######## block 1 ########
Figure 1. Gate families picked out (block 1).
The bar under the picture is 50 microns long.
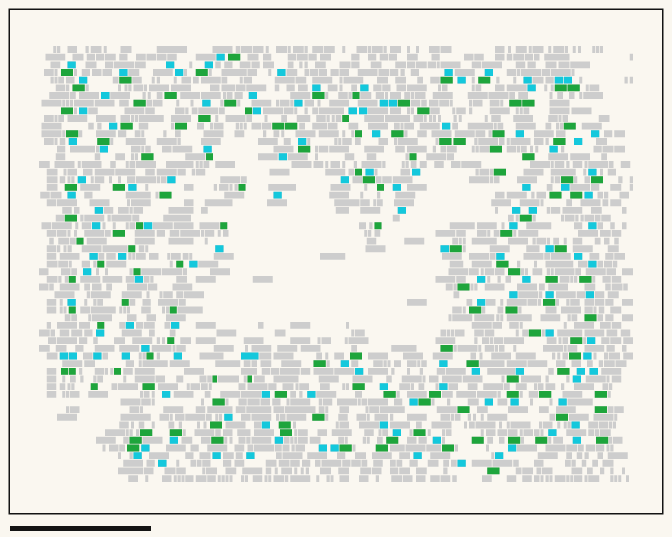

--- src/rtl/pipe_pkg.sv ---
// Shared definitions for the generic pipeline-stage register: occupancy encoding,
// the bubble fill value and the saturating counter helper.
package pipe_pkg;

  localparam int unsigned OCC_W          = 2;
  localparam int unsigned PIPE_CNT_MAX_W = 64;

  localparam logic [OCC_W-1:0] PIPE_OCC_EMPTY = OCC_W'(0);
  localparam logic [OCC_W-1:0] PIPE_OCC_ONE   = OCC_W'(1);
  localparam logic [OCC_W-1:0] PIPE_OCC_FULL  = OCC_W'(2);

  // Replicated to the payload width, so a killed slot decodes as a NOP downstream.
  localparam logic PIPE_BUBBLE_BIT = 1'b0;

  // Increment, holding at all-ones of a counter that is `width` bits wide (width <= 64).
  function automatic logic [PIPE_CNT_MAX_W-1:0] pipe_sat_inc(
    input logic [PIPE_CNT_MAX_W-1:0] cnt,
    input int unsigned               width
  );
    logic [PIPE_CNT_MAX_W-1:0] all_ones;
    all_ones = (PIPE_CNT_MAX_W'(1) << width) - PIPE_CNT_MAX_W'(1);
    if (cnt == all_ones) begin
      return cnt;
    end
    return cnt + PIPE_CNT_MAX_W'(1);
  endfunction

endpackage

--- src/rtl/pipe_slot.sv ---
// One payload register with its valid bit. Reset and clear both empty it and
// zero the payload; drop only empties it, so the payload never toggles while unused.
module pipe_slot
  import pipe_pkg::*;
#(
  parameter int unsigned DATA_W = 128
) (
  input  logic              clk,
  input  logic              rst,
  input  logic              clear,
  input  logic              load,
  input  logic              drop,
  input  logic [DATA_W-1:0] d,
  output logic              valid,
  output logic [DATA_W-1:0] q
);

  always_ff @(posedge clk) begin
    if (rst || clear) begin
      valid <= 1'b0;
      q     <= {DATA_W{PIPE_BUBBLE_BIT}};
    end else if (load) begin
      valid <= 1'b1;
      q     <= d;
    end else if (drop) begin
      valid <= 1'b0;
    end
  end

endmodule

--- src/rtl/pipe_stage_skid.sv ---
// Generic pipeline-stage register with valid/ready handshake, optional skid entry,
// legacy stall/flush. Define PIPE_STAGE_PERF_EN to build the stall/flush counters.
module pipe_stage_skid
  import pipe_pkg::*;
#(
  parameter int unsigned DATA_W  = 128,
  parameter int unsigned SKID_EN = 1,
  parameter int unsigned CNT_W   = 32
) (
  input  logic              clk,
  input  logic              rst,
  input  logic              up_valid_i,
  output logic              up_ready_o,
  input  logic [DATA_W-1:0] up_data_i,
  output logic              dn_valid_o,
  input  logic              dn_ready_i,
  output logic [DATA_W-1:0] dn_data_o,
  input  logic              stall_i,
  input  logic              flush_i,
  output logic [OCC_W-1:0]  occ_o,
  output logic [CNT_W-1:0]  stall_cnt_o,
  output logic [CNT_W-1:0]  flush_cnt_o
);

  logic              main_valid;
  logic [DATA_W-1:0] main_q;
  logic [DATA_W-1:0] main_d;
  logic              main_load;
  logic              main_drop;
  logic              skid_valid;
  logic              take;
  logic              give;

  // Gated by rst so nothing is handed downstream in the reset cycle itself.
  assign dn_valid_o = main_valid & ~rst;
  assign dn_data_o  = dn_valid_o ? main_q : {DATA_W{PIPE_BUBBLE_BIT}};
  assign give       = dn_valid_o & dn_ready_i & ~stall_i;
  assign take       = up_valid_i & up_ready_o;
  assign occ_o      = OCC_W'(main_valid) + OCC_W'(skid_valid);

  pipe_slot #(.DATA_W(DATA_W)) u_main (
    .clk   (clk),
    .rst   (rst),
    .clear (flush_i),
    .load  (main_load),
    .drop  (main_drop),
    .d     (main_d),
    .valid (main_valid),
    .q     (main_q)
  );

  if (SKID_EN != 0) begin : g_skid
    logic              skid_load;
    logic              skid_drop;
    logic [DATA_W-1:0] skid_q;

    // Ready comes straight from a flop: no combinational path from dn_ready_i.
    assign up_ready_o = ~skid_valid;

    // Main refills from skid first to keep FIFO order; skid catches the overflow beat.
    always_comb begin
      main_load = 1'b0;
      main_drop = 1'b0;
      skid_load = 1'b0;
      skid_drop = 1'b0;
      main_d    = up_data_i;
      if (!main_valid || give) begin
        if (skid_valid) begin
          main_load = 1'b1;
          main_d    = skid_q;
          skid_load = take;
          skid_drop = ~take;
        end else if (take) begin
          main_load = 1'b1;
        end else begin
          main_drop = 1'b1;
        end
      end else if (take) begin
        skid_load = 1'b1;
      end
    end

    pipe_slot #(.DATA_W(DATA_W)) u_skid (
      .clk   (clk),
      .rst   (rst),
      .clear (flush_i),
      .load  (skid_load),
      .drop  (skid_drop),
      .d     (up_data_i),
      .valid (skid_valid),
      .q     (skid_q)
    );
  end else begin : g_noskid
    assign skid_valid = 1'b0;
    // Single entry: a beat leaving this cycle frees the slot for the incoming one.
    assign up_ready_o = ~main_valid | give;

    always_comb begin
      main_load = take;
      main_drop = give & ~take;
      main_d    = up_data_i;
    end
  end

`ifdef PIPE_STAGE_PERF_EN
  logic [CNT_W-1:0] stall_cnt_q;
  logic [CNT_W-1:0] flush_cnt_q;

  // Flush events count only when they actually kill a beat (held or arriving).
  always_ff @(posedge clk) begin
    if (rst) begin
      stall_cnt_q <= '0;
      flush_cnt_q <= '0;
    end else begin
      if (dn_valid_o && !give) begin
        stall_cnt_q <= CNT_W'(pipe_sat_inc(PIPE_CNT_MAX_W'(stall_cnt_q), CNT_W));
      end
      if (flush_i && ((occ_o != PIPE_OCC_EMPTY) || take)) begin
        flush_cnt_q <= CNT_W'(pipe_sat_inc(PIPE_CNT_MAX_W'(flush_cnt_q), CNT_W));
      end
    end
  end

  assign stall_cnt_o = stall_cnt_q;
  assign flush_cnt_o = flush_cnt_q;
`else
  assign stall_cnt_o = '0;
  assign flush_cnt_o = '0;
`endif

endmodule

--- config.mk ---
export PLATFORM = sky130hd
export DESIGN_NAME = pipe_stage_skid
export DESIGN_NICKNAME = d
export VERILOG_FILES = /design/src/rtl/pipe_pkg.sv /design/src/rtl/pipe_slot.sv /design/src/rtl/pipe_stage_skid.sv
export SDC_FILE = /design/constraint.sdc
export NUM_CORES = 1
export LEC_CHECK = 0
export CAP_MARGIN = 20
export CORE_ASPECT_RATIO = 0.75
export CORE_MARGIN = 10
export CORE_UTILIZATION = 40
export DETAILED_ROUTE_END_ITERATION = 8
export GPL_TIMING_DRIVEN = 1
export PLACE_DENSITY_LB_ADDON = 0.25
export SLEW_MARGIN = 20
export SYNTH_ARGS = -nofsm -noshare
export SYNTH_HDL_FRONTEND = slang
export SYNTH_SLANG_ARGS = --single-unit
--- constraint.sdc ---
create_clock -name clk -period 1.98 [get_ports clk]
set_input_delay 0.495 -clock clk [delete_from_list [all_inputs] [get_ports clk]]
set_output_delay 0.495 -clock clk [all_outputs]
set_load 0.01 [all_outputs]
######## block 2 ########
[config.mk]
export PLATFORM = sky130hd
export DESIGN_NAME = lab_stats_accum
export DESIGN_NICKNAME = d
export VERILOG_FILES = /design/src/rtl/lab_stats_accum_pkg.sv /design/src/rtl/lab_stats_accum_channel.sv /design/src/rtl/lab_stats_accum.sv
export SDC_FILE = /design/constraint.sdc
export NUM_CORES = 1
export LEC_CHECK = 0
export CAP_MARGIN = 30
export CORE_ASPECT_RATIO = 1.1
export CORE_MARGIN = 1.5
export CORE_UTILIZATION = 50
export CTS_CLUSTER_DIAMETER = 60
export DETAILED_ROUTE_END_ITERATION = 8
export PLACE_DENSITY = 0.81
export SETUP_SLACK_MARGIN = 0.4
export SYNTH_ARGS = -nofsm -noshare
export SYNTH_HDL_FRONTEND = slang
export SYNTH_SLANG_ARGS = --single-unit
[constraint.sdc]
create_clock -name i_clk -period 7.4 [get_ports i_clk]
set_input_delay 2.22 -clock i_clk [delete_from_list [all_inputs] [get_ports i_clk]]
set_output_delay 2.22 -clock i_clk [all_outputs]
set_load 0.01 [all_outputs]
[src/rtl/lab_stats_accum_pkg.sv]
// lab_stats_accum_pkg: shared widths and FSM state encoding for the lab
// statistics accumulator (lab_stats_accum and its per-channel slices).
// The FIN states are only used when LAB_STATS_VAR_EN is defined.
package lab_stats_accum_pkg;

  // Lab samples are signed Q3.13.
  localparam int LAB_W    = 16;
  localparam int LAB_FRAC = 13;

  // Squared samples keep both integer and fraction bits doubled: Q6.26.
  localparam int VAR_W = 2 * (LAB_W - LAB_FRAC) + 2 * LAB_FRAC;

  typedef enum logic [2:0] {
    IDLE  = 3'd0,
    ACCUM = 3'd1,
    FIN0  = 3'd2,
    FIN1  = 3'd3,
    FIN2  = 3'd4,
    DONE  = 3'd5
  } state_t;

  // E[x^2] - mean^2 can dip below zero because both terms are truncated;
  // the sign bit of the widened difference selects a clamp to zero.
  function automatic logic [VAR_W-1:0] clamp_var(input logic [VAR_W:0] diff);
    return diff[VAR_W] ? '0 : diff[VAR_W-1:0];
  endfunction

endpackage

[src/rtl/lab_stats_accum_channel.sv]
// lab_stats_accum_channel: one lab channel's running sum (and, with
// LAB_STATS_VAR_EN defined, running sum of squares). o_mean is the mean that
// results if the current pixel is accepted, so the top can capture it on the
// same edge as the last accept.
module lab_stats_accum_channel
  import lab_stats_accum_pkg::*;
#(
  parameter int LOG2_N = 16
) (
  input  logic             i_clk,
  input  logic             i_rst,
  input  logic             i_clr,
  input  logic             i_acc,
  input  logic [LAB_W-1:0] i_x,
  output logic [LAB_W-1:0] o_mean
`ifdef LAB_STATS_VAR_EN
  ,
  output logic [VAR_W-1:0] o_sq_mean
`endif
);

  localparam int SUM_W = LAB_W + LOG2_N;

  logic [SUM_W-1:0] sum_reg;
  logic [SUM_W-1:0] sum_next;

  assign sum_next = sum_reg + {{LOG2_N{i_x[LAB_W-1]}}, i_x};

  // Arithmetic shift right by LOG2_N, truncated to LAB_W: the top LAB_W bits.
  assign o_mean = sum_next[LOG2_N +: LAB_W];

  // Signed running sum, cleared at frame start.
  always_ff @(posedge i_clk or negedge i_rst) begin
    if (!i_rst) begin
      sum_reg <= '0;
    end else if (i_clr) begin
      sum_reg <= '0;
    end else if (i_acc) begin
      sum_reg <= sum_next;
    end
  end

`ifdef LAB_STATS_VAR_EN
  localparam int SQ_W = VAR_W + LOG2_N;

  logic signed [VAR_W-1:0] x_ext;
  logic [VAR_W-1:0]        x_sq;
  logic [SQ_W-1:0]         sq_reg;

  assign x_ext = {{(VAR_W - LAB_W){i_x[LAB_W-1]}}, i_x};
  assign x_sq  = x_ext * x_ext;

  // Unsigned Q6.26 running sum of squares; it is final once ACCUM ends.
  always_ff @(posedge i_clk or negedge i_rst) begin
    if (!i_rst) begin
      sq_reg <= '0;
    end else if (i_clr) begin
      sq_reg <= '0;
    end else if (i_acc) begin
      sq_reg <= sq_reg + {{LOG2_N{1'b0}}, x_sq};
    end
  end

  assign o_sq_mean = sq_reg[LOG2_N +: VAR_W];
`endif

endmodule

[src/rtl/lab_stats_accum.sv]
// lab_stats_accum: per-frame mean and variance of the l/a/b channels of a
// stream of Q3.13 lab pixels. 2**LOG2_N accepted pixels form one frame.
// Optional feature macro: LAB_STATS_VAR_EN. When undefined, no square sums,
// no squarer, no FIN states; o_done follows the last accept by one cycle and
// the variance outputs are tied to zero.
module lab_stats_accum
  import lab_stats_accum_pkg::*;
#(
  parameter int LOG2_N = 16
) (
  input  logic             i_clk,
  input  logic             i_rst,
  input  logic             i_start,
  input  logic             i_valid,
  input  logic [LAB_W-1:0] i_l,
  input  logic [LAB_W-1:0] i_a,
  input  logic [LAB_W-1:0] i_b,
  output logic             o_ready,
  output logic             o_busy,
  output logic             o_done,
  output logic [LAB_W-1:0] o_mean_l,
  output logic [LAB_W-1:0] o_mean_a,
  output logic [LAB_W-1:0] o_mean_b,
  output logic [VAR_W-1:0] o_var_l,
  output logic [VAR_W-1:0] o_var_a,
  output logic [VAR_W-1:0] o_var_b
);

  state_t            state;
  logic [LOG2_N-1:0] count;
  logic              accept;
  logic              last_accept;
  logic              clear;

  logic [LAB_W-1:0] x_arr         [3];
  logic [LAB_W-1:0] mean_next_arr [3];
  logic [LAB_W-1:0] mean_reg      [3];

  assign x_arr[0] = i_l;
  assign x_arr[1] = i_a;
  assign x_arr[2] = i_b;

  assign accept      = i_valid && (state == ACCUM);
  assign last_accept = accept && (count == '1);
  assign clear       = i_start && (state == IDLE);

  assign o_ready = (state == ACCUM);
  assign o_busy  = (state != IDLE);
  assign o_done  = (state == DONE);

  assign o_mean_l = mean_reg[0];
  assign o_mean_a = mean_reg[1];
  assign o_mean_b = mean_reg[2];

`ifdef LAB_STATS_VAR_EN
  logic [VAR_W-1:0]        sq_mean_arr [3];
  logic [VAR_W-1:0]        var_reg     [3];
  logic [1:0]              fin_idx;
  logic [LAB_W-1:0]        fin_mean;
  logic signed [VAR_W-1:0] mean_ext;
  logic [VAR_W-1:0]        m2;
  logic [VAR_W-1:0]        var_calc;
`endif

  genvar gi;
  generate
    for (gi = 0; gi < 3; gi++) begin : g_chan
      lab_stats_accum_channel #(
        .LOG2_N(LOG2_N)
      ) u_chan (
        .i_clk  (i_clk),
        .i_rst  (i_rst),
        .i_clr  (clear),
        .i_acc  (accept),
        .i_x    (x_arr[gi]),
        .o_mean (mean_next_arr[gi])
`ifdef LAB_STATS_VAR_EN
        ,
        .o_sq_mean(sq_mean_arr[gi])
`endif
      );
    end
  endgenerate

`ifdef LAB_STATS_VAR_EN
  // Pick the channel whose variance is finished in the current FIN state.
  always_comb begin
    fin_idx = 2'd0;
    case (state)
      FIN1:    fin_idx = 2'd1;
      FIN2:    fin_idx = 2'd2;
      default: fin_idx = 2'd0;
    endcase
  end

  // One shared squarer serves all three channels, one per FIN cycle.
  assign fin_mean = mean_reg[fin_idx];
  assign mean_ext = {{(VAR_W - LAB_W){fin_mean[LAB_W-1]}}, fin_mean};
  assign m2       = mean_ext * mean_ext;
  assign var_calc = clamp_var({1'b0, sq_mean_arr[fin_idx]} - {1'b0, m2});

  assign o_var_l = var_reg[0];
  assign o_var_a = var_reg[1];
  assign o_var_b = var_reg[2];
`else
  assign o_var_l = '0;
  assign o_var_a = '0;
  assign o_var_b = '0;
`endif

  // Frame sequencing, pixel counter and result registers.
  always_ff @(posedge i_clk or negedge i_rst) begin
    if (!i_rst) begin
      state <= IDLE;
      count <= '0;
      for (int i = 0; i < 3; i++) begin
        mean_reg[i] <= '0;
`ifdef LAB_STATS_VAR_EN
        var_reg[i]  <= '0;
`endif
      end
    end else begin
      case (state)
        IDLE: begin
          if (i_start) begin
            state <= ACCUM;
            count <= '0;
            for (int i = 0; i < 3; i++) begin
              mean_reg[i] <= '0;
`ifdef LAB_STATS_VAR_EN
              var_reg[i]  <= '0;
`endif
            end
          end
        end
        ACCUM: begin
          if (accept) begin
            count <= count + LOG2_N'(1);
            if (last_accept) begin
              for (int i = 0; i < 3; i++) begin
                mean_reg[i] <= mean_next_arr[i];
              end
`ifdef LAB_STATS_VAR_EN
              state <= FIN0;
`else
              state <= DONE;
`endif
            end
          end
        end
`ifdef LAB_STATS_VAR_EN
        FIN0: begin
          var_reg[0] <= var_calc;
          state      <= FIN1;
        end
        FIN1: begin
          var_reg[1] <= var_calc;
          state      <= FIN2;
        end
        FIN2: begin
          var_reg[2] <= var_calc;
          state      <= DONE;
        end
`endif
        DONE:    state <= IDLE;
        default: state <= IDLE;
      endcase
    end
  end

endmodule

######## block 3 ########
<file path="config.mk">
export PLATFORM = sky130hd
export DESIGN_NAME = beat_period_meter
export DESIGN_NICKNAME = d
export VERILOG_FILES = /design/src/rtl/beat_period_meter.sv
export SDC_FILE = /design/constraint.sdc
export NUM_CORES = 1
export LEC_CHECK = 0
export ABC_AREA = 1
export CAP_MARGIN = 25
export CORE_MARGIN = 2
export CORE_UTILIZATION = 37
export CTS_CLUSTER_SIZE = 28
export DETAILED_ROUTE_END_ITERATION = 7
export PLACE_DENSITY = 0.5
export SLEW_MARGIN = 20
export SYNTH_ARGS = -nofsm -noshare
export SYNTH_HDL_FRONTEND = slang
export SYNTH_SLANG_ARGS = --single-unit
</file>
<file path="constraint.sdc">
create_clock -name clk -period 2.6 [get_ports clk]
set_input_delay 0.39 -clock clk [delete_from_list [all_inputs] [get_ports clk]]
set_output_delay 0.39 -clock clk [all_outputs]
set_load 0.02 [all_outputs]
</file>
<file path="src/rtl/beat_period_meter.sv">
`default_nettype none
// ============================================================================
// Module   : beat_period_meter
// Brief    : Measures clock cycles between rising edges of a beat strobe,
//            reports each period, flags lock on a stable period and pulses
//            timeout when beats stop arriving.
// Revision : 1.0 - initial release
// ============================================================================
module beat_period_meter #(
    parameter int WIDTH      = 16,
    parameter int TIMEOUT    = 65000,
    parameter int TOL        = 2,
    parameter int LOCK_COUNT = 4
) (
    input  logic             clk,
    input  logic             reset,
    input  logic             en,
    input  logic             beat_in,
    output logic [WIDTH-1:0] period,
    output logic             period_valid,
    output logic             locked,
    output logic             timeout
);

    localparam int              c_MW      = $clog2(LOCK_COUNT + 1);
    localparam logic [WIDTH-1:0] c_TIMEOUT = WIDTH'(TIMEOUT);
    localparam logic [WIDTH-1:0] c_ONE     = WIDTH'(1);
    localparam logic [WIDTH:0]   c_TOL     = (WIDTH+1)'(TOL);
    localparam logic [c_MW-1:0]  c_LOCK    = c_MW'(LOCK_COUNT);
    localparam logic [c_MW-1:0]  c_MONE    = c_MW'(1);

    localparam logic [1:0] c_IDLE    = 2'd0;
    localparam logic [1:0] c_FIRST   = 2'd1;
    localparam logic [1:0] c_MEASURE = 2'd2;

    logic [1:0]       r_state;
    logic [1:0]       w_state_nxt;
    logic [WIDTH-1:0] r_cnt;
    logic             r_beat_d;
    logic [c_MW-1:0]  r_match;

    logic             w_edge;
    logic             w_load;
    logic             w_tmo_hit;
    logic [WIDTH:0]   w_cnt_x;
    logic [WIDTH:0]   w_per_x;
    logic [WIDTH:0]   w_diff;
    logic             w_match_ok;
    logic [c_MW-1:0]  w_match_inc;

    assign w_edge = beat_in & ~r_beat_d;

    // Distance of the new interval from the previous period, one bit wider so
    // the subtraction cannot wrap.
    assign w_cnt_x     = {1'b0, r_cnt};
    assign w_per_x     = {1'b0, period};
    assign w_diff      = (r_cnt >= period) ? (w_cnt_x - w_per_x) : (w_per_x - w_cnt_x);
    assign w_match_ok  = (w_diff <= c_TOL);
    assign w_match_inc = (r_match == c_LOCK) ? r_match : (r_match + c_MONE);

    // State register
    always_ff @(posedge clk) begin
        if (reset) begin
            r_state <= c_IDLE;
        end else begin
            r_state <= w_state_nxt;
        end
    end

    // Next-state decode; a beat edge always beats a coincident timeout
    always_comb begin
        w_state_nxt = r_state;
        if (en) begin
            case (r_state)
                c_IDLE: begin
                    if (w_edge) begin
                        w_state_nxt = c_FIRST;
                    end
                end
                c_FIRST, c_MEASURE: begin
                    if (w_load) begin
                        w_state_nxt = c_MEASURE;
                    end else if (w_tmo_hit) begin
                        w_state_nxt = c_IDLE;
                    end
                end
                default: w_state_nxt = c_IDLE;
            endcase
        end
    end

    // Action decode: load a new period on an edge, or time out at the limit
    always_comb begin
        w_load    = 1'b0;
        w_tmo_hit = 1'b0;
        if (en && (r_state == c_FIRST || r_state == c_MEASURE)) begin
            if (w_edge) begin
                w_load = 1'b1;
            end else if (r_cnt == c_TIMEOUT) begin
                w_tmo_hit = 1'b1;
            end
        end
    end

    // Interval counter, registered outputs and lock tracking; frozen while en=0
    always_ff @(posedge clk) begin
        if (reset) begin
            r_beat_d     <= 1'b0;
            r_cnt        <= '0;
            r_match      <= '0;
            period       <= '0;
            period_valid <= 1'b0;
            locked       <= 1'b0;
            timeout      <= 1'b0;
        end else if (en) begin
            r_beat_d     <= beat_in;
            period_valid <= w_load;
            timeout      <= w_tmo_hit;

            if (r_state == c_IDLE) begin
                r_cnt <= w_edge ? c_ONE : '0;
            end else if (w_load) begin
                r_cnt <= c_ONE;
            end else if (w_tmo_hit) begin
                r_cnt <= '0;
            end else if (r_cnt != c_TIMEOUT) begin
                r_cnt <= r_cnt + c_ONE;
            end

            if (w_load) begin
                period <= r_cnt;
                if (r_state == c_FIRST) begin
                    // First interval has nothing to compare against
                    r_match <= '0;
                end else if (w_match_ok) begin
                    r_match <= w_match_inc;
                    locked  <= (w_match_inc == c_LOCK);
                end else begin
                    r_match <= '0;
                    locked  <= 1'b0;
                end
            end else if (w_tmo_hit) begin
                r_match <= '0;
                locked  <= 1'b0;
            end
        end else begin
            period_valid <= 1'b0;
            timeout      <= 1'b0;
        end
    end

endmodule
`default_nettype wire

</file>
######## block 4 ########
File: config.mk
export PLATFORM = sky130hd
export DESIGN_NAME = turn_signal_scheduler
export DESIGN_NICKNAME = d
export VERILOG_FILES = /design/src/rtl/turn_signal_scheduler.sv
export SDC_FILE = /design/constraint.sdc
export NUM_CORES = 1
export LEC_CHECK = 0
export ABC_AREA = 1
export CORE_MARGIN = 3
export CORE_UTILIZATION = 30
export DETAILED_ROUTE_END_ITERATION = 10
export PLACE_DENSITY_LB_ADDON = 0.3
export SLEW_MARGIN = 20
export SYNTH_ARGS = -nofsm -noshare
export SYNTH_HDL_FRONTEND = slang
export SYNTH_SLANG_ARGS = --single-unit
File: constraint.sdc
create_clock -name div_clk -period 1.5 [get_ports div_clk]
set_clock_uncertainty 0.05 [all_clocks]
set_input_delay 0.15 -clock div_clk [delete_from_list [all_inputs] [get_ports div_clk]]
set_output_delay 0.15 -clock div_clk [all_outputs]
set_load 0.01 [all_outputs]
File: src/rtl/turn_signal_scheduler.sv
// Arbitrates left/right/hazard switches onto a single shared taillight sequencer,
// issuing one-cycle request pulses and guaranteeing comfort-blink repeats after a short tap.
module turn_signal_scheduler #(
  parameter int DEB_CYCLES  = 4,
  parameter int COMFORT_SEQ = 3,
  parameter int CNT_W       = 3
) (
  input  logic       div_clk,
  input  logic       rst,
  input  logic       left_sw,
  input  logic       right_sw,
  input  logic       hazard_sw,
  input  logic       seq_idle,
  output logic       seq_left,
  output logic       seq_right,
  output logic [1:0] active_side,
  output logic       hazard_act,
  output logic       seq_err
);

  localparam int DW = $clog2(DEB_CYCLES);

  localparam logic [1:0] ST_IDLE  = 2'd0;
  localparam logic [1:0] ST_ISSUE = 2'd1;
  localparam logic [1:0] ST_RUN   = 2'd2;

  localparam logic [1:0] SIDE_NONE = 2'b00;
  localparam logic [1:0] SIDE_L    = 2'b01;
  localparam logic [1:0] SIDE_R    = 2'b10;

  localparam logic [DW-1:0]    DEB_LAST     = DW'(DEB_CYCLES - 1);
  localparam logic [DW-1:0]    DEB_ONE      = DW'(1);
  localparam logic [DW-1:0]    DEB_ZERO     = DW'(0);
  localparam logic [CNT_W-1:0] COMFORT_LOAD = CNT_W'(COMFORT_SEQ);
  localparam logic [CNT_W-1:0] REM_ONE      = CNT_W'(1);
  localparam logic [CNT_W-1:0] REM_ZERO     = CNT_W'(0);

  // Bit order for the per-switch vectors: [0] left, [1] right, [2] hazard.
  logic [2:0]       r_sync1;
  logic [2:0]       r_sync2;
  logic [2:0]       r_lvl;
  logic [1:0]       r_lvl_prev;
  logic [DW-1:0]    r_deb_cnt [3];
  logic [1:0]       w_rise;

  logic [1:0]       r_state;
  logic [1:0]       w_state_nxt;
  logic             r_seq_left;
  logic             r_seq_right;
  logic [1:0]       r_active_side;
  logic             r_hazard_act;
  logic             r_seq_err;
  logic             r_rr_right;
  logic             r_run_first;

  logic [CNT_W-1:0] r_remain;
  logic [1:0]       r_comf_side;

  logic             w_grant;
  logic [1:0]       w_grant_side;
  logic             w_grant_haz;
  logic             w_done;
  logic             w_abort;

  // Synchronize the raw switches and debounce each synchronized level.
  always_ff @(posedge div_clk or posedge rst) begin
    if (rst) begin
      r_sync1    <= 3'b000;
      r_sync2    <= 3'b000;
      r_lvl      <= 3'b000;
      r_lvl_prev <= 2'b00;
      for (int i = 0; i < 3; i++) begin
        r_deb_cnt[i] <= DEB_ZERO;
      end
    end else begin
      r_sync1    <= {hazard_sw, right_sw, left_sw};
      r_sync2    <= r_sync1;
      r_lvl_prev <= r_lvl[1:0];
      for (int i = 0; i < 3; i++) begin
        if (r_sync2[i] == r_lvl[i]) begin
          r_deb_cnt[i] <= DEB_ZERO;
        end else if (r_deb_cnt[i] == DEB_LAST) begin
          r_lvl[i]     <= r_sync2[i];
          r_deb_cnt[i] <= DEB_ZERO;
        end else begin
          r_deb_cnt[i] <= r_deb_cnt[i] + DEB_ONE;
        end
      end
    end
  end

  assign w_rise = r_lvl[1:0] & ~r_lvl_prev;

  // Arbitration and next-state decode.
  always_comb begin
    w_state_nxt  = r_state;
    w_grant      = 1'b0;
    w_grant_side = SIDE_NONE;
    w_grant_haz  = 1'b0;
    w_done       = 1'b0;
    w_abort      = 1'b0;
    case (r_state)
      ST_IDLE: begin
        if (seq_idle) begin
          if (r_lvl[2]) begin
            w_grant      = 1'b1;
            w_grant_haz  = 1'b1;
            w_grant_side = r_rr_right ? SIDE_L : SIDE_R;
          end else if (r_lvl[0] ^ r_lvl[1]) begin
            w_grant      = 1'b1;
            w_grant_side = r_lvl[0] ? SIDE_L : SIDE_R;
          end else if (!(r_lvl[0] & r_lvl[1]) && (r_remain != REM_ZERO) &&
                       (r_comf_side != SIDE_NONE)) begin
            w_grant      = 1'b1;
            w_grant_side = r_comf_side;
          end else begin
            w_grant = 1'b0;
          end
        end else begin
          w_grant = 1'b0;
        end
        if (w_grant) begin
          w_state_nxt = ST_ISSUE;
        end else begin
          w_state_nxt = ST_IDLE;
        end
      end
      ST_ISSUE: begin
        w_state_nxt = ST_RUN;
      end
      ST_RUN: begin
        // Still idle one cycle after the pulse means the sequencer never took it.
        if (seq_idle && r_run_first) begin
          w_abort     = 1'b1;
          w_state_nxt = ST_IDLE;
        end else if (seq_idle) begin
          w_done      = 1'b1;
          w_state_nxt = ST_IDLE;
        end else begin
          w_state_nxt = ST_RUN;
        end
      end
      default: begin
        w_state_nxt = ST_IDLE;
      end
    endcase
  end

  // FSM state, request pulses, grant status and the hazard round-robin pointer.
  always_ff @(posedge div_clk or posedge rst) begin
    if (rst) begin
      r_state       <= ST_IDLE;
      r_seq_left    <= 1'b0;
      r_seq_right   <= 1'b0;
      r_active_side <= SIDE_NONE;
      r_hazard_act  <= 1'b0;
      r_seq_err     <= 1'b0;
      r_rr_right    <= 1'b1;
      r_run_first   <= 1'b0;
    end else begin
      r_state     <= w_state_nxt;
      r_seq_left  <= 1'b0;
      r_seq_right <= 1'b0;
      case (r_state)
        ST_IDLE: begin
          if (w_grant) begin
            r_seq_left    <= (w_grant_side == SIDE_L);
            r_seq_right   <= (w_grant_side == SIDE_R);
            r_active_side <= w_grant_side;
            r_hazard_act  <= w_grant_haz;
            if (w_grant_haz) begin
              r_rr_right <= (w_grant_side == SIDE_R);
            end
          end
        end
        ST_ISSUE: begin
          r_run_first <= 1'b1;
        end
        ST_RUN: begin
          r_run_first <= 1'b0;
          if (w_abort) begin
            r_seq_err <= 1'b1;
          end
          if (w_abort || w_done) begin
            r_active_side <= SIDE_NONE;
            r_hazard_act  <= 1'b0;
          end
        end
        default: begin
          r_active_side <= SIDE_NONE;
          r_hazard_act  <= 1'b0;
          r_run_first   <= 1'b0;
        end
      endcase
    end
  end

  // Comfort-blink budget: loaded by a clean tap, cleared by hazard, spent per completed sequence.
  always_ff @(posedge div_clk or posedge rst) begin
    if (rst) begin
      r_remain    <= REM_ZERO;
      r_comf_side <= SIDE_NONE;
    end else if (r_lvl[2]) begin
      r_remain <= REM_ZERO;
    end else if (w_rise[0] && !r_lvl[1]) begin
      r_remain    <= COMFORT_LOAD;
      r_comf_side <= SIDE_L;
    end else if (w_rise[1] && !r_lvl[0]) begin
      r_remain    <= COMFORT_LOAD;
      r_comf_side <= SIDE_R;
    end else if (w_done && (r_active_side == r_comf_side) && (r_remain != REM_ZERO)) begin
      r_remain <= r_remain - REM_ONE;
    end
  end

  assign seq_left    = r_seq_left;
  assign seq_right   = r_seq_right;
  assign active_side = r_active_side;
  assign hazard_act  = r_hazard_act;
  assign seq_err     = r_seq_err;

endmodule

Figure 2. Gate families picked out (block 2).
The bar under the picture is 50 microns long.
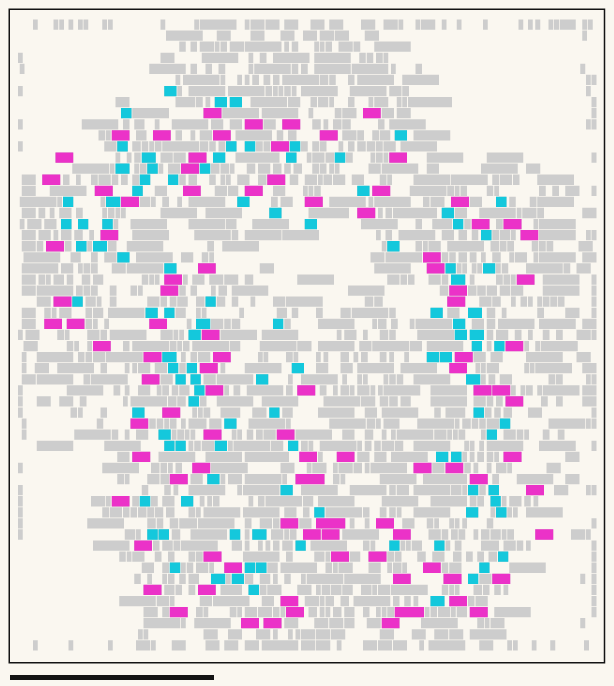
magenta -> adder and majority cells  # cells 97, where spread over the die
cyan -> AND-OR and OR-AND gates  # cells 106

==> impl_metrics.json, block 2 <==
{
  "fin_crit_ns": 5.43,
  "first_iter_violations": 417,
  "setup_tns_ns": 0,
  "pre_cts_slack_ns": 1.63,
  "hold_ws_ns": 0.484,
  "rows": 57,
  "hold_class": "flip-flop to flip-flop",
  "r2r-end": "g_chan[0].u_chan.sum_reg[30]",
  "outcome": "finished, final reports clean",
  "dp_cells": 1624,
  "cp-endpoint": "g_chan[0].u_chan.sum_reg[31]",
  "grt_pass1_wl_microns": 42000,
  "die_height_microns": 160,
  "cts_buffers": 17,
  "via_per_inst": 5.45,
  "num_vias": 9022,
  "hold_path_end": "g_chan[2].u_chan.sum_reg[13]",
  "worst_pin_slew_ns": 1.01,
  "adder_share": 0.110,
  "num_antenna_cells": 0,
  "ir_drop_mv": 0.165,
  "ys_sh_simple": 0.153,
  "avgSynthCellArea_sq_um": 8.85,
  "cp_top_family": "AND-OR/OR-AND gates",
  "cp.depth": 11,
  "crit_start": "i_l[15]",
  "ys_sh_xor": 0.0751,
  "arrival_ns": 5.78,
  "grt_start_max_net_pins": 87,
  "postCtsSetupRepairBufs": 0,
  "die-area_sq_um": 23300,
  "yosysChipArea_sq_um": 11200,
  "yosys.stat.seqShare": 0.362,
  "cpPeakStageDelay_ns": 0.99
}
## block 2: where the power goes
group	leakage (nW)	switching, mW	internal [mW]	total (mW)
registers	2.07	0.173	1.16	1.34
logic	3.73	1.43	1.15	2.58
clock network	0.322	0.357	0.633	0.991
## block 2: layer usage
metal	vias up	part of all wire	wire, microns	GRT usage
li1	4459	-	-	-
met1	4312	0.43	10700	0.265
met2	205	0.50	12400	0.387
met3	46	0.033	820	0.0283
met4	0	0.033	814	0.0937
met5	-	0	0	0
## block 2: cells in the mapped netlist, types with 5 or more instances
cell type	n
a211oi_1	7
a21o_1	46
a21oi_1	86
a22o_1	27
a31oi_1	9
a41oi_1	5
and2_1	9
and3_1	10
buf_1	7
buf_4	96
clkbuf_1	38
dfrtp_1	162
ha_1	94
inv_1	23
nand2_1	163
nand2b_1	11
nand3_1	71
nand4_1	10
nor2_1	67
nor2b_1	14
nor3_1	8
o21a_1	14
o21ai_0	86
o21ai_1	26
o21bai_1	17
o31ai_1	5
xnor2_1	52
xor2_1	44
## block 2: cell type report
type,count,share of cell area
multi-input combinational,1033,0.511
sequential,162,0.317
timing repair buffer,110,0.0846
clock buffer,22,0.0378
tap,295,0.0288
clock inverter,9,0.0138
inverter,24,0.00704
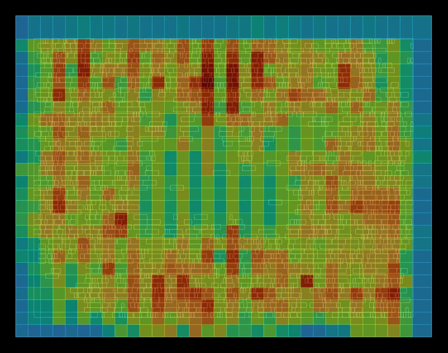
Figure 3: block 1, routing congestion.
final core utilization: 0.562
met3 GRT Util: 0.0475
All-Layer GR Usage: 0.197

Notes on Figure 1 above:
green -> inverting AOI/OAI gates  # cells 130, where spread over the die
cyan -> AND-OR and OR-AND gates  # cells 129, where spread over the die

==> impl_metrics.json, block 1 <==
{
  "cap_violations": 0,
  "setup_violations": 129,
  "taps": 442,
  "cpPeakStageDelay_ns": 0.32,
  "cpMaxStageDelayCell": "dfxtp_2",
  "clockRootBuffer": "clkbuf_16",
  "cts_max_level": 1,
  "nNonClkInverters": 2,
  "ioPinCount": 330,
  "ys_sh_simple": 0.232,
  "worstSetupPathType": "flip-flop to primary output",
  "intPower_mw": 9.45,
  "die_w_microns": 231,
  "ys_types": 25,
  "synthFlopType": "dfxtp_1",
  "antenna_found_initial": 5,
  "outcome": "finished, violations left",
  "ir_drop_mv": 0.491,
  "grt.overflow.total": 0,
  "cts_resized": 616,
  "globalRouteMet1Util": 0.253,
  "hold_path_end": "g_skid.u_skid.q[32]",
  "top_cell": "dfxtp_1",
  "regToRegSetupSlack_ns": 0.06,
  "rsz0062_at_grt": "yes",
  "hold_class": "flip-flop to flip-flop",
  "setup_ws_ns": -0.461,
  "avgSynthCellArea_sq_um": 8.91,
  "violations": "negative setup slack"
}
## block 1: layout by cell type (no fill, tap or decap), drive strengths merged
master / n
clkdlybuf4s15: 14
mux2i: 128
nor3: 2
buf: 224
conb: 64
and2: 128
dfxtp: 258
nor2b: 129
clkdlybuf4s50: 131
clkbuf: 48
a21oi: 1
a211oi: 128
nor3b: 1
o21ai: 1
o22a: 129
and3b: 1
clkinv: 2
or2: 1
dlygate4sd2: 2
ha: 1
diode: 1
bufinv: 3
nor2: 130
inv: 2
nand2b: 1
nand2: 257
## block 1: how the worst max path moves through the flow
stage                endpoint  slack (ns)  cells past startpoint
2_1_floorplan  dn_data_o[108]        0.21                      4
5_1_grt         dn_data_o[34]       -0.50                      8
4_1_cts         dn_data_o[14]       -0.54                      9
3_5_place_dp    dn_data_o[18]       -0.70                      5
3_3_place_gp    dn_data_o[18]       -0.72                      5
6_report        dn_data_o[34]       -0.46                      8
## block 1: power groups by stage
stage	Combinational [mW]	Sequential [mW]	Clock, mW
4_1_cts	1.58	5.45	5.60
2_1_floorplan	0.920	5.52	0
3_5_place_dp	1.43	5.56	0
3_3_place_gp	1.41	5.56	0
5_1_grt	1.72	5.47	5.80
6_report	1.59	5.46	5.49
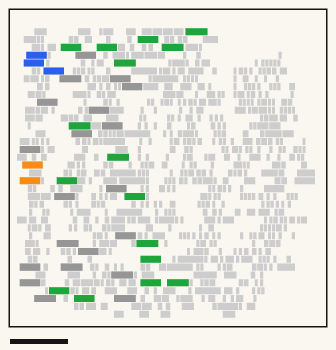
Figure 4: block 3, where the registers sit.
The bar under the picture is 20 microns long.
orange -> r_state  # sequential cells 2
green -> period  # sequential cells 16
blue -> r_match  # sequential cells 3
not colored = 20

==> impl_metrics.json, block 3 <==
{
  "nNonClkInverters": 129,
  "grt_pass1_vias": 4233,
  "drive_gt1_frac": 0.198,
  "wl_met1_microns": 5660,
  "cts_resized": 2,
  "largest_cell_class": "multi-input combinational cells",
  "synth-seq-cells": 41,
  "taps": 140,
  "port_buffers": 22,
  "grt.overflow.total": 0,
  "r2r-end": "r_match[1]",
  "clock_area_frac": 0.0172,
  "timing.rr.start": "r_cnt[5]",
  "ant_nets": 0,
  "intPower_mw": 1.25,
  "outcome": "finished, final reports clean",
  "place_area_sq_um": 4700,
  "track_usage": 0.215
}
[block 3: how the worst min path moves through the flow]
stage                    start  depth (start not counted)  slack, ns          to
floorplan           r_state[1]                          2       0.44  r_state[1]
global placement    r_state[1]                          2       0.45  r_state[1]
detailed placement  r_state[1]                          2       0.47  r_state[1]
CTS                 r_state[1]                          2       0.48  r_state[1]
global route        r_state[1]                          2       0.50  r_state[1]
finish              r_state[1]                          2       0.48  r_state[1]
[block 3: registers in the layout, summed over array words and instances (netlist names)]
signal / cells
locked: 1
period: 16
period_valid: 1
r_beat_d: 1
r_cnt: 16
r_match: 3
r_state: 2
timeout: 1
[block 3: synth_stat cells (3+ instances only)]
| cell type | number |
|---|---|
| nand2_1 | 187 |
| inv_1 | 110 |
| a21oi_1 | 52 |
| nand3_1 | 45 |
| dfxtp_1 | 41 |
| nor2_1 | 39 |
| ha_1 | 38 |
| o21ai_0 | 30 |
| nand4_1 | 18 |
| nand2_2 | 16 |
| inv_2 | 14 |
| nor2_2 | 9 |
| xor2_1 | 9 |
| nand2_4 | 7 |
| nor3_1 | 7 |
| clkbuf_1 | 3 |
| nor4_1 | 3 |
| o211ai_1 | 3 |
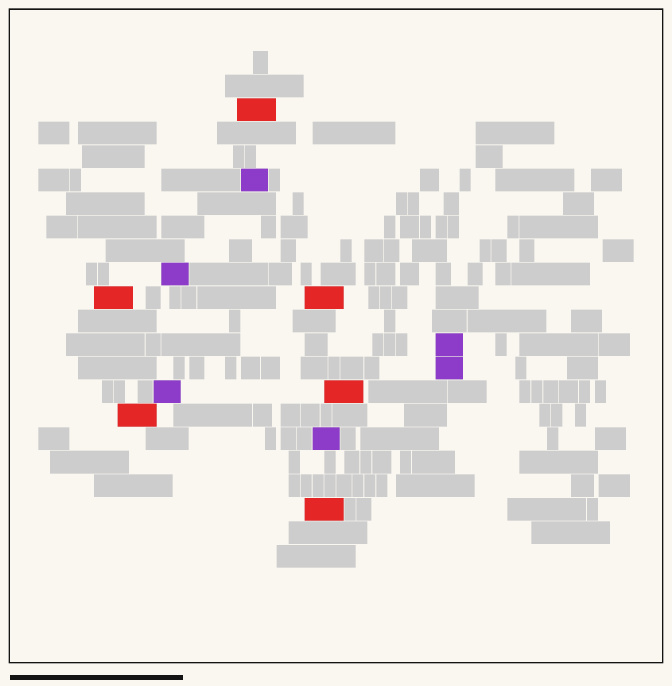
Figure 5: block 4, gate families picked out.
The bar under the picture is 20 microns long.
red -> adder and majority cells  # cells 6, where center
purple -> XOR/XNOR gates  # cells 6

==> impl_metrics.json, block 4 <==
{
  "setup_violations": 0,
  "switching_share": 0.389,
  "globalRouteMet1Util": 0.103,
  "route.detailed.drc": 0,
  "clock_sinks": 32,
  "track_usage": 0.0949,
  "fp_util": 0.321,
  "nClkBuffers": 6,
  "finalCritPeriodShare": 0.957,
  "cts_resized": 0,
  "postCtsSetupRepairBufs": 0,
  "cts_max_level": 2,
  "cp_top_family": "buffers and inverters",
  "rsz0062_at_grt": "no",
  "place_area_sq_um": 1650,
  "netSwitchingPower_mw": 1.44,
  "setup_ws_ns": 0.0645,
  "grt_start_max_net_pins": 33,
  "slew_violations": 0,
  "drive_gt1_frac": 0.231,
  "grt_util_met3": 0.0356,
  "signal_buffer_area_fraction": 0.0873,
  "timing.rr.start": "r_lvl[1]",
  "wl_met3_microns": 89,
  "die_height_microns": 75.4,
  "via_per_inst": 4.26,
  "rows": 24,
  "outcome": "finished, final reports clean",
  "final_cells": 221,
  "combPwrFrac": 0.444,
  "synth_area_sq_um": 1450,
  "ys_types": 26
}
## block 4: cells in the mapped netlist, drive strengths merged
master	count
o21bai	1
dfrtp	31
xor2	1
xnor2	5
nand2	33
ha	6
dfstp	1
a21oi	2
o21ai	7
nor3	4
buf	1
nand4	1
nand3	11
and2	1
inv	24
nor2	17
o21a	1
## block 4: state kept, by name, summed over array words and instances, names as in the netlist, 2 cells and up
register / count
r_sync1: 3
r_sync2: 3
r_lvl_prev: 2
r_lvl: 3
r_remain: 3
r_state: 2
r_comf_side: 2
r_deb_cnt: 6
active_side: 2
## block 4: logic make-up after synthesis
logic type,Yosys count
flip-flops,32
XOR/XNOR,6
AND/OR/NAND/NOR,67
buffers and inverters,25
adder cells (fa/ha/maj),6
AND-OR/OR-AND,11
## block 4: power by group through the flow
stage / Combinational (mW) / Clock, mW / Sequential (mW)
after floorplan: 1.24 / 0 / 1.40
after global placement: 1.59 / 0 / 1.40
after detailed placement: 1.64 / 0 / 1.42
after CTS: 1.65 / 0.687 / 1.40
after global routing: 1.89 / 0.728 / 1.44
final: 1.64 / 0.657 / 1.40

######## block 5 ########
Figure 6. Gate families picked out (block 5).
The bar under the picture is 20 microns long.
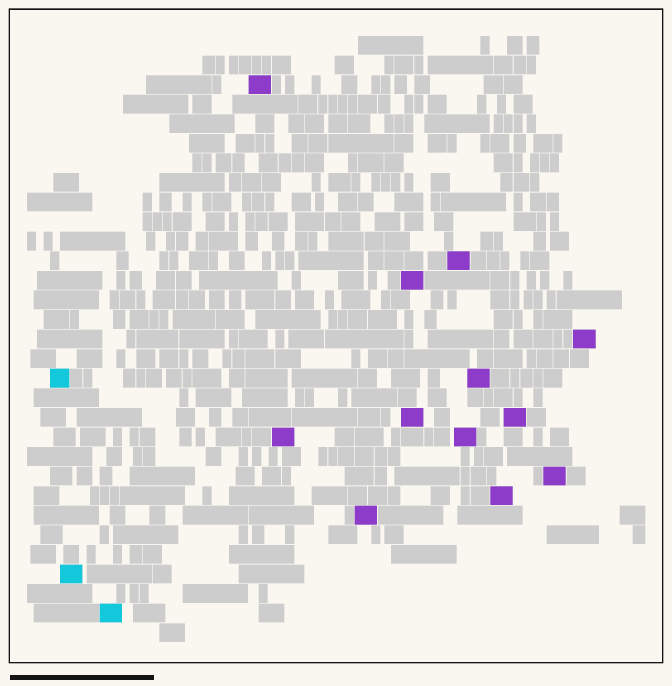

[src/rtl/sound_request_arbiter.sv]
// sound_request_arbiter: latches four sound request edges and sequences the single score player
// (select setup, trigger pulse, play window, gap). Optional preemption in PLAY: define SOUND_PREEMPT_EN.
module sound_request_arbiter #(
    parameter int unsigned SETUP_CYCLES    = 4,
    parameter int unsigned PULSE_CYCLES    = 500000,
    parameter int unsigned MAX_PLAY_CYCLES = 50000000,
    parameter int unsigned GAP_CYCLES      = 1000000,
    parameter int unsigned CNT_W           = 26
) (
    input  logic       Clock,
    input  logic       Reset,
    input  logic [3:0] Request,
    input  logic       Done,
    output logic [1:0] Choice,
    output logic       PlayAgain,
    output logic       Busy,
    output logic [3:0] Pending,
    output logic       Dropped
);

    localparam int unsigned REQ_W = 4;
    localparam int unsigned SEL_W = 2;

    typedef enum logic [2:0] {
        IDLE  = 3'd0,
        SETUP = 3'd1,
        PULSE = 3'd2,
        PLAY  = 3'd3,
        GAP   = 3'd4
    } state_t;

    state_t             state;
    state_t             stateNext;
    logic [CNT_W-1:0]   count;
    logic [CNT_W-1:0]   countNext;
    logic [REQ_W-1:0]   requestQ;
    logic [REQ_W-1:0]   rise;
    logic [REQ_W-1:0]   clearMask;
    logic [REQ_W-1:0]   pendingNext;
    logic [SEL_W-1:0]   grantIdx;
    logic [SEL_W-1:0]   choiceNext;
    logic               grant;
    logic               playAgainNext;
    logic               droppedNext;
    logic               busyNext;

    // Highest set bit wins; bit 3 has top priority.
    function automatic logic [SEL_W-1:0] highestBit(input logic [REQ_W-1:0] v);
        logic [SEL_W-1:0] r;
        r = '0;
        for (int i = 0; i < int'(REQ_W); i++) begin
            if (v[i]) r = SEL_W'(i);
        end
        return r;
    endfunction

    // State, counter and all registered outputs.
    always_ff @(posedge Clock or negedge Reset) begin
        if (!Reset) begin
            state     <= IDLE;
            count     <= '0;
            requestQ  <= '0;
            Choice    <= '0;
            PlayAgain <= 1'b0;
            Busy      <= 1'b0;
            Pending   <= '0;
            Dropped   <= 1'b0;
        end else begin
            state     <= stateNext;
            count     <= countNext;
            requestQ  <= Request;
            Choice    <= choiceNext;
            PlayAgain <= playAgainNext;
            Busy      <= busyNext;
            Pending   <= pendingNext;
            Dropped   <= droppedNext;
        end
    end

    // Next-state, grant and request bookkeeping.
    always_comb begin
        stateNext     = state;
        countNext     = (count != '0) ? count - CNT_W'(1) : '0;
        choiceNext    = Choice;
        playAgainNext = PlayAgain;
        grant         = 1'b0;
        rise          = Request & ~requestQ;
        grantIdx      = highestBit(Pending);

        case (state)
            IDLE: begin
                if (Pending != '0) begin
                    grant      = 1'b1;
                    choiceNext = grantIdx;
                    countNext  = CNT_W'(SETUP_CYCLES);
                    stateNext  = SETUP;
                end
            end
            SETUP: begin
                if (count == CNT_W'(1)) begin
                    playAgainNext = 1'b1;
                    countNext     = CNT_W'(PULSE_CYCLES);
                    stateNext     = PULSE;
                end
            end
            PULSE: begin
                if (count == CNT_W'(1)) begin
                    playAgainNext = 1'b0;
                    countNext     = CNT_W'(MAX_PLAY_CYCLES);
                    stateNext     = PLAY;
                end
            end
            PLAY: begin
                if (Done || count == CNT_W'(1)) begin
                    if (GAP_CYCLES == 0) begin
                        countNext = '0;
                        stateNext = IDLE;
                    end else begin
                        countNext = CNT_W'(GAP_CYCLES);
                        stateNext = GAP;
                    end
                end
`ifdef SOUND_PREEMPT_EN
                // A strictly higher request abandons the current sound and skips its gap.
                if (Pending != '0 && grantIdx > Choice) begin
                    grant      = 1'b1;
                    choiceNext = grantIdx;
                    countNext  = CNT_W'(SETUP_CYCLES);
                    stateNext  = SETUP;
                end
`endif
            end
            GAP: begin
                if (count == CNT_W'(1)) begin
                    countNext = '0;
                    stateNext = IDLE;
                end
            end
            default: begin
                countNext = '0;
                stateNext = IDLE;
            end
        endcase

        // A new edge on the granted bit re-arms it; only a surviving pending bit counts as a drop.
        clearMask   = grant ? (REQ_W'(1) << grantIdx) : '0;
        pendingNext = (Pending & ~clearMask) | rise;
        droppedNext = |(rise & Pending & ~clearMask);
        busyNext    = (stateNext != IDLE);
    end

endmodule

[config.mk]
export PLATFORM = sky130hd
export DESIGN_NAME = sound_request_arbiter
export DESIGN_NICKNAME = d
export VERILOG_FILES = /design/src/rtl/sound_request_arbiter.sv
export SDC_FILE = /design/constraint.sdc
export NUM_CORES = 1
export LEC_CHECK = 0
export ABC_AREA = 1
export ABC_CLOCK_PERIOD_IN_PS = 1650
export CAP_MARGIN = 30
export CORE_MARGIN = 2
export CORE_UTILIZATION = 34
export DETAILED_ROUTE_END_ITERATION = 8
export GPL_ROUTABILITY_DRIVEN = 0
export PLACE_DENSITY_LB_ADDON = 0.25
export SYNTH_ARGS = -nofsm -noshare
export SYNTH_HDL_FRONTEND = slang
export SYNTH_SLANG_ARGS = --single-unit
[constraint.sdc]
create_clock -name Clock -period 1.65 [get_ports Clock]
set_input_delay 0.33 -clock Clock [delete_from_list [all_inputs] [get_ports Clock]]
set_output_delay 0.33 -clock Clock [all_outputs]
set_load 0.02 [all_outputs]
######## block 6 ########
[src/rtl/if_fetch_queue.sv]
`default_nettype none
// ============================================================================
// Module   : if_fetch_queue
// Purpose  : Instruction-fetch stage. Drives a synchronous instruction memory
//            (one-cycle read latency) and buffers fetched words in a small
//            fetch queue so fetch keeps running while ID stalls. A redirect
//            from ID flushes the queue and cancels any in-flight response.
// Ports    : clk, rst (asynchronous, active-low)
//            redirect / redirect_pc   taken branch or jump from ID
//            stall                    ID cannot accept the head this cycle
//            imem_addr / imem_req     fetch request to instruction memory
//            imem_rdata               memory data, one cycle after request
//            id_valid / id_inst / id_pc / id_pc4   queue head towards ID
//            fq_count                 current queue occupancy
// Options  : IF_TRACE_EN adds id_ins_number / id_ins_type trace ports
//            decoded from the queue head.
// Revision : 1.0 - initial release
// ============================================================================
module if_fetch_queue #(
  parameter int              PC_W     = 32,
  parameter int              IMEM_AW  = 8,
  parameter int              FQ_DEPTH = 4,
  parameter logic [PC_W-1:0] RESET_PC = '0
) (
  input  logic                      clk,
  input  logic                      rst,
  input  logic                      redirect,
  input  logic [PC_W-1:0]           redirect_pc,
  input  logic                      stall,
  output logic [IMEM_AW-1:0]        imem_addr,
  output logic                      imem_req,
  input  logic [31:0]               imem_rdata,
  output logic                      id_valid,
  output logic [31:0]               id_inst,
  output logic [PC_W-1:0]           id_pc,
  output logic [PC_W-1:0]           id_pc4,
  output logic [$clog2(FQ_DEPTH):0] fq_count
`ifdef IF_TRACE_EN
  ,
  output logic [3:0]                id_ins_number,
  output logic [3:0]                id_ins_type
`endif
);

  localparam int                c_PTR_W  = $clog2(FQ_DEPTH);
  localparam int                c_CNT_W  = c_PTR_W + 1;
  localparam logic [PC_W-1:0]   c_PC_ONE = PC_W'(1);
  localparam logic [c_CNT_W:0]  c_DEPTH  = (c_CNT_W + 1)'(FQ_DEPTH);

  // --------------------------------------------------------------------------
  // State
  // --------------------------------------------------------------------------
  logic [PC_W-1:0]    r_pc;            // next sequential fetch address
  logic               r_inflight;      // a request was issued last cycle
  logic [PC_W-1:0]    r_inflight_pc;   // PC of that request
  logic [31:0]        r_fq_inst [FQ_DEPTH];
  logic [PC_W-1:0]    r_fq_pc   [FQ_DEPTH];
  logic [c_PTR_W-1:0] r_rd_ptr;
  logic [c_PTR_W-1:0] r_wr_ptr;
  logic [c_CNT_W-1:0] r_count;

  logic [c_CNT_W:0]   w_occupancy;
  logic               w_has_credit;
  logic               w_issue;
  logic [PC_W-1:0]    w_issue_pc;
  logic               w_push;
  logic               w_pop;

  // --------------------------------------------------------------------------
  // Issue
  // --------------------------------------------------------------------------
  // Credit counts both queued words and the word still on its way back from
  // memory. A pop in the same cycle is deliberately not credited, which keeps
  // the credit path free of the ID stall timing.
  assign w_occupancy  = {1'b0, r_count} + {{c_CNT_W{1'b0}}, r_inflight};
  assign w_has_credit = (w_occupancy < c_DEPTH);

  // A redirect flushes the queue, so its target fetch needs no credit.
  // Requests are held off while reset is asserted.
  assign w_issue    = rst && (redirect || w_has_credit);
  assign w_issue_pc = redirect ? redirect_pc : r_pc;

  assign imem_req  = w_issue;
  assign imem_addr = w_issue_pc[IMEM_AW-1:0];

  // --------------------------------------------------------------------------
  // Queue control
  // --------------------------------------------------------------------------
  assign id_valid = (r_count != '0);
  // On redirect the head may still be consumed (delay slot) if ID is not
  // stalled; the rest of the queue is discarded regardless.
  assign w_pop    = id_valid && !stall;
  // The response belonging to a request issued before a redirect arrives in
  // the redirect cycle itself and is dropped here.
  assign w_push   = r_inflight && !redirect;

  always_ff @(posedge clk or negedge rst) begin
    if (!rst) begin
      r_pc          <= RESET_PC;
      r_inflight    <= 1'b0;
      r_inflight_pc <= '0;
      r_rd_ptr      <= '0;
      r_wr_ptr      <= '0;
      r_count       <= '0;
    end else begin
      r_inflight <= w_issue;
      if (w_issue) begin
        r_inflight_pc <= w_issue_pc;
        r_pc          <= w_issue_pc + c_PC_ONE;
      end

      if (redirect) begin
        r_rd_ptr <= '0;
        r_wr_ptr <= '0;
        r_count  <= '0;
      end else begin
        if (w_push) begin
          r_wr_ptr <= r_wr_ptr + c_PTR_W'(1);
        end
        if (w_pop) begin
          r_rd_ptr <= r_rd_ptr + c_PTR_W'(1);
        end
        case ({w_push, w_pop})
          2'b10:   r_count <= r_count + c_CNT_W'(1);
          2'b01:   r_count <= r_count - c_CNT_W'(1);
          default: r_count <= r_count;
        endcase
      end
    end
  end

  // Storage carries no reset: entries are only observed through id_valid.
  // The issue credit guarantees a push never lands on a full queue.
  always_ff @(posedge clk) begin
    if (w_push) begin
      r_fq_inst[r_wr_ptr] <= imem_rdata;
      r_fq_pc[r_wr_ptr]   <= r_inflight_pc;
    end
  end

  // --------------------------------------------------------------------------
  // Head outputs (NOP at PC 0 when empty)
  // --------------------------------------------------------------------------
  assign id_inst  = id_valid ? r_fq_inst[r_rd_ptr] : 32'd0;
  assign id_pc    = id_valid ? r_fq_pc[r_rd_ptr]   : '0;
  assign id_pc4   = id_pc + c_PC_ONE;
  assign fq_count = r_count;

`ifdef IF_TRACE_EN
  // --------------------------------------------------------------------------
  // Trace decode of the queue head
  // --------------------------------------------------------------------------
  localparam logic [3:0] INST_TYPE_NONE = 4'd0;
  localparam logic [3:0] INST_TYPE_ADD  = 4'd1;
  localparam logic [3:0] INST_TYPE_SUB  = 4'd2;
  localparam logic [3:0] INST_TYPE_AND  = 4'd3;
  localparam logic [3:0] INST_TYPE_OR   = 4'd4;
  localparam logic [3:0] INST_TYPE_NOR  = 4'd5;
  localparam logic [3:0] INST_TYPE_SLT  = 4'd6;
  localparam logic [3:0] INST_TYPE_SLL  = 4'd7;
  localparam logic [3:0] INST_TYPE_SRL  = 4'd8;
  localparam logic [3:0] INST_TYPE_SRA  = 4'd9;
  localparam logic [3:0] INST_TYPE_LW   = 4'd10;
  localparam logic [3:0] INST_TYPE_SW   = 4'd11;
  localparam logic [3:0] INST_TYPE_BEQ  = 4'd12;
  localparam logic [3:0] INST_TYPE_BNE  = 4'd13;
  localparam logic [3:0] INST_TYPE_J    = 4'd14;

  localparam logic [5:0] OP_RTYPE = 6'b000000;
  localparam logic [5:0] OP_J     = 6'b000010;
  localparam logic [5:0] OP_BEQ   = 6'b000100;
  localparam logic [5:0] OP_BNE   = 6'b000101;
  localparam logic [5:0] OP_ADDI  = 6'b001000;
  localparam logic [5:0] OP_ANDI  = 6'b001100;
  localparam logic [5:0] OP_ORI   = 6'b001101;
  localparam logic [5:0] OP_LW    = 6'b100011;
  localparam logic [5:0] OP_SW    = 6'b101011;

  localparam logic [5:0] FUNC_SLL = 6'b000000;
  localparam logic [5:0] FUNC_SRL = 6'b000010;
  localparam logic [5:0] FUNC_SRA = 6'b000011;
  localparam logic [5:0] FUNC_ADD = 6'b100000;
  localparam logic [5:0] FUNC_SUB = 6'b100010;
  localparam logic [5:0] FUNC_AND = 6'b100100;
  localparam logic [5:0] FUNC_OR  = 6'b100101;
  localparam logic [5:0] FUNC_NOR = 6'b100111;
  localparam logic [5:0] FUNC_SLT = 6'b101010;

  logic [5:0] w_op;
  logic [5:0] w_func;
  logic [3:0] w_dec_type;

  assign w_op   = id_inst[31:26];
  assign w_func = id_inst[5:0];

  always_comb begin
    w_dec_type = INST_TYPE_NONE;
    case (w_op)
      OP_RTYPE: begin
        case (w_func)
          FUNC_ADD: w_dec_type = INST_TYPE_ADD;
          FUNC_SUB: w_dec_type = INST_TYPE_SUB;
          FUNC_AND: w_dec_type = INST_TYPE_AND;
          FUNC_OR:  w_dec_type = INST_TYPE_OR;
          FUNC_NOR: w_dec_type = INST_TYPE_NOR;
          FUNC_SLT: w_dec_type = INST_TYPE_SLT;
          FUNC_SLL: w_dec_type = INST_TYPE_SLL;
          FUNC_SRL: w_dec_type = INST_TYPE_SRL;
          FUNC_SRA: w_dec_type = INST_TYPE_SRA;
          default:  w_dec_type = INST_TYPE_NONE;
        endcase
      end
      // Immediate forms report the ALU operation they perform.
      OP_ADDI: w_dec_type = INST_TYPE_ADD;
      OP_ANDI: w_dec_type = INST_TYPE_AND;
      OP_ORI:  w_dec_type = INST_TYPE_OR;
      OP_LW:   w_dec_type = INST_TYPE_LW;
      OP_SW:   w_dec_type = INST_TYPE_SW;
      OP_BEQ:  w_dec_type = INST_TYPE_BEQ;
      OP_BNE:  w_dec_type = INST_TYPE_BNE;
      OP_J:    w_dec_type = INST_TYPE_J;
      default: w_dec_type = INST_TYPE_NONE;
    endcase
  end

  // Only an instruction actually being handed to ID this cycle is traced.
  assign id_ins_type   = (id_valid && !stall) ? w_dec_type : INST_TYPE_NONE;
  assign id_ins_number = id_pc[3:0];
`endif

endmodule
`default_nettype wire
[config.mk]
export PLATFORM = sky130hd
export DESIGN_NAME = if_fetch_queue
export DESIGN_NICKNAME = d
export VERILOG_FILES = /design/src/rtl/if_fetch_queue.sv
export SDC_FILE = /design/constraint.sdc
export NUM_CORES = 1
export LEC_CHECK = 0
export ABC_AREA = 1
export CAP_MARGIN = 25
export CORE_ASPECT_RATIO = 1.5
export CORE_MARGIN = 3
export CORE_UTILIZATION = 41
export DETAILED_ROUTE_END_ITERATION = 10
export HOLD_SLACK_MARGIN = 0.1
export PLACE_DENSITY = 0.65
export SETUP_SLACK_MARGIN = 0.3
export SLEW_MARGIN = 25
export SYNTH_ARGS = -nofsm -noshare
export SYNTH_HDL_FRONTEND = slang
export SYNTH_SLANG_ARGS = --single-unit
[constraint.sdc]
create_clock -name clk -period 11.2 [get_ports clk]
set_input_delay 2.24 -clock clk [delete_from_list [all_inputs] [get_ports clk]]
set_output_delay 2.24 -clock clk [all_outputs]
set_load 0.02 [all_outputs]

==> screenshots <==
Cells colored by class.
panel A
The bar under the picture is 20 microns long.
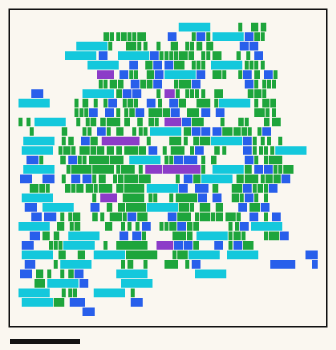
panel B
The bar under the picture is 50 microns long.
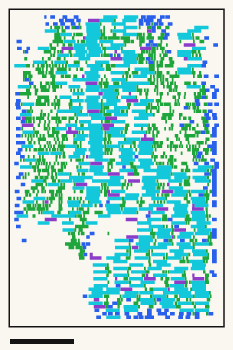
panel A -> block 5
panel B -> block 6

Key to panel A:
cyan -> flip-flops  # cells 42, share of their area 29%
blue -> other buffers and delay cells  # cells 96, share of their area 21%
green -> all other logic  # cells 305, share of their area 46%
purple -> clock drivers and dummy loads  # cells 8, share of their area 3.8%

Figure 7. Where the registers sit (block 6).
The bar under the picture is 50 microns long.
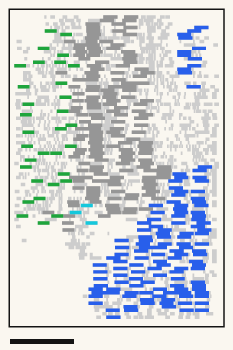
cyan -> fq_count  # sequential cells 3
green -> r_pc  # sequential cells 32
blue -> r_fq_inst  # sequential cells 128

==> impl_metrics.json, block 6 <==
{
  "outcome": "finished, final reports clean",
  "gp_congestion": 0.884,
  "layout.comb_gates.multi_input": 1166,
  "clockRootBuffer": "clkbuf_16",
  "num_vias": 12000,
  "grt.overflow.total": 0,
  "aoi_share": 0.0626,
  "dp_hpwl_microns": 26100,
  "antenna_found_initial": 0,
  "flops": 328,
  "cts_tree": "yes",
  "worstPathBufferInverterCount": 3,
  "clk_latency_ns": 0.57,
  "fp_nets": 1796,
  "clock_sinks": 328,
  "p_total_mw": 3.66,
  "cp.required_ns": 8.96,
  "end_kind": "primary output",
  "cts_hold_buffers": 0,
  "crit_start": "r_rd_ptr[0]",
  "r2r-end": "fq_count[2]",
  "ant_nets": 0,
  "seq_share": 0.507
}
==> block 6: worst min-delay path: cells and delay by family (launching register included) <==
family	cells	cell delay, ns
AND/OR/NAND/NOR	1	0.05
flip-flops	1	0.35
AND-OR/OR-AND	1	0.06
==> block 6: synthesized netlist by cell type (12+ instances only) <==
library cell / number / area (sq um)
clkbuf_1: 22 / 82.6
xor2_1: 15 / 131
dfrtp_1: 72 / 1800
buf_4: 14 / 105
nand3_1: 140 / 701
edfxtp_1: 256 / 7690
nor2_2: 29 / 181
o21ai_0: 107 / 536
inv_1: 133 / 499
nor2_1: 296 / 1110
buf_2: 23 / 115
nand2_1: 459 / 1720
a21oi_1: 39 / 195
buf_6: 12 / 135
==> block 6: per-layer routing <==
metal | GRT usage | vias up | part of all wire
met5 | 0 | - | 0
met4 | 0.0661 | 0 | 0.026
met3 | 0.0262 | 57 | 0.050
met2 | 0.340 | 349 | 0.50
met1 | 0.247 | 5712 | 0.42
li1 | - | 5905 | -
==> block 6: where the power goes <==
part / total [mW] / leakage (nW) / switching (mW) / internal [mW]
sequential: 1.50 / 3.20 / 0.0745 / 1.42
combinational: 1.18 / 3.60 / 0.756 / 0.423
clock: 0.980 / 0.470 / 0.444 / 0.536
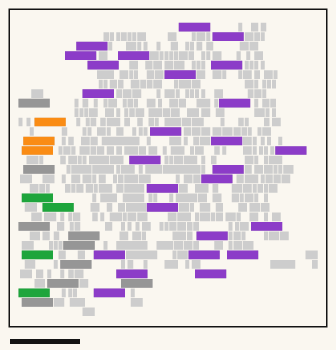
Figure 8: block 5, where the registers sit.
The bar under the picture is 20 microns long.
green -> requestQ  # sequential cells 4
orange -> state  # sequential cells 3
purple -> count  # sequential cells 26

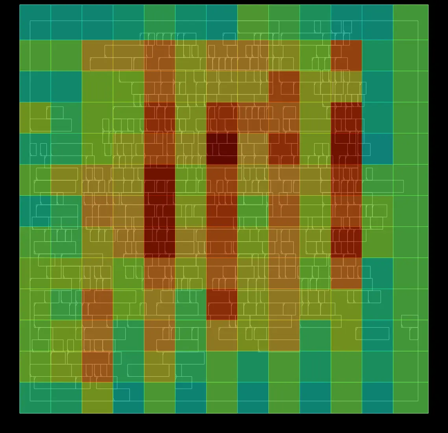
Figure 9: block 5, routing congestion.
GRT met1 Usage: 0.255
WL per Instance: 13.7 microns
met2 Use GR: 0.312
final core utilization: 0.522
All-Layer GR Usage: 0.191

About Figure 6:
purple -> XOR/XNOR gates  # cells 12
cyan -> AND-OR and OR-AND gates  # cells 3

==> impl_metrics.json, block 5 <==
{
  "drive_gt1_frac": 0.353,
  "setup_violations": 28,
  "coreArea_sq_um": 7250,
  "yosys.stat.seqShare": 0.412,
  "outcome": "finished, violations left",
  "power_frac_seq": 0.491,
  "violations": "negative setup slack",
  "die_height_microns": 90.6,
  "ant_nets": 0,
  "setup_ws_ns": -0.171,
  "cpPeakStageDelay_ns": 0.41,
  "mux_share": 0,
  "powerDensity_nw_per_um2": 558,
  "first_iter_violations": 137,
  "grt_pass1_vias": 2631,
  "fin_crit_ns": 1.82
}
[block 5: worst paths after layout]
check	cells after the start	end	slack, ns	from
min in group asynchronous	3	count[10]	0.52	Reset
max	11	count[11]	-0.17	count[1]
min reg2reg	1	Pending[3]	0.46	requestQ[3]
max in group asynchronous	3	Busy	0.92	Reset
min	1	Pending[3]	0.46	requestQ[3]
max reg2reg	11	count[11]	-0.17	count[1]
[block 5: cell usage after synthesis (all sizes together)]
library cell and number:
or2 2, dfrtp 42, ha 2, nand3 28, xor2 10, a21o 1
inv 52, a21boi 4, a22o 1, a21oi 16, o22ai 1, nand4 9
o21bai 3, nor3 7, buf 1, xnor2 2, nor2 76, nand2 76
o22a 1, o21ai 14
[block 5: state kept, by name, indices dropped and copies added, names as in the netlist]
register   flops
Choice         2
Dropped        1
Busy           1
requestQ       4
Pending        4
count         26
state          3
PlayAgain      1
[block 5: metrics by stage]
step                      power, mW  TNS, ns  cells  area, sq um
after global routing           2.18    -7.04    550         3790
after floorplan                1.07        0    348         2550
final                          2.11    -3.71    550         3790
after detailed placement       1.12    -5.54    535         3380
after CTS                      2.14    -2.20    547         3640
after global placement         1.12    -4.74    535         3380

######## block 7 ########
`config.mk`:
```
export PLATFORM = sky130hd
export DESIGN_NAME = alu_arbiter_2ch
export DESIGN_NICKNAME = d
export VERILOG_FILES = /design/src/rtl/alu_arbiter_2ch.sv
export SDC_FILE = /design/constraint.sdc
export NUM_CORES = 1
export LEC_CHECK = 0
export CORE_MARGIN = 3
export CORE_UTILIZATION = 33
export DETAILED_ROUTE_END_ITERATION = 8
export GPL_ROUTABILITY_DRIVEN = 0
export GPL_TIMING_DRIVEN = 1
export PLACE_DENSITY = 0.7
export SYNTH_ARGS = -nofsm -noshare
export SYNTH_HDL_FRONTEND = slang
export SYNTH_SLANG_ARGS = --single-unit
```
`constraint.sdc`:
```
create_clock -name clk -period 2.07 [get_ports clk]
set_input_delay 0.207 -clock clk [delete_from_list [all_inputs] [get_ports clk]]
set_output_delay 0.207 -clock clk [all_outputs]
set_load 0.02 [all_outputs]
```
`src/rtl/alu_arbiter_2ch.sv`:
```
// Two-channel round-robin arbiter that issues {a, b, sel} to one shared ALU
// and returns result/carry on the requesting channel's response port.
module alu_arbiter_2ch #(
  parameter int DW = 4,
  parameter int SW = 3,
  parameter int CW = 8
) (
  input  logic          clk,
  input  logic          rst,
  input  logic          req0_valid,
  output logic          req0_ready,
  input  logic [DW-1:0] req0_a,
  input  logic [DW-1:0] req0_b,
  input  logic [SW-1:0] req0_sel,
  input  logic          req1_valid,
  output logic          req1_ready,
  input  logic [DW-1:0] req1_a,
  input  logic [DW-1:0] req1_b,
  input  logic [SW-1:0] req1_sel,
  output logic          resp0_valid,
  input  logic          resp0_ready,
  output logic [DW-1:0] resp0_result,
  output logic          resp0_carry,
  output logic          resp1_valid,
  input  logic          resp1_ready,
  output logic [DW-1:0] resp1_result,
  output logic          resp1_carry,
  output logic [DW-1:0] alu_a,
  output logic [DW-1:0] alu_b,
  output logic [SW-1:0] alu_sel,
  input  logic [DW-1:0] alu_result,
  input  logic          alu_carry,
  output logic          busy,
  output logic [CW-1:0] done_count
);

  typedef enum logic [1:0] {IDLE, EXEC, RESP} state_t;

  state_t state_q, state_d;
  logic   gnt_q, prio_q;
  logic   pick, req_fire, resp_fire;

  // Handshakes: a transfer happens on a rising edge where valid && ready.
  // Requesters hold valid and payload until ready; responses hold valid,
  // result and carry stable until the consumer's ready.
  always_comb begin
    pick = prio_q;
    if (req0_valid && !req1_valid) pick = 1'b0;
    else if (req1_valid && !req0_valid) pick = 1'b1;
    req_fire   = (state_q == IDLE) && (req0_valid || req1_valid);
    req0_ready = req_fire && !pick;
    req1_ready = req_fire && pick;
    resp_fire  = (state_q == RESP) && (gnt_q ? resp1_ready : resp0_ready);
    busy       = (state_q != IDLE);
  end

  always_comb begin
    state_d = state_q;
    case (state_q)
      IDLE:    if (req_fire) state_d = EXEC;
      EXEC:    state_d = RESP;
      RESP:    if (resp_fire) state_d = IDLE;
      default: state_d = IDLE;
    endcase
  end

  always_ff @(posedge clk or posedge rst) begin
    if (rst) state_q <= IDLE;
    else     state_q <= state_d;
  end

  always_ff @(posedge clk or posedge rst) begin
    if (rst) begin
      gnt_q        <= 1'b0;
      prio_q       <= 1'b0;
      alu_a        <= '0;
      alu_b        <= '0;
      alu_sel      <= '0;
      resp0_valid  <= 1'b0;
      resp0_result <= '0;
      resp0_carry  <= 1'b0;
      resp1_valid  <= 1'b0;
      resp1_result <= '0;
      resp1_carry  <= 1'b0;
      done_count   <= '0;
    end else begin
      if (req_fire) begin
        gnt_q   <= pick;
        alu_a   <= pick ? req1_a   : req0_a;
        alu_b   <= pick ? req1_b   : req0_b;
        alu_sel <= pick ? req1_sel : req0_sel;
      end
      // The ALU is combinational, so its outputs settle during EXEC.
      if (state_q == EXEC) begin
        if (gnt_q) begin
          resp1_valid  <= 1'b1;
          resp1_result <= alu_result;
          resp1_carry  <= alu_carry;
        end else begin
          resp0_valid  <= 1'b1;
          resp0_result <= alu_result;
          resp0_carry  <= alu_carry;
        end
      end
      if (resp_fire) begin
        prio_q      <= ~gnt_q;
        done_count  <= done_count + 1'b1;
        resp0_valid <= 1'b0;
        resp1_valid <= 1'b0;
      end
    end
  end

endmodule

```
######## block 8 ########
## src/rtl/uart_byte_tx_if.sv

```systemverilog
// Byte-wide handshake and status bundle between a byte sender and the UART transmitter.
// Latency: none, wires only.
// Backpressure: the sender should load only while tx_empty is high; a load while it is low is dropped.
//
// Signals:
//   tx_data    : byte to transmit, sampled on an accepted load
//   ld_tx_data : single-cycle load strobe
//   tx_enable  : permits new frames to start
//   tx_empty   : holding register empty, a load is accepted this cycle
//   tx_out     : serial line, 8N1, idle high
//   tx_busy    : a frame is on the line
//   tx_overrun : sticky, a load was dropped since reset
interface uart_byte_tx_if;
    logic [7:0] tx_data;
    logic       ld_tx_data;
    logic       tx_enable;
    logic       tx_empty;
    logic       tx_out;
    logic       tx_busy;
    logic       tx_overrun;

    // Byte sender side.
    modport master (
        output tx_data,
        output ld_tx_data,
        output tx_enable,
        input  tx_empty,
        input  tx_out,
        input  tx_busy,
        input  tx_overrun
    );

    // Transmitter side.
    modport slave (
        input  tx_data,
        input  ld_tx_data,
        input  tx_enable,
        output tx_empty,
        output tx_out,
        output tx_busy,
        output tx_overrun
    );
endinterface

```

## src/rtl/uart_byte_tx.sv

```systemverilog
// Double-buffered 8N1 UART byte transmitter (holding register + shift register).
// Latency: a load accepted at edge k in IDLE with tx_enable high drives the start bit from edge k+1.
// Backpressure: tx_empty low means the holding register is full; loads then are dropped and flag tx_overrun.
//
// Ports:
//   clk : sole clock, all state updates on the rising edge
//   rst : synchronous active-high reset; truncates any frame and empties both buffers
//   bus : uart_byte_tx_if.slave (tx_data, ld_tx_data, tx_enable in; tx_empty, tx_out, tx_busy, tx_overrun out)
// CLKS_PER_BIT sets clock cycles per serial bit; legal values are >= 2.
module uart_byte_tx #(
    parameter int CLKS_PER_BIT = 434
) (
    input  logic           clk,
    input  logic           rst,
    uart_byte_tx_if.slave  bus
);

    localparam int              BAUD_W    = (CLKS_PER_BIT > 2) ? $clog2(CLKS_PER_BIT) : 1;
    localparam logic [BAUD_W-1:0] BAUD_LAST = BAUD_W'(CLKS_PER_BIT - 1);

    typedef enum logic [1:0] {
        S_IDLE  = 2'd0,
        S_START = 2'd1,
        S_DATA  = 2'd2,
        S_STOP  = 2'd3
    } state_t;

    state_t            state_q;
    state_t            state_d;

    logic [BAUD_W-1:0] baud_q;
    logic [BAUD_W-1:0] baud_d;
    logic [2:0]        bit_q;
    logic [2:0]        bit_d;
    logic [7:0]        shift_q;
    logic [7:0]        shift_d;
    logic              tx_out_q;
    logic              tx_out_d;

    logic [7:0]        hold_q;
    logic              hold_full_q;
    logic              overrun_q;

    logic              baud_done;
    logic              frame_ready;
    logic              transfer;
    logic              load_ok;
    logic              load_drop;

    // Last cycle of the current serial bit.
    assign baud_done   = (baud_q == BAUD_LAST);

    // A buffered byte may start a frame only while enabled; a frame already
    // on the line is never aborted by tx_enable going low.
    assign frame_ready = hold_full_q && bus.tx_enable;

    // Loads need an empty holding register and transfers need a full one, so
    // the two can never coincide and need no arbitration.
    assign load_ok     = bus.ld_tx_data && !hold_full_q;
    assign load_drop   = bus.ld_tx_data &&  hold_full_q;

    //--------------------------------------------------------------------
    // FSM state register
    //--------------------------------------------------------------------
    always_ff @(posedge clk) begin
        if (rst) begin
            state_q <= S_IDLE;
        end else begin
            state_q <= state_d;
        end
    end

    //--------------------------------------------------------------------
    // FSM next-state logic; also flags the holding->shift transfer
    //--------------------------------------------------------------------
    always_comb begin
        state_d  = state_q;
        transfer = 1'b0;
        case (state_q)
            S_IDLE: begin
                if (frame_ready) begin
                    state_d  = S_START;
                    transfer = 1'b1;
                end
            end
            S_START: begin
                if (baud_done) begin
                    state_d = S_DATA;
                end
            end
            S_DATA: begin
                if (baud_done && (bit_q == 3'd7)) begin
                    state_d = S_STOP;
                end
            end
            S_STOP: begin
                if (baud_done) begin
                    // Chain straight into the next start bit when a byte waits,
                    // so back-to-back frames have no idle gap.
                    if (frame_ready) begin
                        state_d  = S_START;
                        transfer = 1'b1;
                    end else begin
                        state_d = S_IDLE;
                    end
                end
            end
            default: begin
                state_d = S_IDLE;
            end
        endcase
    end

    //--------------------------------------------------------------------
    // FSM output / datapath next-value logic
    //--------------------------------------------------------------------
    always_comb begin
        baud_d   = baud_done ? '0 : baud_q + 1'b1;
        bit_d    = bit_q;
        shift_d  = shift_q;
        tx_out_d = tx_out_q;

        case (state_q)
            S_IDLE: begin
                baud_d   = '0;
                tx_out_d = 1'b1;
                if (transfer) begin
                    shift_d  = hold_q;
                    tx_out_d = 1'b0;
                end
            end
            S_START: begin
                if (baud_done) begin
                    // LSB first: present bit 0 and shift the rest down.
                    tx_out_d = shift_q[0];
                    shift_d  = {1'b0, shift_q[7:1]};
                end
            end
            S_DATA: begin
                if (baud_done) begin
                    if (bit_q == 3'd7) begin
                        tx_out_d = 1'b1;
                    end else begin
                        tx_out_d = shift_q[0];
                        shift_d  = {1'b0, shift_q[7:1]};
                        bit_d    = bit_q + 3'd1;
                    end
                end
            end
            S_STOP: begin
                if (baud_done) begin
                    if (transfer) begin
                        shift_d  = hold_q;
                        tx_out_d = 1'b0;
                    end else begin
                        tx_out_d = 1'b1;
                    end
                end
            end
            default: begin
                tx_out_d = 1'b1;
            end
        endcase

        // Both counters restart from zero on every state entry.
        if (state_d != state_q) begin
            baud_d = '0;
            bit_d  = '0;
        end
    end

    //--------------------------------------------------------------------
    // Datapath registers
    //--------------------------------------------------------------------
    always_ff @(posedge clk) begin
        if (rst) begin
            baud_q   <= '0;
            bit_q    <= '0;
            shift_q  <= '0;
            tx_out_q <= 1'b1;
        end else begin
            baud_q   <= baud_d;
            bit_q    <= bit_d;
            shift_q  <= shift_d;
            tx_out_q <= tx_out_d;
        end
    end

    // Holding register and overrun flag. Reset wins over a load in the same cycle.
    always_ff @(posedge clk) begin
        if (rst) begin
            hold_q      <= '0;
            hold_full_q <= 1'b0;
            overrun_q   <= 1'b0;
        end else begin
            if (transfer) begin
                hold_full_q <= 1'b0;
            end else if (load_ok) begin
                hold_q      <= bus.tx_data;
                hold_full_q <= 1'b1;
            end
            if (load_drop) begin
                overrun_q <= 1'b1;
            end
        end
    end

    //--------------------------------------------------------------------
    // Outputs
    //--------------------------------------------------------------------
    assign bus.tx_out     = tx_out_q;
    assign bus.tx_empty   = ~hold_full_q;
    assign bus.tx_busy    = (state_q != S_IDLE);
    assign bus.tx_overrun = overrun_q;

endmodule
```

## src/flat_wrapper.sv

```systemverilog
// flat-port wrapper written by rule: the top's interface ports become plain ports
module uart_byte_tx_flat 
#(
    parameter int CLKS_PER_BIT = 434
)
  (clk, rst, bus_tx_data, bus_ld_tx_data, bus_tx_enable, bus_tx_empty, bus_tx_out, bus_tx_busy, bus_tx_overrun);
  uart_byte_tx_if bus_i ();
  input  logic clk;
  input  logic rst;
  input wire logic [$bits(bus_i.tx_data)-1:0] bus_tx_data;
  input wire logic [$bits(bus_i.ld_tx_data)-1:0] bus_ld_tx_data;
  input wire logic [$bits(bus_i.tx_enable)-1:0] bus_tx_enable;
  output wire logic [$bits(bus_i.tx_empty)-1:0] bus_tx_empty;
  output wire logic [$bits(bus_i.tx_out)-1:0] bus_tx_out;
  output wire logic [$bits(bus_i.tx_busy)-1:0] bus_tx_busy;
  output wire logic [$bits(bus_i.tx_overrun)-1:0] bus_tx_overrun;
  assign bus_i.tx_data = bus_tx_data;
  assign bus_i.ld_tx_data = bus_ld_tx_data;
  assign bus_i.tx_enable = bus_tx_enable;
  assign bus_tx_empty = bus_i.tx_empty;
  assign bus_tx_out = bus_i.tx_out;
  assign bus_tx_busy = bus_i.tx_busy;
  assign bus_tx_overrun = bus_i.tx_overrun;
  uart_byte_tx #(.CLKS_PER_BIT(CLKS_PER_BIT)) u_core (.clk(clk), .rst(rst), .bus(bus_i));
endmodule
```

## config.mk

```make
export PLATFORM = sky130hd
export DESIGN_NAME = uart_byte_tx_flat
export DESIGN_NICKNAME = d
export VERILOG_FILES = /design/src/rtl/uart_byte_tx_if.sv /design/src/rtl/uart_byte_tx.sv /design/src/flat_wrapper.sv
export SDC_FILE = /design/constraint.sdc
export NUM_CORES = 1
export LEC_CHECK = 0
export ABC_AREA = 1
export CAP_MARGIN = 20
export CORE_ASPECT_RATIO = 1.25
export CORE_UTILIZATION = 50
export DETAILED_ROUTE_END_ITERATION = 8
export GPL_ROUTABILITY_DRIVEN = 0
export GPL_TIMING_DRIVEN = 0
export PLACE_DENSITY = 0.8
export RECOVER_POWER = 50
export SLEW_MARGIN = 20
export SYNTH_ARGS = -nofsm -noshare
export SYNTH_HDL_FRONTEND = slang
export SYNTH_SLANG_ARGS = --single-unit
```

## constraint.sdc

```tcl
create_clock -name clk -period 1.7 [get_ports clk]
set_input_delay 0.34 -clock clk [delete_from_list [all_inputs] [get_ports clk]]
set_output_delay 0.34 -clock clk [all_outputs]
set_load 0.1 [all_outputs]
```

######## block 9 ########
## src/rtl/filt_pkg.sv

```systemverilog
// Shared filter definitions: sequencer state encoding, tap index type, Q-format
// constants and the round/saturate helper used by the filter family.
package filt_pkg;

  typedef enum logic [1:0] {IDLE, MAC, OUT} filt_state_e;

  typedef logic [2:0] tap_t;
  localparam tap_t TAP_LAST = 3'd4;

  localparam int Q_FRAC = 14;
  localparam int Q_ONE  = 1 << Q_FRAC;

  typedef struct packed {
    logic               sat;
    logic signed [31:0] val;
  } sat_res_t;

  // Round half up at bit 'frac', then clamp to a signed 'bits'-wide range.
  function automatic sat_res_t round_sat(input logic signed [63:0] acc,
                                         input int frac, input int bits);
    logic signed [63:0] r, hi, lo;
    sat_res_t res;
    r  = (acc + (64'sd1 <<< (frac - 1))) >>> frac;
    hi = (64'sd1 <<< (bits - 1)) - 64'sd1;
    lo = -(64'sd1 <<< (bits - 1));
    res.sat = 1'b1;
    if (r > hi)      res.val = hi[31:0];
    else if (r < lo) res.val = lo[31:0];
    else begin
      res.val = r[31:0];
      res.sat = 1'b0;
    end
    return res;
  endfunction

endpackage

```

## src/rtl/iir_biquad_seq_if.sv

```systemverilog
// Sample stream pair (in/out valid-ready) for the sequential biquad.
interface iir_biquad_seq_if #(parameter int CALC_BITS = 16);
  logic                        in_valid;
  logic                        in_ready;
  logic signed [CALC_BITS-1:0] in_data;
  logic                        out_valid;
  logic                        out_ready;
  logic signed [CALC_BITS-1:0] out_data;
  logic                        out_sat;

  modport master (output in_valid, in_data, out_ready,
                  input  in_ready, out_valid, out_data, out_sat);
  modport slave  (input  in_valid, in_data, out_ready,
                  output in_ready, out_valid, out_data, out_sat);
endinterface

```

## src/rtl/filt_mac.sv

```systemverilog
// Signed multiply-accumulate: acc +/- coef*data, with sync clear and enable.
module filt_mac #(
  parameter int COEF_BITS = 16,
  parameter int DATA_BITS = 16,
  parameter int ACC_BITS  = 36
) (
  input  logic                        clk,
  input  logic                        reset,
  input  logic                        clr,
  input  logic                        en,
  input  logic                        sub,
  input  logic signed [COEF_BITS-1:0] coef,
  input  logic signed [DATA_BITS-1:0] data,
  output logic signed [ACC_BITS-1:0]  acc_nxt
);
  localparam int P_BITS = COEF_BITS + DATA_BITS;

  logic signed [P_BITS-1:0]   prod;
  logic signed [ACC_BITS-1:0] prod_ext;
  logic signed [ACC_BITS-1:0] acc;

  assign prod     = coef * data;
  assign prod_ext = {{(ACC_BITS-P_BITS){prod[P_BITS-1]}}, prod};
  assign acc_nxt  = sub ? acc - prod_ext : acc + prod_ext;

  always_ff @(posedge clk or negedge reset) begin
    if (!reset)   acc <= '0;
    else if (clr) acc <= '0;
    else if (en)  acc <= acc_nxt;
  end
endmodule

```

## src/rtl/iir_biquad_seq.sv

```systemverilog
// Second-order IIR section; one MAC is stepped over the five taps per sample.
// History advances only on the output handshake so a stall never corrupts it.
module iir_biquad_seq
  import filt_pkg::*;
#(
  parameter int CALC_BITS = 16,
  parameter int COEF_BITS = 16,
  parameter int COEF_FRAC = Q_FRAC,
  parameter int ACC_BITS  = 36,
  parameter int B0        = 4096,
  parameter int B1        = 8192,
  parameter int B2        = 4096,
  parameter int A1        = -16384,
  parameter int A2        = 4096
) (
  input  logic             clk,
  input  logic             reset,
  input  logic             clr,
  iir_biquad_seq_if.slave  bus
);
  localparam logic signed [COEF_BITS-1:0] CB0 = COEF_BITS'(B0);
  localparam logic signed [COEF_BITS-1:0] CB1 = COEF_BITS'(B1);
  localparam logic signed [COEF_BITS-1:0] CB2 = COEF_BITS'(B2);
  localparam logic signed [COEF_BITS-1:0] CA1 = COEF_BITS'(A1);
  localparam logic signed [COEF_BITS-1:0] CA2 = COEF_BITS'(A2);

  filt_state_e state, state_n;
  tap_t        tap, tap_n;
  logic signed [CALC_BITS-1:0] x0, x1, x2, y1, y2, out_data_q;
  logic        out_sat_q;
  logic        accept, commit, load_out, mac_en, mac_sub;
  logic signed [COEF_BITS-1:0] mac_coef;
  logic signed [CALC_BITS-1:0] mac_data;
  logic signed [ACC_BITS-1:0]  acc_nxt;
  sat_res_t    rs;
  logic        unused_rs_hi;

  always_comb begin
    state_n  = state;
    tap_n    = tap;
    accept   = 1'b0;
    commit   = 1'b0;
    load_out = 1'b0;
    mac_en   = 1'b0;
    unique case (state)
      IDLE: if (bus.in_valid) begin
        accept  = 1'b1;
        tap_n   = '0;
        state_n = MAC;
      end
      MAC: begin
        mac_en = 1'b1;
        if (tap == TAP_LAST) begin
          load_out = 1'b1;
          tap_n    = '0;
          state_n  = OUT;
        end else begin
          tap_n = tap + tap_t'(1);
        end
      end
      OUT: if (bus.out_ready) begin
        commit  = 1'b1;
        state_n = IDLE;
      end
      default: state_n = IDLE;
    endcase
  end

  // Feedback taps subtract, so the stored A coefficients keep their natural sign.
  always_comb begin
    mac_coef = CB0;
    mac_data = x0;
    mac_sub  = 1'b0;
    case (tap)
      3'd1: begin mac_coef = CB1; mac_data = x1; end
      3'd2: begin mac_coef = CB2; mac_data = x2; end
      3'd3: begin mac_coef = CA1; mac_data = y1; mac_sub = 1'b1; end
      3'd4: begin mac_coef = CA2; mac_data = y2; mac_sub = 1'b1; end
      default: ;
    endcase
  end

  filt_mac #(.COEF_BITS(COEF_BITS), .DATA_BITS(CALC_BITS), .ACC_BITS(ACC_BITS)) u_mac (
    .clk     (clk),
    .reset   (reset),
    .clr     (clr | accept),
    .en      (mac_en),
    .sub     (mac_sub),
    .coef    (mac_coef),
    .data    (mac_data),
    .acc_nxt (acc_nxt)
  );

  // The last tap's sum is rounded straight into the output register.
  assign rs           = round_sat(64'(acc_nxt), COEF_FRAC, CALC_BITS);
  assign unused_rs_hi = ^rs.val[31:CALC_BITS];

  always_ff @(posedge clk or negedge reset) begin
    if (!reset) begin
      state      <= IDLE;
      tap        <= '0;
      x0         <= '0;
      x1         <= '0;
      x2         <= '0;
      y1         <= '0;
      y2         <= '0;
      out_data_q <= '0;
      out_sat_q  <= 1'b0;
    end else if (clr) begin
      state <= IDLE;
      tap   <= '0;
      x0    <= '0;
      x1    <= '0;
      x2    <= '0;
      y1    <= '0;
      y2    <= '0;
    end else begin
      state <= state_n;
      tap   <= tap_n;
      if (accept) x0 <= bus.in_data;
      if (load_out) begin
        out_data_q <= rs.val[CALC_BITS-1:0];
        out_sat_q  <= rs.sat;
      end
      if (commit) begin
        x2 <= x1;
        x1 <= x0;
        y2 <= y1;
        y1 <= out_data_q;
      end
    end
  end

  assign bus.in_ready  = (state == IDLE);
  assign bus.out_valid = (state == OUT);
  assign bus.out_data  = out_data_q;
  assign bus.out_sat   = out_sat_q;
endmodule

```

## src/flat_wrapper.sv

```systemverilog
// flat-port wrapper written by rule: the top's interface ports become plain ports
module iir_biquad_seq_flat import filt_pkg::*;
#(
  parameter int CALC_BITS = 16,
  parameter int COEF_BITS = 16,
  parameter int COEF_FRAC = Q_FRAC,
  parameter int ACC_BITS  = 36,
  parameter int B0        = 4096,
  parameter int B1        = 8192,
  parameter int B2        = 4096,
  parameter int A1        = -16384,
  parameter int A2        = 4096
)
  (clk, reset, clr, bus_in_valid, bus_in_data, bus_out_ready, bus_in_ready, bus_out_valid, bus_out_data, bus_out_sat);
  iir_biquad_seq_if #(.CALC_BITS(CALC_BITS)) bus_i ();
  input  logic clk;
  input  logic reset;
  input  logic clr;
  input wire logic [$bits(bus_i.in_valid)-1:0] bus_in_valid;
  input wire logic [$bits(bus_i.in_data)-1:0] bus_in_data;
  input wire logic [$bits(bus_i.out_ready)-1:0] bus_out_ready;
  output wire logic [$bits(bus_i.in_ready)-1:0] bus_in_ready;
  output wire logic [$bits(bus_i.out_valid)-1:0] bus_out_valid;
  output wire logic [$bits(bus_i.out_data)-1:0] bus_out_data;
  output wire logic [$bits(bus_i.out_sat)-1:0] bus_out_sat;
  assign bus_i.in_valid = bus_in_valid;
  assign bus_i.in_data = bus_in_data;
  assign bus_i.out_ready = bus_out_ready;
  assign bus_in_ready = bus_i.in_ready;
  assign bus_out_valid = bus_i.out_valid;
  assign bus_out_data = bus_i.out_data;
  assign bus_out_sat = bus_i.out_sat;
  iir_biquad_seq #(.CALC_BITS(CALC_BITS), .COEF_BITS(COEF_BITS), .COEF_FRAC(COEF_FRAC), .ACC_BITS(ACC_BITS), .B0(B0), .B1(B1), .B2(B2), .A1(A1), .A2(A2)) u_core (.clk(clk), .reset(reset), .clr(clr), .bus(bus_i));
endmodule
```

## config.mk

```make
export PLATFORM = sky130hd
export DESIGN_NAME = iir_biquad_seq_flat
export DESIGN_NICKNAME = d
export VERILOG_FILES = /design/src/rtl/filt_pkg.sv /design/src/rtl/iir_biquad_seq_if.sv /design/src/rtl/filt_mac.sv /design/src/rtl/iir_biquad_seq.sv /design/src/flat_wrapper.sv
export SDC_FILE = /design/constraint.sdc
export NUM_CORES = 1
export LEC_CHECK = 0
export ABC_AREA = 0
export CAP_MARGIN = 10
export CORE_UTILIZATION = 65
export DETAILED_ROUTE_END_ITERATION = 16
export PLACE_DENSITY = 0.84
export RECOVER_POWER = 50
export SLEW_MARGIN = 20
export SYNTH_ARGS = -nofsm -noshare
export SYNTH_HDL_FRONTEND = slang
export SYNTH_SLANG_ARGS = --single-unit
```

## constraint.sdc

```tcl
create_clock -name clk -period 17.1 [get_ports clk]
set_input_delay 3.42 -clock clk [delete_from_list [all_inputs] [get_ports clk]]
set_output_delay 3.42 -clock clk [all_outputs]
set_load 0.005 [all_outputs]
```

######## block 10 ########
===== config.mk =====
export PLATFORM = sky130hd
export DESIGN_NAME = ifetch_unit
export DESIGN_NICKNAME = d
export VERILOG_FILES = /design/src/rtl/ifetch_unit.sv
export SDC_FILE = /design/constraint.sdc
export NUM_CORES = 1
export LEC_CHECK = 0
export CAP_MARGIN = 5
export CORE_UTILIZATION = 45
export CTS_BUF_LIST = sky130_fd_sc_hd__clkbuf_8
export CTS_CLUSTER_SIZE = 10
export DETAILED_ROUTE_END_ITERATION = 16
export PLACE_DENSITY = 0.78
export SETUP_SLACK_MARGIN = 0.2
export SLEW_MARGIN = 20
export SYNTH_ARGS = -nofsm -noshare
export SYNTH_HDL_FRONTEND = slang
export SYNTH_SLANG_ARGS = --single-unit

===== constraint.sdc =====
create_clock -name clk -period 7.15 [get_ports clk]
set_input_delay 0.715 -clock clk [delete_from_list [all_inputs] [get_ports clk]]
set_output_delay 0.715 -clock clk [all_outputs]
set_load 0.05 [all_outputs]

===== src/rtl/ifetch_unit.sv =====
// Fetch stage: owns the PC, drives imem, presents (pc, inst) pairs to decode one cycle after address issue.
// A stall re-issues the held response address so imem keeps returning the same word; a redirect kills the current response.
module ifetch_unit #(
    parameter logic [31:0] RESET_PC   = 32'h8000_0000,
    parameter int          IMEM_DEPTH = 256,
    parameter logic [31:0] NOP_INST   = 32'h0000_0013
) (
    input  logic        clk,
    input  logic        rst,
    output logic [31:0] imem_addr,
    input  logic [31:0] imem_data,
    input  logic        redirect_valid,
    input  logic [31:0] redirect_pc,
    output logic        out_valid,
    input  logic        out_ready,
    output logic [31:0] out_pc,
    output logic [31:0] out_inst,
    output logic        out_fault,
    output logic [31:0] fetch_cnt
);
    localparam logic [32:0] WIN_END = {1'b0, RESET_PC} + 33'(4 * IMEM_DEPTH);

    logic [31:0] r_pc_q;
    logic [31:0] r_resp_pc;
    logic [31:0] r_fetch_cnt;
    logic        r_resp_valid;

    logic        w_stall;
    logic        w_fire;
    logic        w_fault;

    assign w_stall = r_resp_valid & ~out_ready;
    assign w_fire  = out_valid & out_ready;
    // 33-bit compare so a window ending at 2^32 still works
    assign w_fault = (r_resp_pc[1:0] != 2'b00) || (r_resp_pc < RESET_PC) ||
                     ({1'b0, r_resp_pc} >= WIN_END);

    always_comb begin
        if (rst)
            imem_addr = RESET_PC;
        else if (redirect_valid)
            imem_addr = redirect_pc;
        else if (w_stall)
            imem_addr = r_resp_pc;
        else
            imem_addr = r_pc_q;
    end

    assign out_valid = ~rst & r_resp_valid & ~redirect_valid;
    assign out_pc    = r_resp_pc;
    assign out_fault = w_fault;
    assign out_inst  = w_fault ? NOP_INST : imem_data;
    assign fetch_cnt = r_fetch_cnt;

    always_ff @(posedge clk) begin
        if (rst) begin
            r_pc_q       <= RESET_PC;
            r_resp_pc    <= RESET_PC;
            r_resp_valid <= 1'b0;
            r_fetch_cnt  <= 32'd0;
        end else begin
            if (w_fire)
                r_fetch_cnt <= r_fetch_cnt + 32'd1;
            if (redirect_valid) begin
                r_resp_pc    <= redirect_pc;
                r_resp_valid <= 1'b1;
                r_pc_q       <= redirect_pc + 32'd4;
            end else if (!w_stall) begin
                r_resp_pc    <= r_pc_q;
                r_resp_valid <= 1'b1;
                r_pc_q       <= r_pc_q + 32'd4;
            end
        end
    end
endmodule


==> gallery <==
Cells colored by class.
shot_01.png
The bar under the picture is 20 microns long.
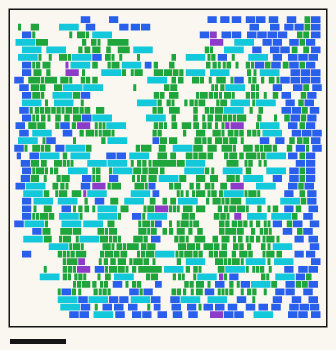
shot_02.png
The bar under the picture is 20 microns long.
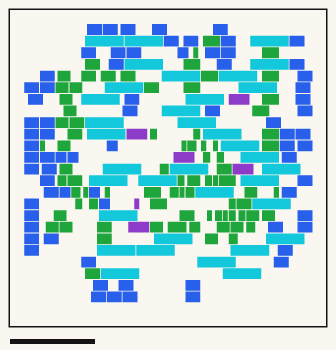
shot_03.png
The bar under the picture is 20 microns long.
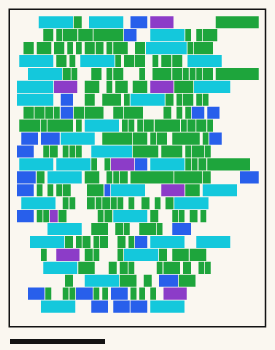
shot_04.png
The bar under the picture is 50 microns long.
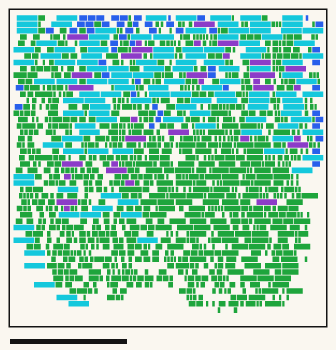
The one with the most cells is shot_04.png.
- shot_03.png = block 8
- shot_01.png = block 10
- shot_04.png = block 9
- shot_02.png = block 7

Key to shot_03.png:
green -> all other logic  # cells 177, share of their area 53%
purple -> clock drivers and dummy loads  # cells 8, share of their area 4.8%
blue -> other buffers and delay cells  # cells 25, share of their area 11%
cyan -> flip-flops  # cells 33, share of their area 32%

Figure 10. Routing congestion (block 7).
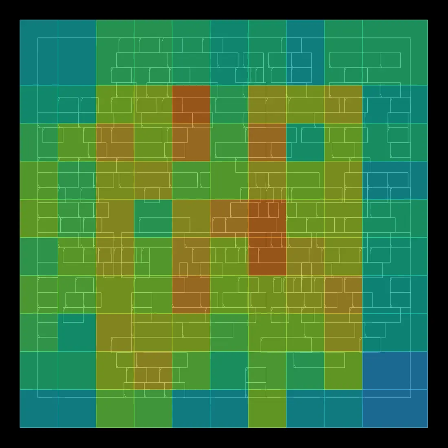
All-Layer GR Usage: 0.143
most used routing layer: met2
met2 Use GR: 0.241
met3 GRT Util: 0.0365
GRT met1 Usage: 0.182

==> impl_metrics.json, block 7 <==
{
  "setup_tns_ns": 0,
  "largest_register_ffs": 8,
  "fin_crit_ns": 1.96,
  "pg_seq_mw": 1.26,
  "cp-endpoint": "req0_ready",
  "postCtsSetupRepairBufs": 0,
  "fp_util": 0.345,
  "cts_resized": 0,
  "syn_to_final_growth_pct": 54.7,
  "outcome": "finished, final reports clean",
  "comb_area_sq_um": 611,
  "drive_gt1_frac": 0.134,
  "worstSetupPathType": "flip-flop to primary output",
  "die-area_sq_um": 5470,
  "dp_cells": 240
}
-- block 7: per-stage QoR --
stage / cell area [sq um] / utilization / hold WS [ns] / setup slack, ns / power, mW
floorplan: 1520 / - / 0.352 / 0.601 / 2.22
global placement: 2280 / 0.516 / 0.462 / 0.252 / 3.06
detailed placement: 2280 / 0.516 / 0.484 / 0.227 / 3.13
CTS: 2350 / 0.533 / 0.344 / 0.0262 / 3.57
global route: 2360 / 0.534 / 0.383 / 0.0118 / 3.77
finish: 2360 / 0.534 / 0.333 / 0.113 / 3.53
-- block 7: synth_stat cells (all sizes together) (3+ instances only) --
master,n,area [sq um]
dfrtp,35,876
mux2,12,135
a221o,11,110
and4,11,96.3
clkbuf,5,18.8
inv,5,18.8
o21ai,5,25.0
nand2,4,15.0
nor2,4,17.5
xnor2,4,35.0
and3,3,18.8
nand2b,3,18.8
xor2,3,26.3
-- block 7: critical path, delay by kind of cell (launching register included) --
family	cells	cell delay (ns)
buf+inv	1	0.62
flops	1	0.44
simple gates	2	0.41
-- block 7: final cells by class --
class,count,share of cell area
Inverter,5,0.00797
Tap cell,52,0.0276
Multi-Input combinational cell,75,0.259
Clock buffer,6,0.0308
Timing Repair Buffer,73,0.303
Sequential cell,35,0.372
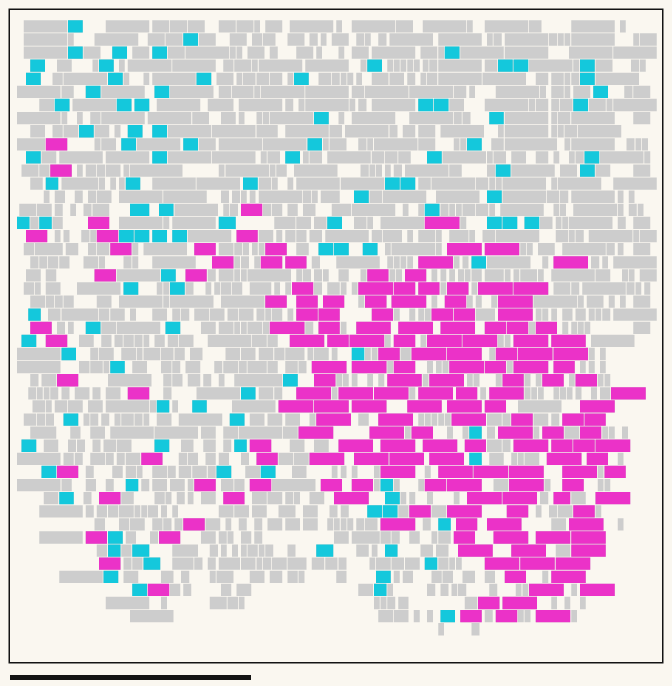
Figure 11: block 9, gate families picked out.
The bar under the picture is 50 microns long.
cyan -> AND-OR and OR-AND gates  # cells 110, where spread over the die
magenta -> adder and majority cells  # cells 178

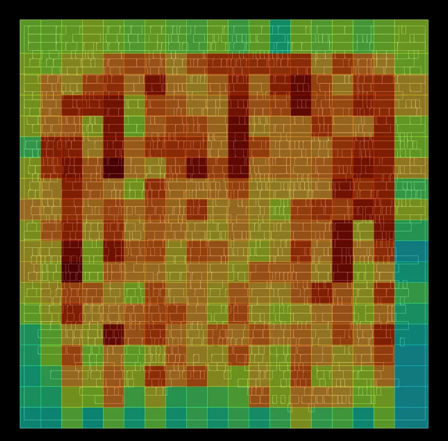
Figure 12: block 9, routing congestion.
met3 GRT Util: 0.0595
most used routing layer: met2
All-Layer GR Usage: 0.344
GRT met1 Usage: 0.440

==> impl_metrics.json, block 9 <==
{
  "outcome": "finished, violations left",
  "violations": "max-capacitance violations, max-slew violations",
  "logic_family": "adder cells",
  "fp_util": 0.666,
  "powerDensity_nw_per_um2": 102,
  "grt_pass1_vias": 9402,
  "via_per_inst": 6.38,
  "hold_depth": 2,
  "ys_sh_simple": 0.137,
  "slew_violations": 129,
  "fp_nets": 1431,
  "cts_buffers": 17,
  "adder_share": 0.250,
  "fin_crit_ns": 11.23,
  "edf_count": 0,
  "coreArea_sq_um": 17400,
  "ys_sh_xor": 0.0642,
  "die_height_microns": 135,
  "taps": 225,
  "hp-start": "u_core.u_mac.acc[12]",
  "clk_latency_ns": 0.44,
  "cap_violations": 2,
  "die-area_sq_um": 18300,
  "cts.path.max_buffers": 2
}
-- block 9: through the flow --
step	cell area, sq um	power [mW]	utilization	instances	setup slack [ns]
CTS	12700	1.29	0.730	1482	5.87
global placement	12100	0.897	0.696	1450	6.24
floorplan	11600	0.773	-	1233	6.91
detailed placement	12100	0.911	0.696	1450	5.94
global route	12700	1.36	0.730	1482	5.16
finish	12700	1.29	0.730	1482	5.87
-- block 9: where the power goes --
| group | leakage [nW] | switching, mW | internal [mW] |
|---|---|---|---|
| sequential | 1.75 | 0.0135 | 0.313 |
| combinational | 4.05 | 0.374 | 0.219 |
| clock | 0.286 | 0.155 | 0.219 |
| total | 6.08 | 0.542 | 0.752 |
-- block 9: registers in the layout, indices dropped and copies added, names as in the netlist --
name                 count
u_core.tap               3
u_core.state             2
u_core.x0               16
u_core.x2               16
u_core.bus.out_sat       1
u_core.x1               16
u_core.u_mac.acc        24
u_core.y2               16
u_core.bus.out_data     16
u_core.y1               16
-- block 9: routing by layer --
metal | vias up | wire length [microns] | track usage
met5 | - | 0 | 0
met4 | 0 | 1080 | 0.146
met3 | 87 | 2310 | 0.0595
met2 | 408 | 14900 | 0.577
met1 | 4624 | 11700 | 0.440
li1 | 4343 | - | -
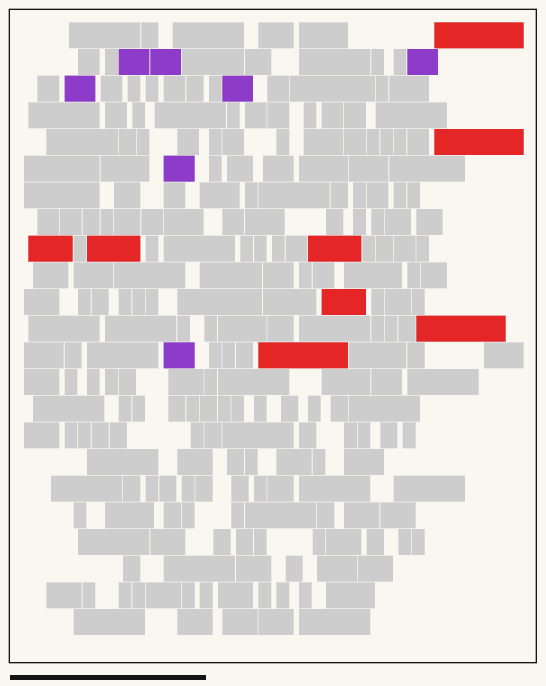
Figure 13: block 8, gate families picked out.
The bar under the picture is 20 microns long.
purple -> XOR/XNOR gates  # cells 7
red -> adder and majority cells  # cells 8

==> impl_metrics.json, block 8 <==
{
  "outcome": "finished, final reports clean",
  "finalHoldViolations": 0,
  "ant_nets": 0,
  "ys_sh_xor": 0.0368,
  "layout.comb_gates.multi_input": 155,
  "hold_depth": 2,
  "setup_violations": 0,
  "p_clk_frac": 0.176,
  "coreArea_sq_um": 3190,
  "flops": 33,
  "drt_first_pass_iters": 4,
  "power_frac_seq": 0.266,
  "synthFlopType": "dfxtp_1",
  "finalCritPeriodShare": 0.977,
  "area_leaders": "dfxtp_1 (40%), nor2_1 (8.3%), nand2_1 (6.8%), ha_1 (6.0%), mux2i_1 (4.2%)",
  "leakage_nw": 0.883,
  "ir_drop_mv": 1.24,
  "comb_area_sq_um": 1020,
  "yosysChipArea_sq_um": 1660,
  "clock_sinks": 33,
  "grt_pass1_vias": 1346,
  "num_antenna_cells": 0,
  "place_area_sq_um": 1890,
  "slew_headroom": 0.637,
  "cts_max_level": 2,
  "path_max_fanout": 6,
  "nNetsFinal": 262,
  "avgSynthCellArea_sq_um": 7.81,
  "netlist_instances": 213,
  "ioPinCount": 16,
  "die_height_microns": 66.5,
  "top_cells_by_count": "nor2_1 (37), dfxtp_1 (33), nand2_1 (30)"
}
## block 8: critical path: stages (launching register included)
cell and delay [ns]:
dfxtp_4 0.39, inv_4 0.07, ha_4 0.19, inv_1 0.08, nand3b_1 0.14, buf_4 0.18, a21oi_4 0.15, buf_4 0.17
nand3_1 0.07, nand2_1 0.06, nor2_1 0.05
## block 8: metrics by stage
| stage | worst slack (ns) | TNS (ns) | instances |
|---|---|---|---|
| after global routing | -0.0517 | -0.437 | 280 |
| after global placement | -0.450 | -5.20 | 265 |
| final | 0.0395 | 0 | 280 |
| after floorplan | -0.153 | -0.935 | 213 |
| after CTS | 0.00235 | 0 | 275 |
| after detailed placement | -0.457 | -5.58 | 265 |
## block 8: layer usage
metal,up-vias,GRT usage,wire [microns]
met3,7,0.0708,94
met2,22,0.353,1810
met1,669,0.229,1580
met5,-,0,0
met4,0,0.141,63
li1,745,-,-
## block 8: sequential cells by signal (all words and copies together) (netlist names)
register / cells
u_core.bit_q: 3
u_core.hold_q: 8
u_core.shift_q: 8
u_core.hold_full_q: 1
u_core.state_q: 2
u_core.bus.tx_overrun: 1
u_core.baud_q: 9
u_core.bus.tx_out: 1
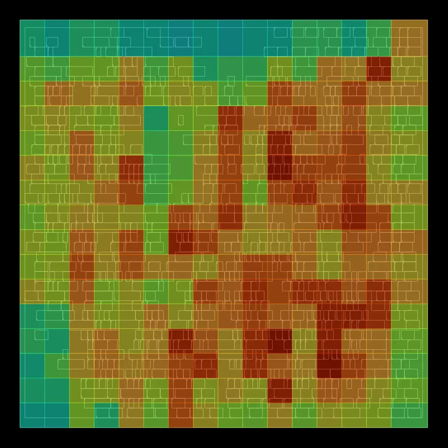
Figure 14: block 10, routing congestion.
met3 GRT Util: 0.0712
All-Layer GR Usage: 0.284
final core utilization: 0.645

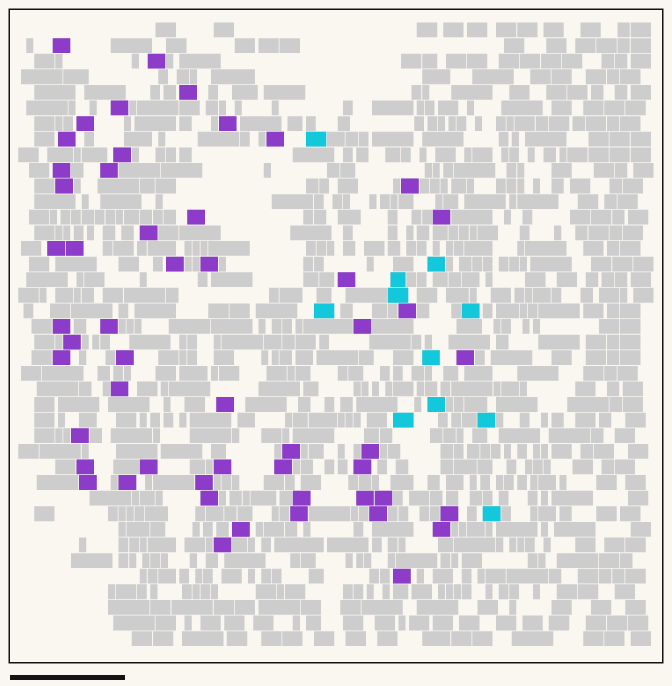
Figure 15: block 10, gate families picked out.
The bar under the picture is 20 microns long.
purple -> XOR/XNOR gates  # cells 53
cyan -> AND-OR and OR-AND gates  # cells 11

==> impl_metrics.json, block 10 <==
{
  "num_vias": 5963,
  "regToRegSetupSlack_ns": 4.41,
  "timing.rr.start": "r_pc_q[5]",
  "dp_cells": 1063,
  "ioPinCount": 198,
  "async_flop_share": 0,
  "die-area_sq_um": 12900,
  "most-common-layout-cells": "clkdlybuf4s50_1 (195), nand2_1 (113), dfxtp_1 (97)",
  "routed-wl-met2_microns": 9050,
  "synth_area_sq_um": 5610,
  "leakage_nw": 2.73,
  "gp_congestion": 0.912,
  "yosysWarnings": 0,
  "netlist_instances": 741,
  "grt_start_max_net_pins": 92,
  "max_freq_mhz": 242,
  "end_kind": "primary output",
  "synth_stat.cells": 741,
  "slew_headroom": 0.380,
  "finalCritPeriodShare": 0.578,
  "postCtsSetupRepairBufs": 0,
  "via_per_inst": 5.53,
  "ys_types": 59,
  "die_height_microns": 114,
  "ant_nets": 0,
  "outcome": "finished, final reports clean",
  "path_max_fanout": 91,
  "flops": 97,
  "worstSetupStartpointType": "input pin",
  "cts_resized": 0,
  "setup_ws_ns": 3.02,
  "gr-max-usage-layer": "met2",
  "drt_first_pass_iters": 4,
  "routed_wl_microns": 18300,
  "avgSynthCellArea_sq_um": 7.57,
  "route.top_layer_used": "met4",
  "coreArea_sq_um": 12100
}
-- block 10: critical path, stage by stage --
cell	delay [ns]
buf_4	0.36
buf_4	0.74
a21oi_1	0.08
a221oi_1	0.55
clkdlybuf4s50_1	0.91
-- block 10: worst min path at each step --
stage / start / to / slack, ns / depth (start not counted)
after detailed placement: r_pc_q[26] / r_pc_q[26] / 0.46 / 2
after global routing: r_pc_q[26] / r_pc_q[26] / 0.51 / 2
after CTS: r_pc_q[26] / r_pc_q[26] / 0.47 / 2
after floorplan: r_pc_q[26] / r_pc_q[26] / 0.44 / 2
after global placement: r_pc_q[26] / r_pc_q[26] / 0.46 / 2
final: r_pc_q[26] / r_pc_q[26] / 0.48 / 2
-- block 10: where the power goes --
part           leakage [nW]  internal [mW]  switching [mW]  total (mW)
sequential            0.796          0.565          0.0264       0.591
clock                0.0836          0.123           0.199       0.322
combinational          1.85          0.120           0.196       0.316
-- block 10: through the flow --
step | util | cell area (sq um) | hold WS (ns)
6_report | 0.645 | 7780 | 0.482
5_1_grt | 0.645 | 7780 | 0.507
4_1_cts | 0.645 | 7780 | 0.474
3_5_place_dp | 0.631 | 7610 | 0.461
3_3_place_gp | 0.631 | 7610 | 0.456
2_1_floorplan | - | 5610 | 0.445


==> screenshots <==
Gate families picked out.
image #1
The bar under the picture is 50 microns long.
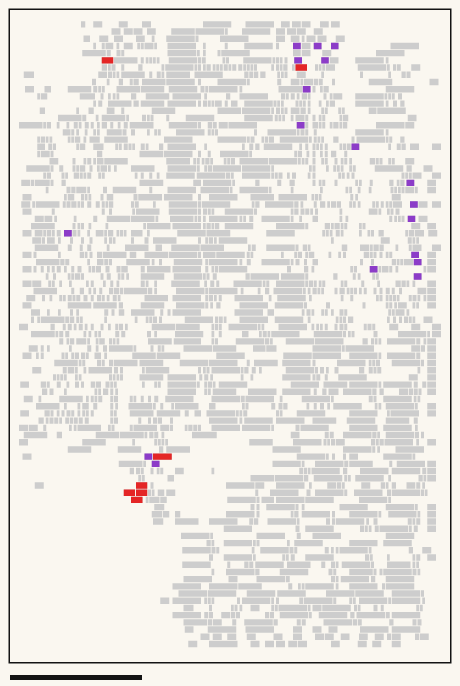
image #2
The bar under the picture is 20 microns long.
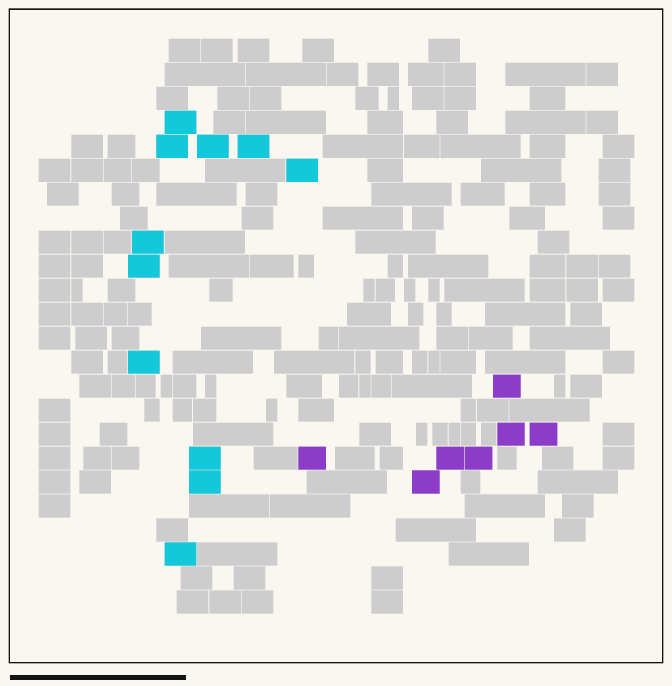
image #3
The bar under the picture is 20 microns long.
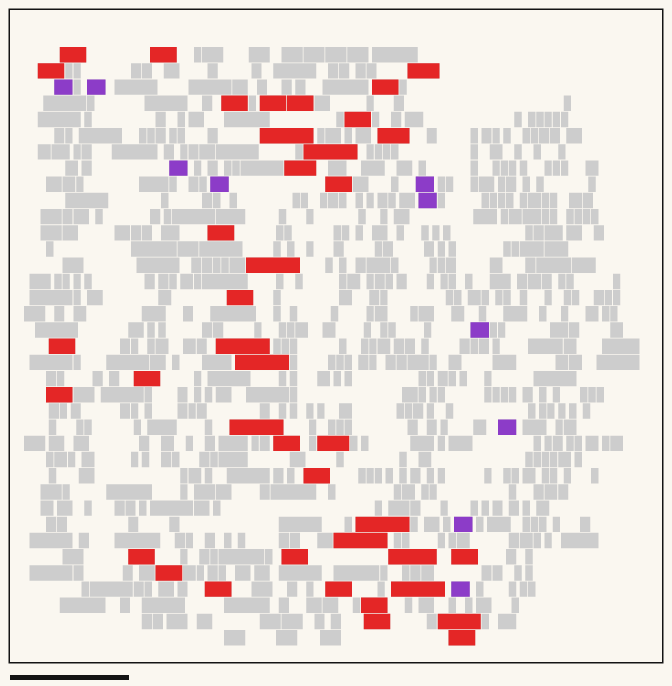
block 7 -> image #2
block 6 -> image #1
block 3 -> image #3
The one with the smallest die is image #2.


## Gallery

Cell sizes after repair.
Plate I
The bar under the picture is 20 microns long.
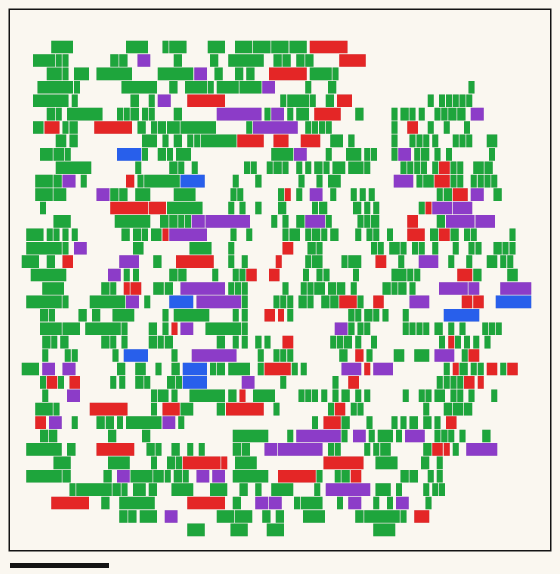
Plate II
The bar under the picture is 20 microns long.
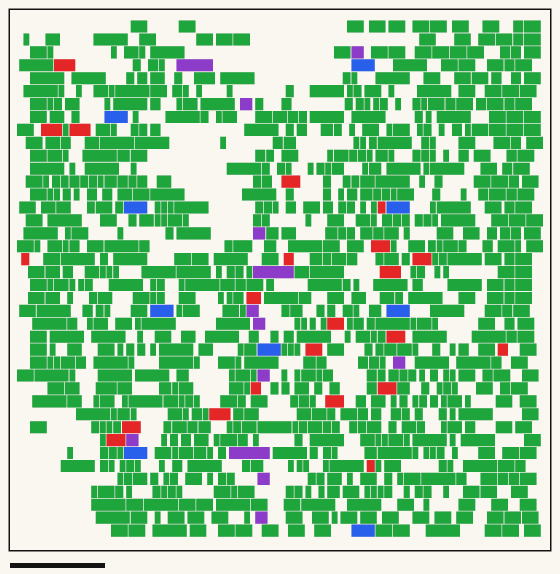
Plate III
The bar under the picture is 50 microns long.
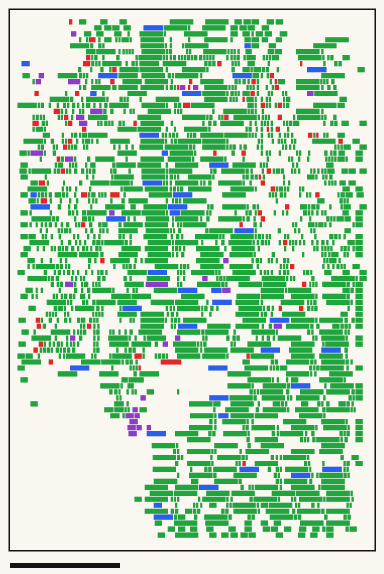
Plate IV
The bar under the picture is 20 microns long.
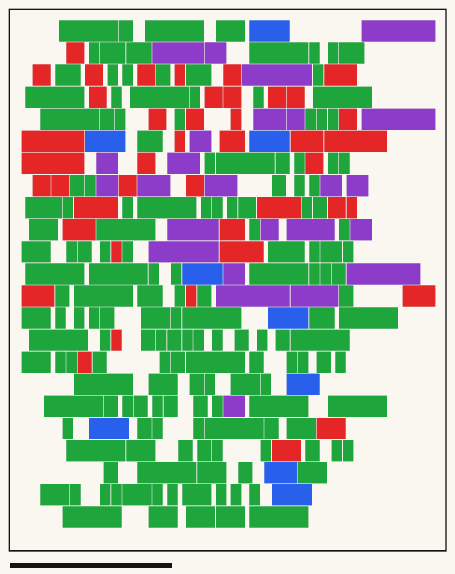
Plate V
The bar under the picture is 50 microns long.
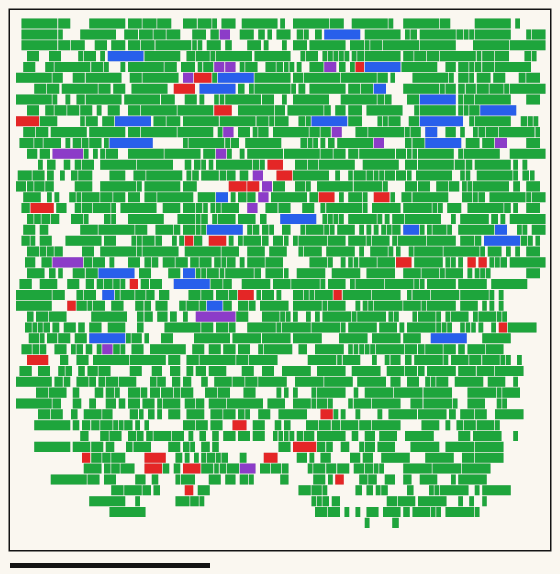
Plate VI
The bar under the picture is 20 microns long.
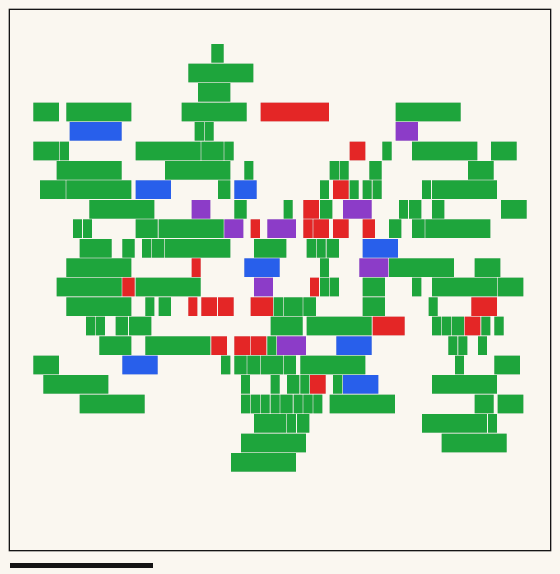
Plate III is block 6.
Plate IV is block 8.
Plate V is block 9.
Plate I is block 3.
Plate VI is block 4.
Plate II is block 10.

Key to Plate VI:
red -> drive 2  # cells 23, share 14%
blue -> drive 6 and up  # cells 8, share 4.7%
green -> drive 1 or less  # cells 130, share 77%
purple -> drive 3 to 4  # cells 8, share 4.7%

Power and IR drop assume default switching activity.
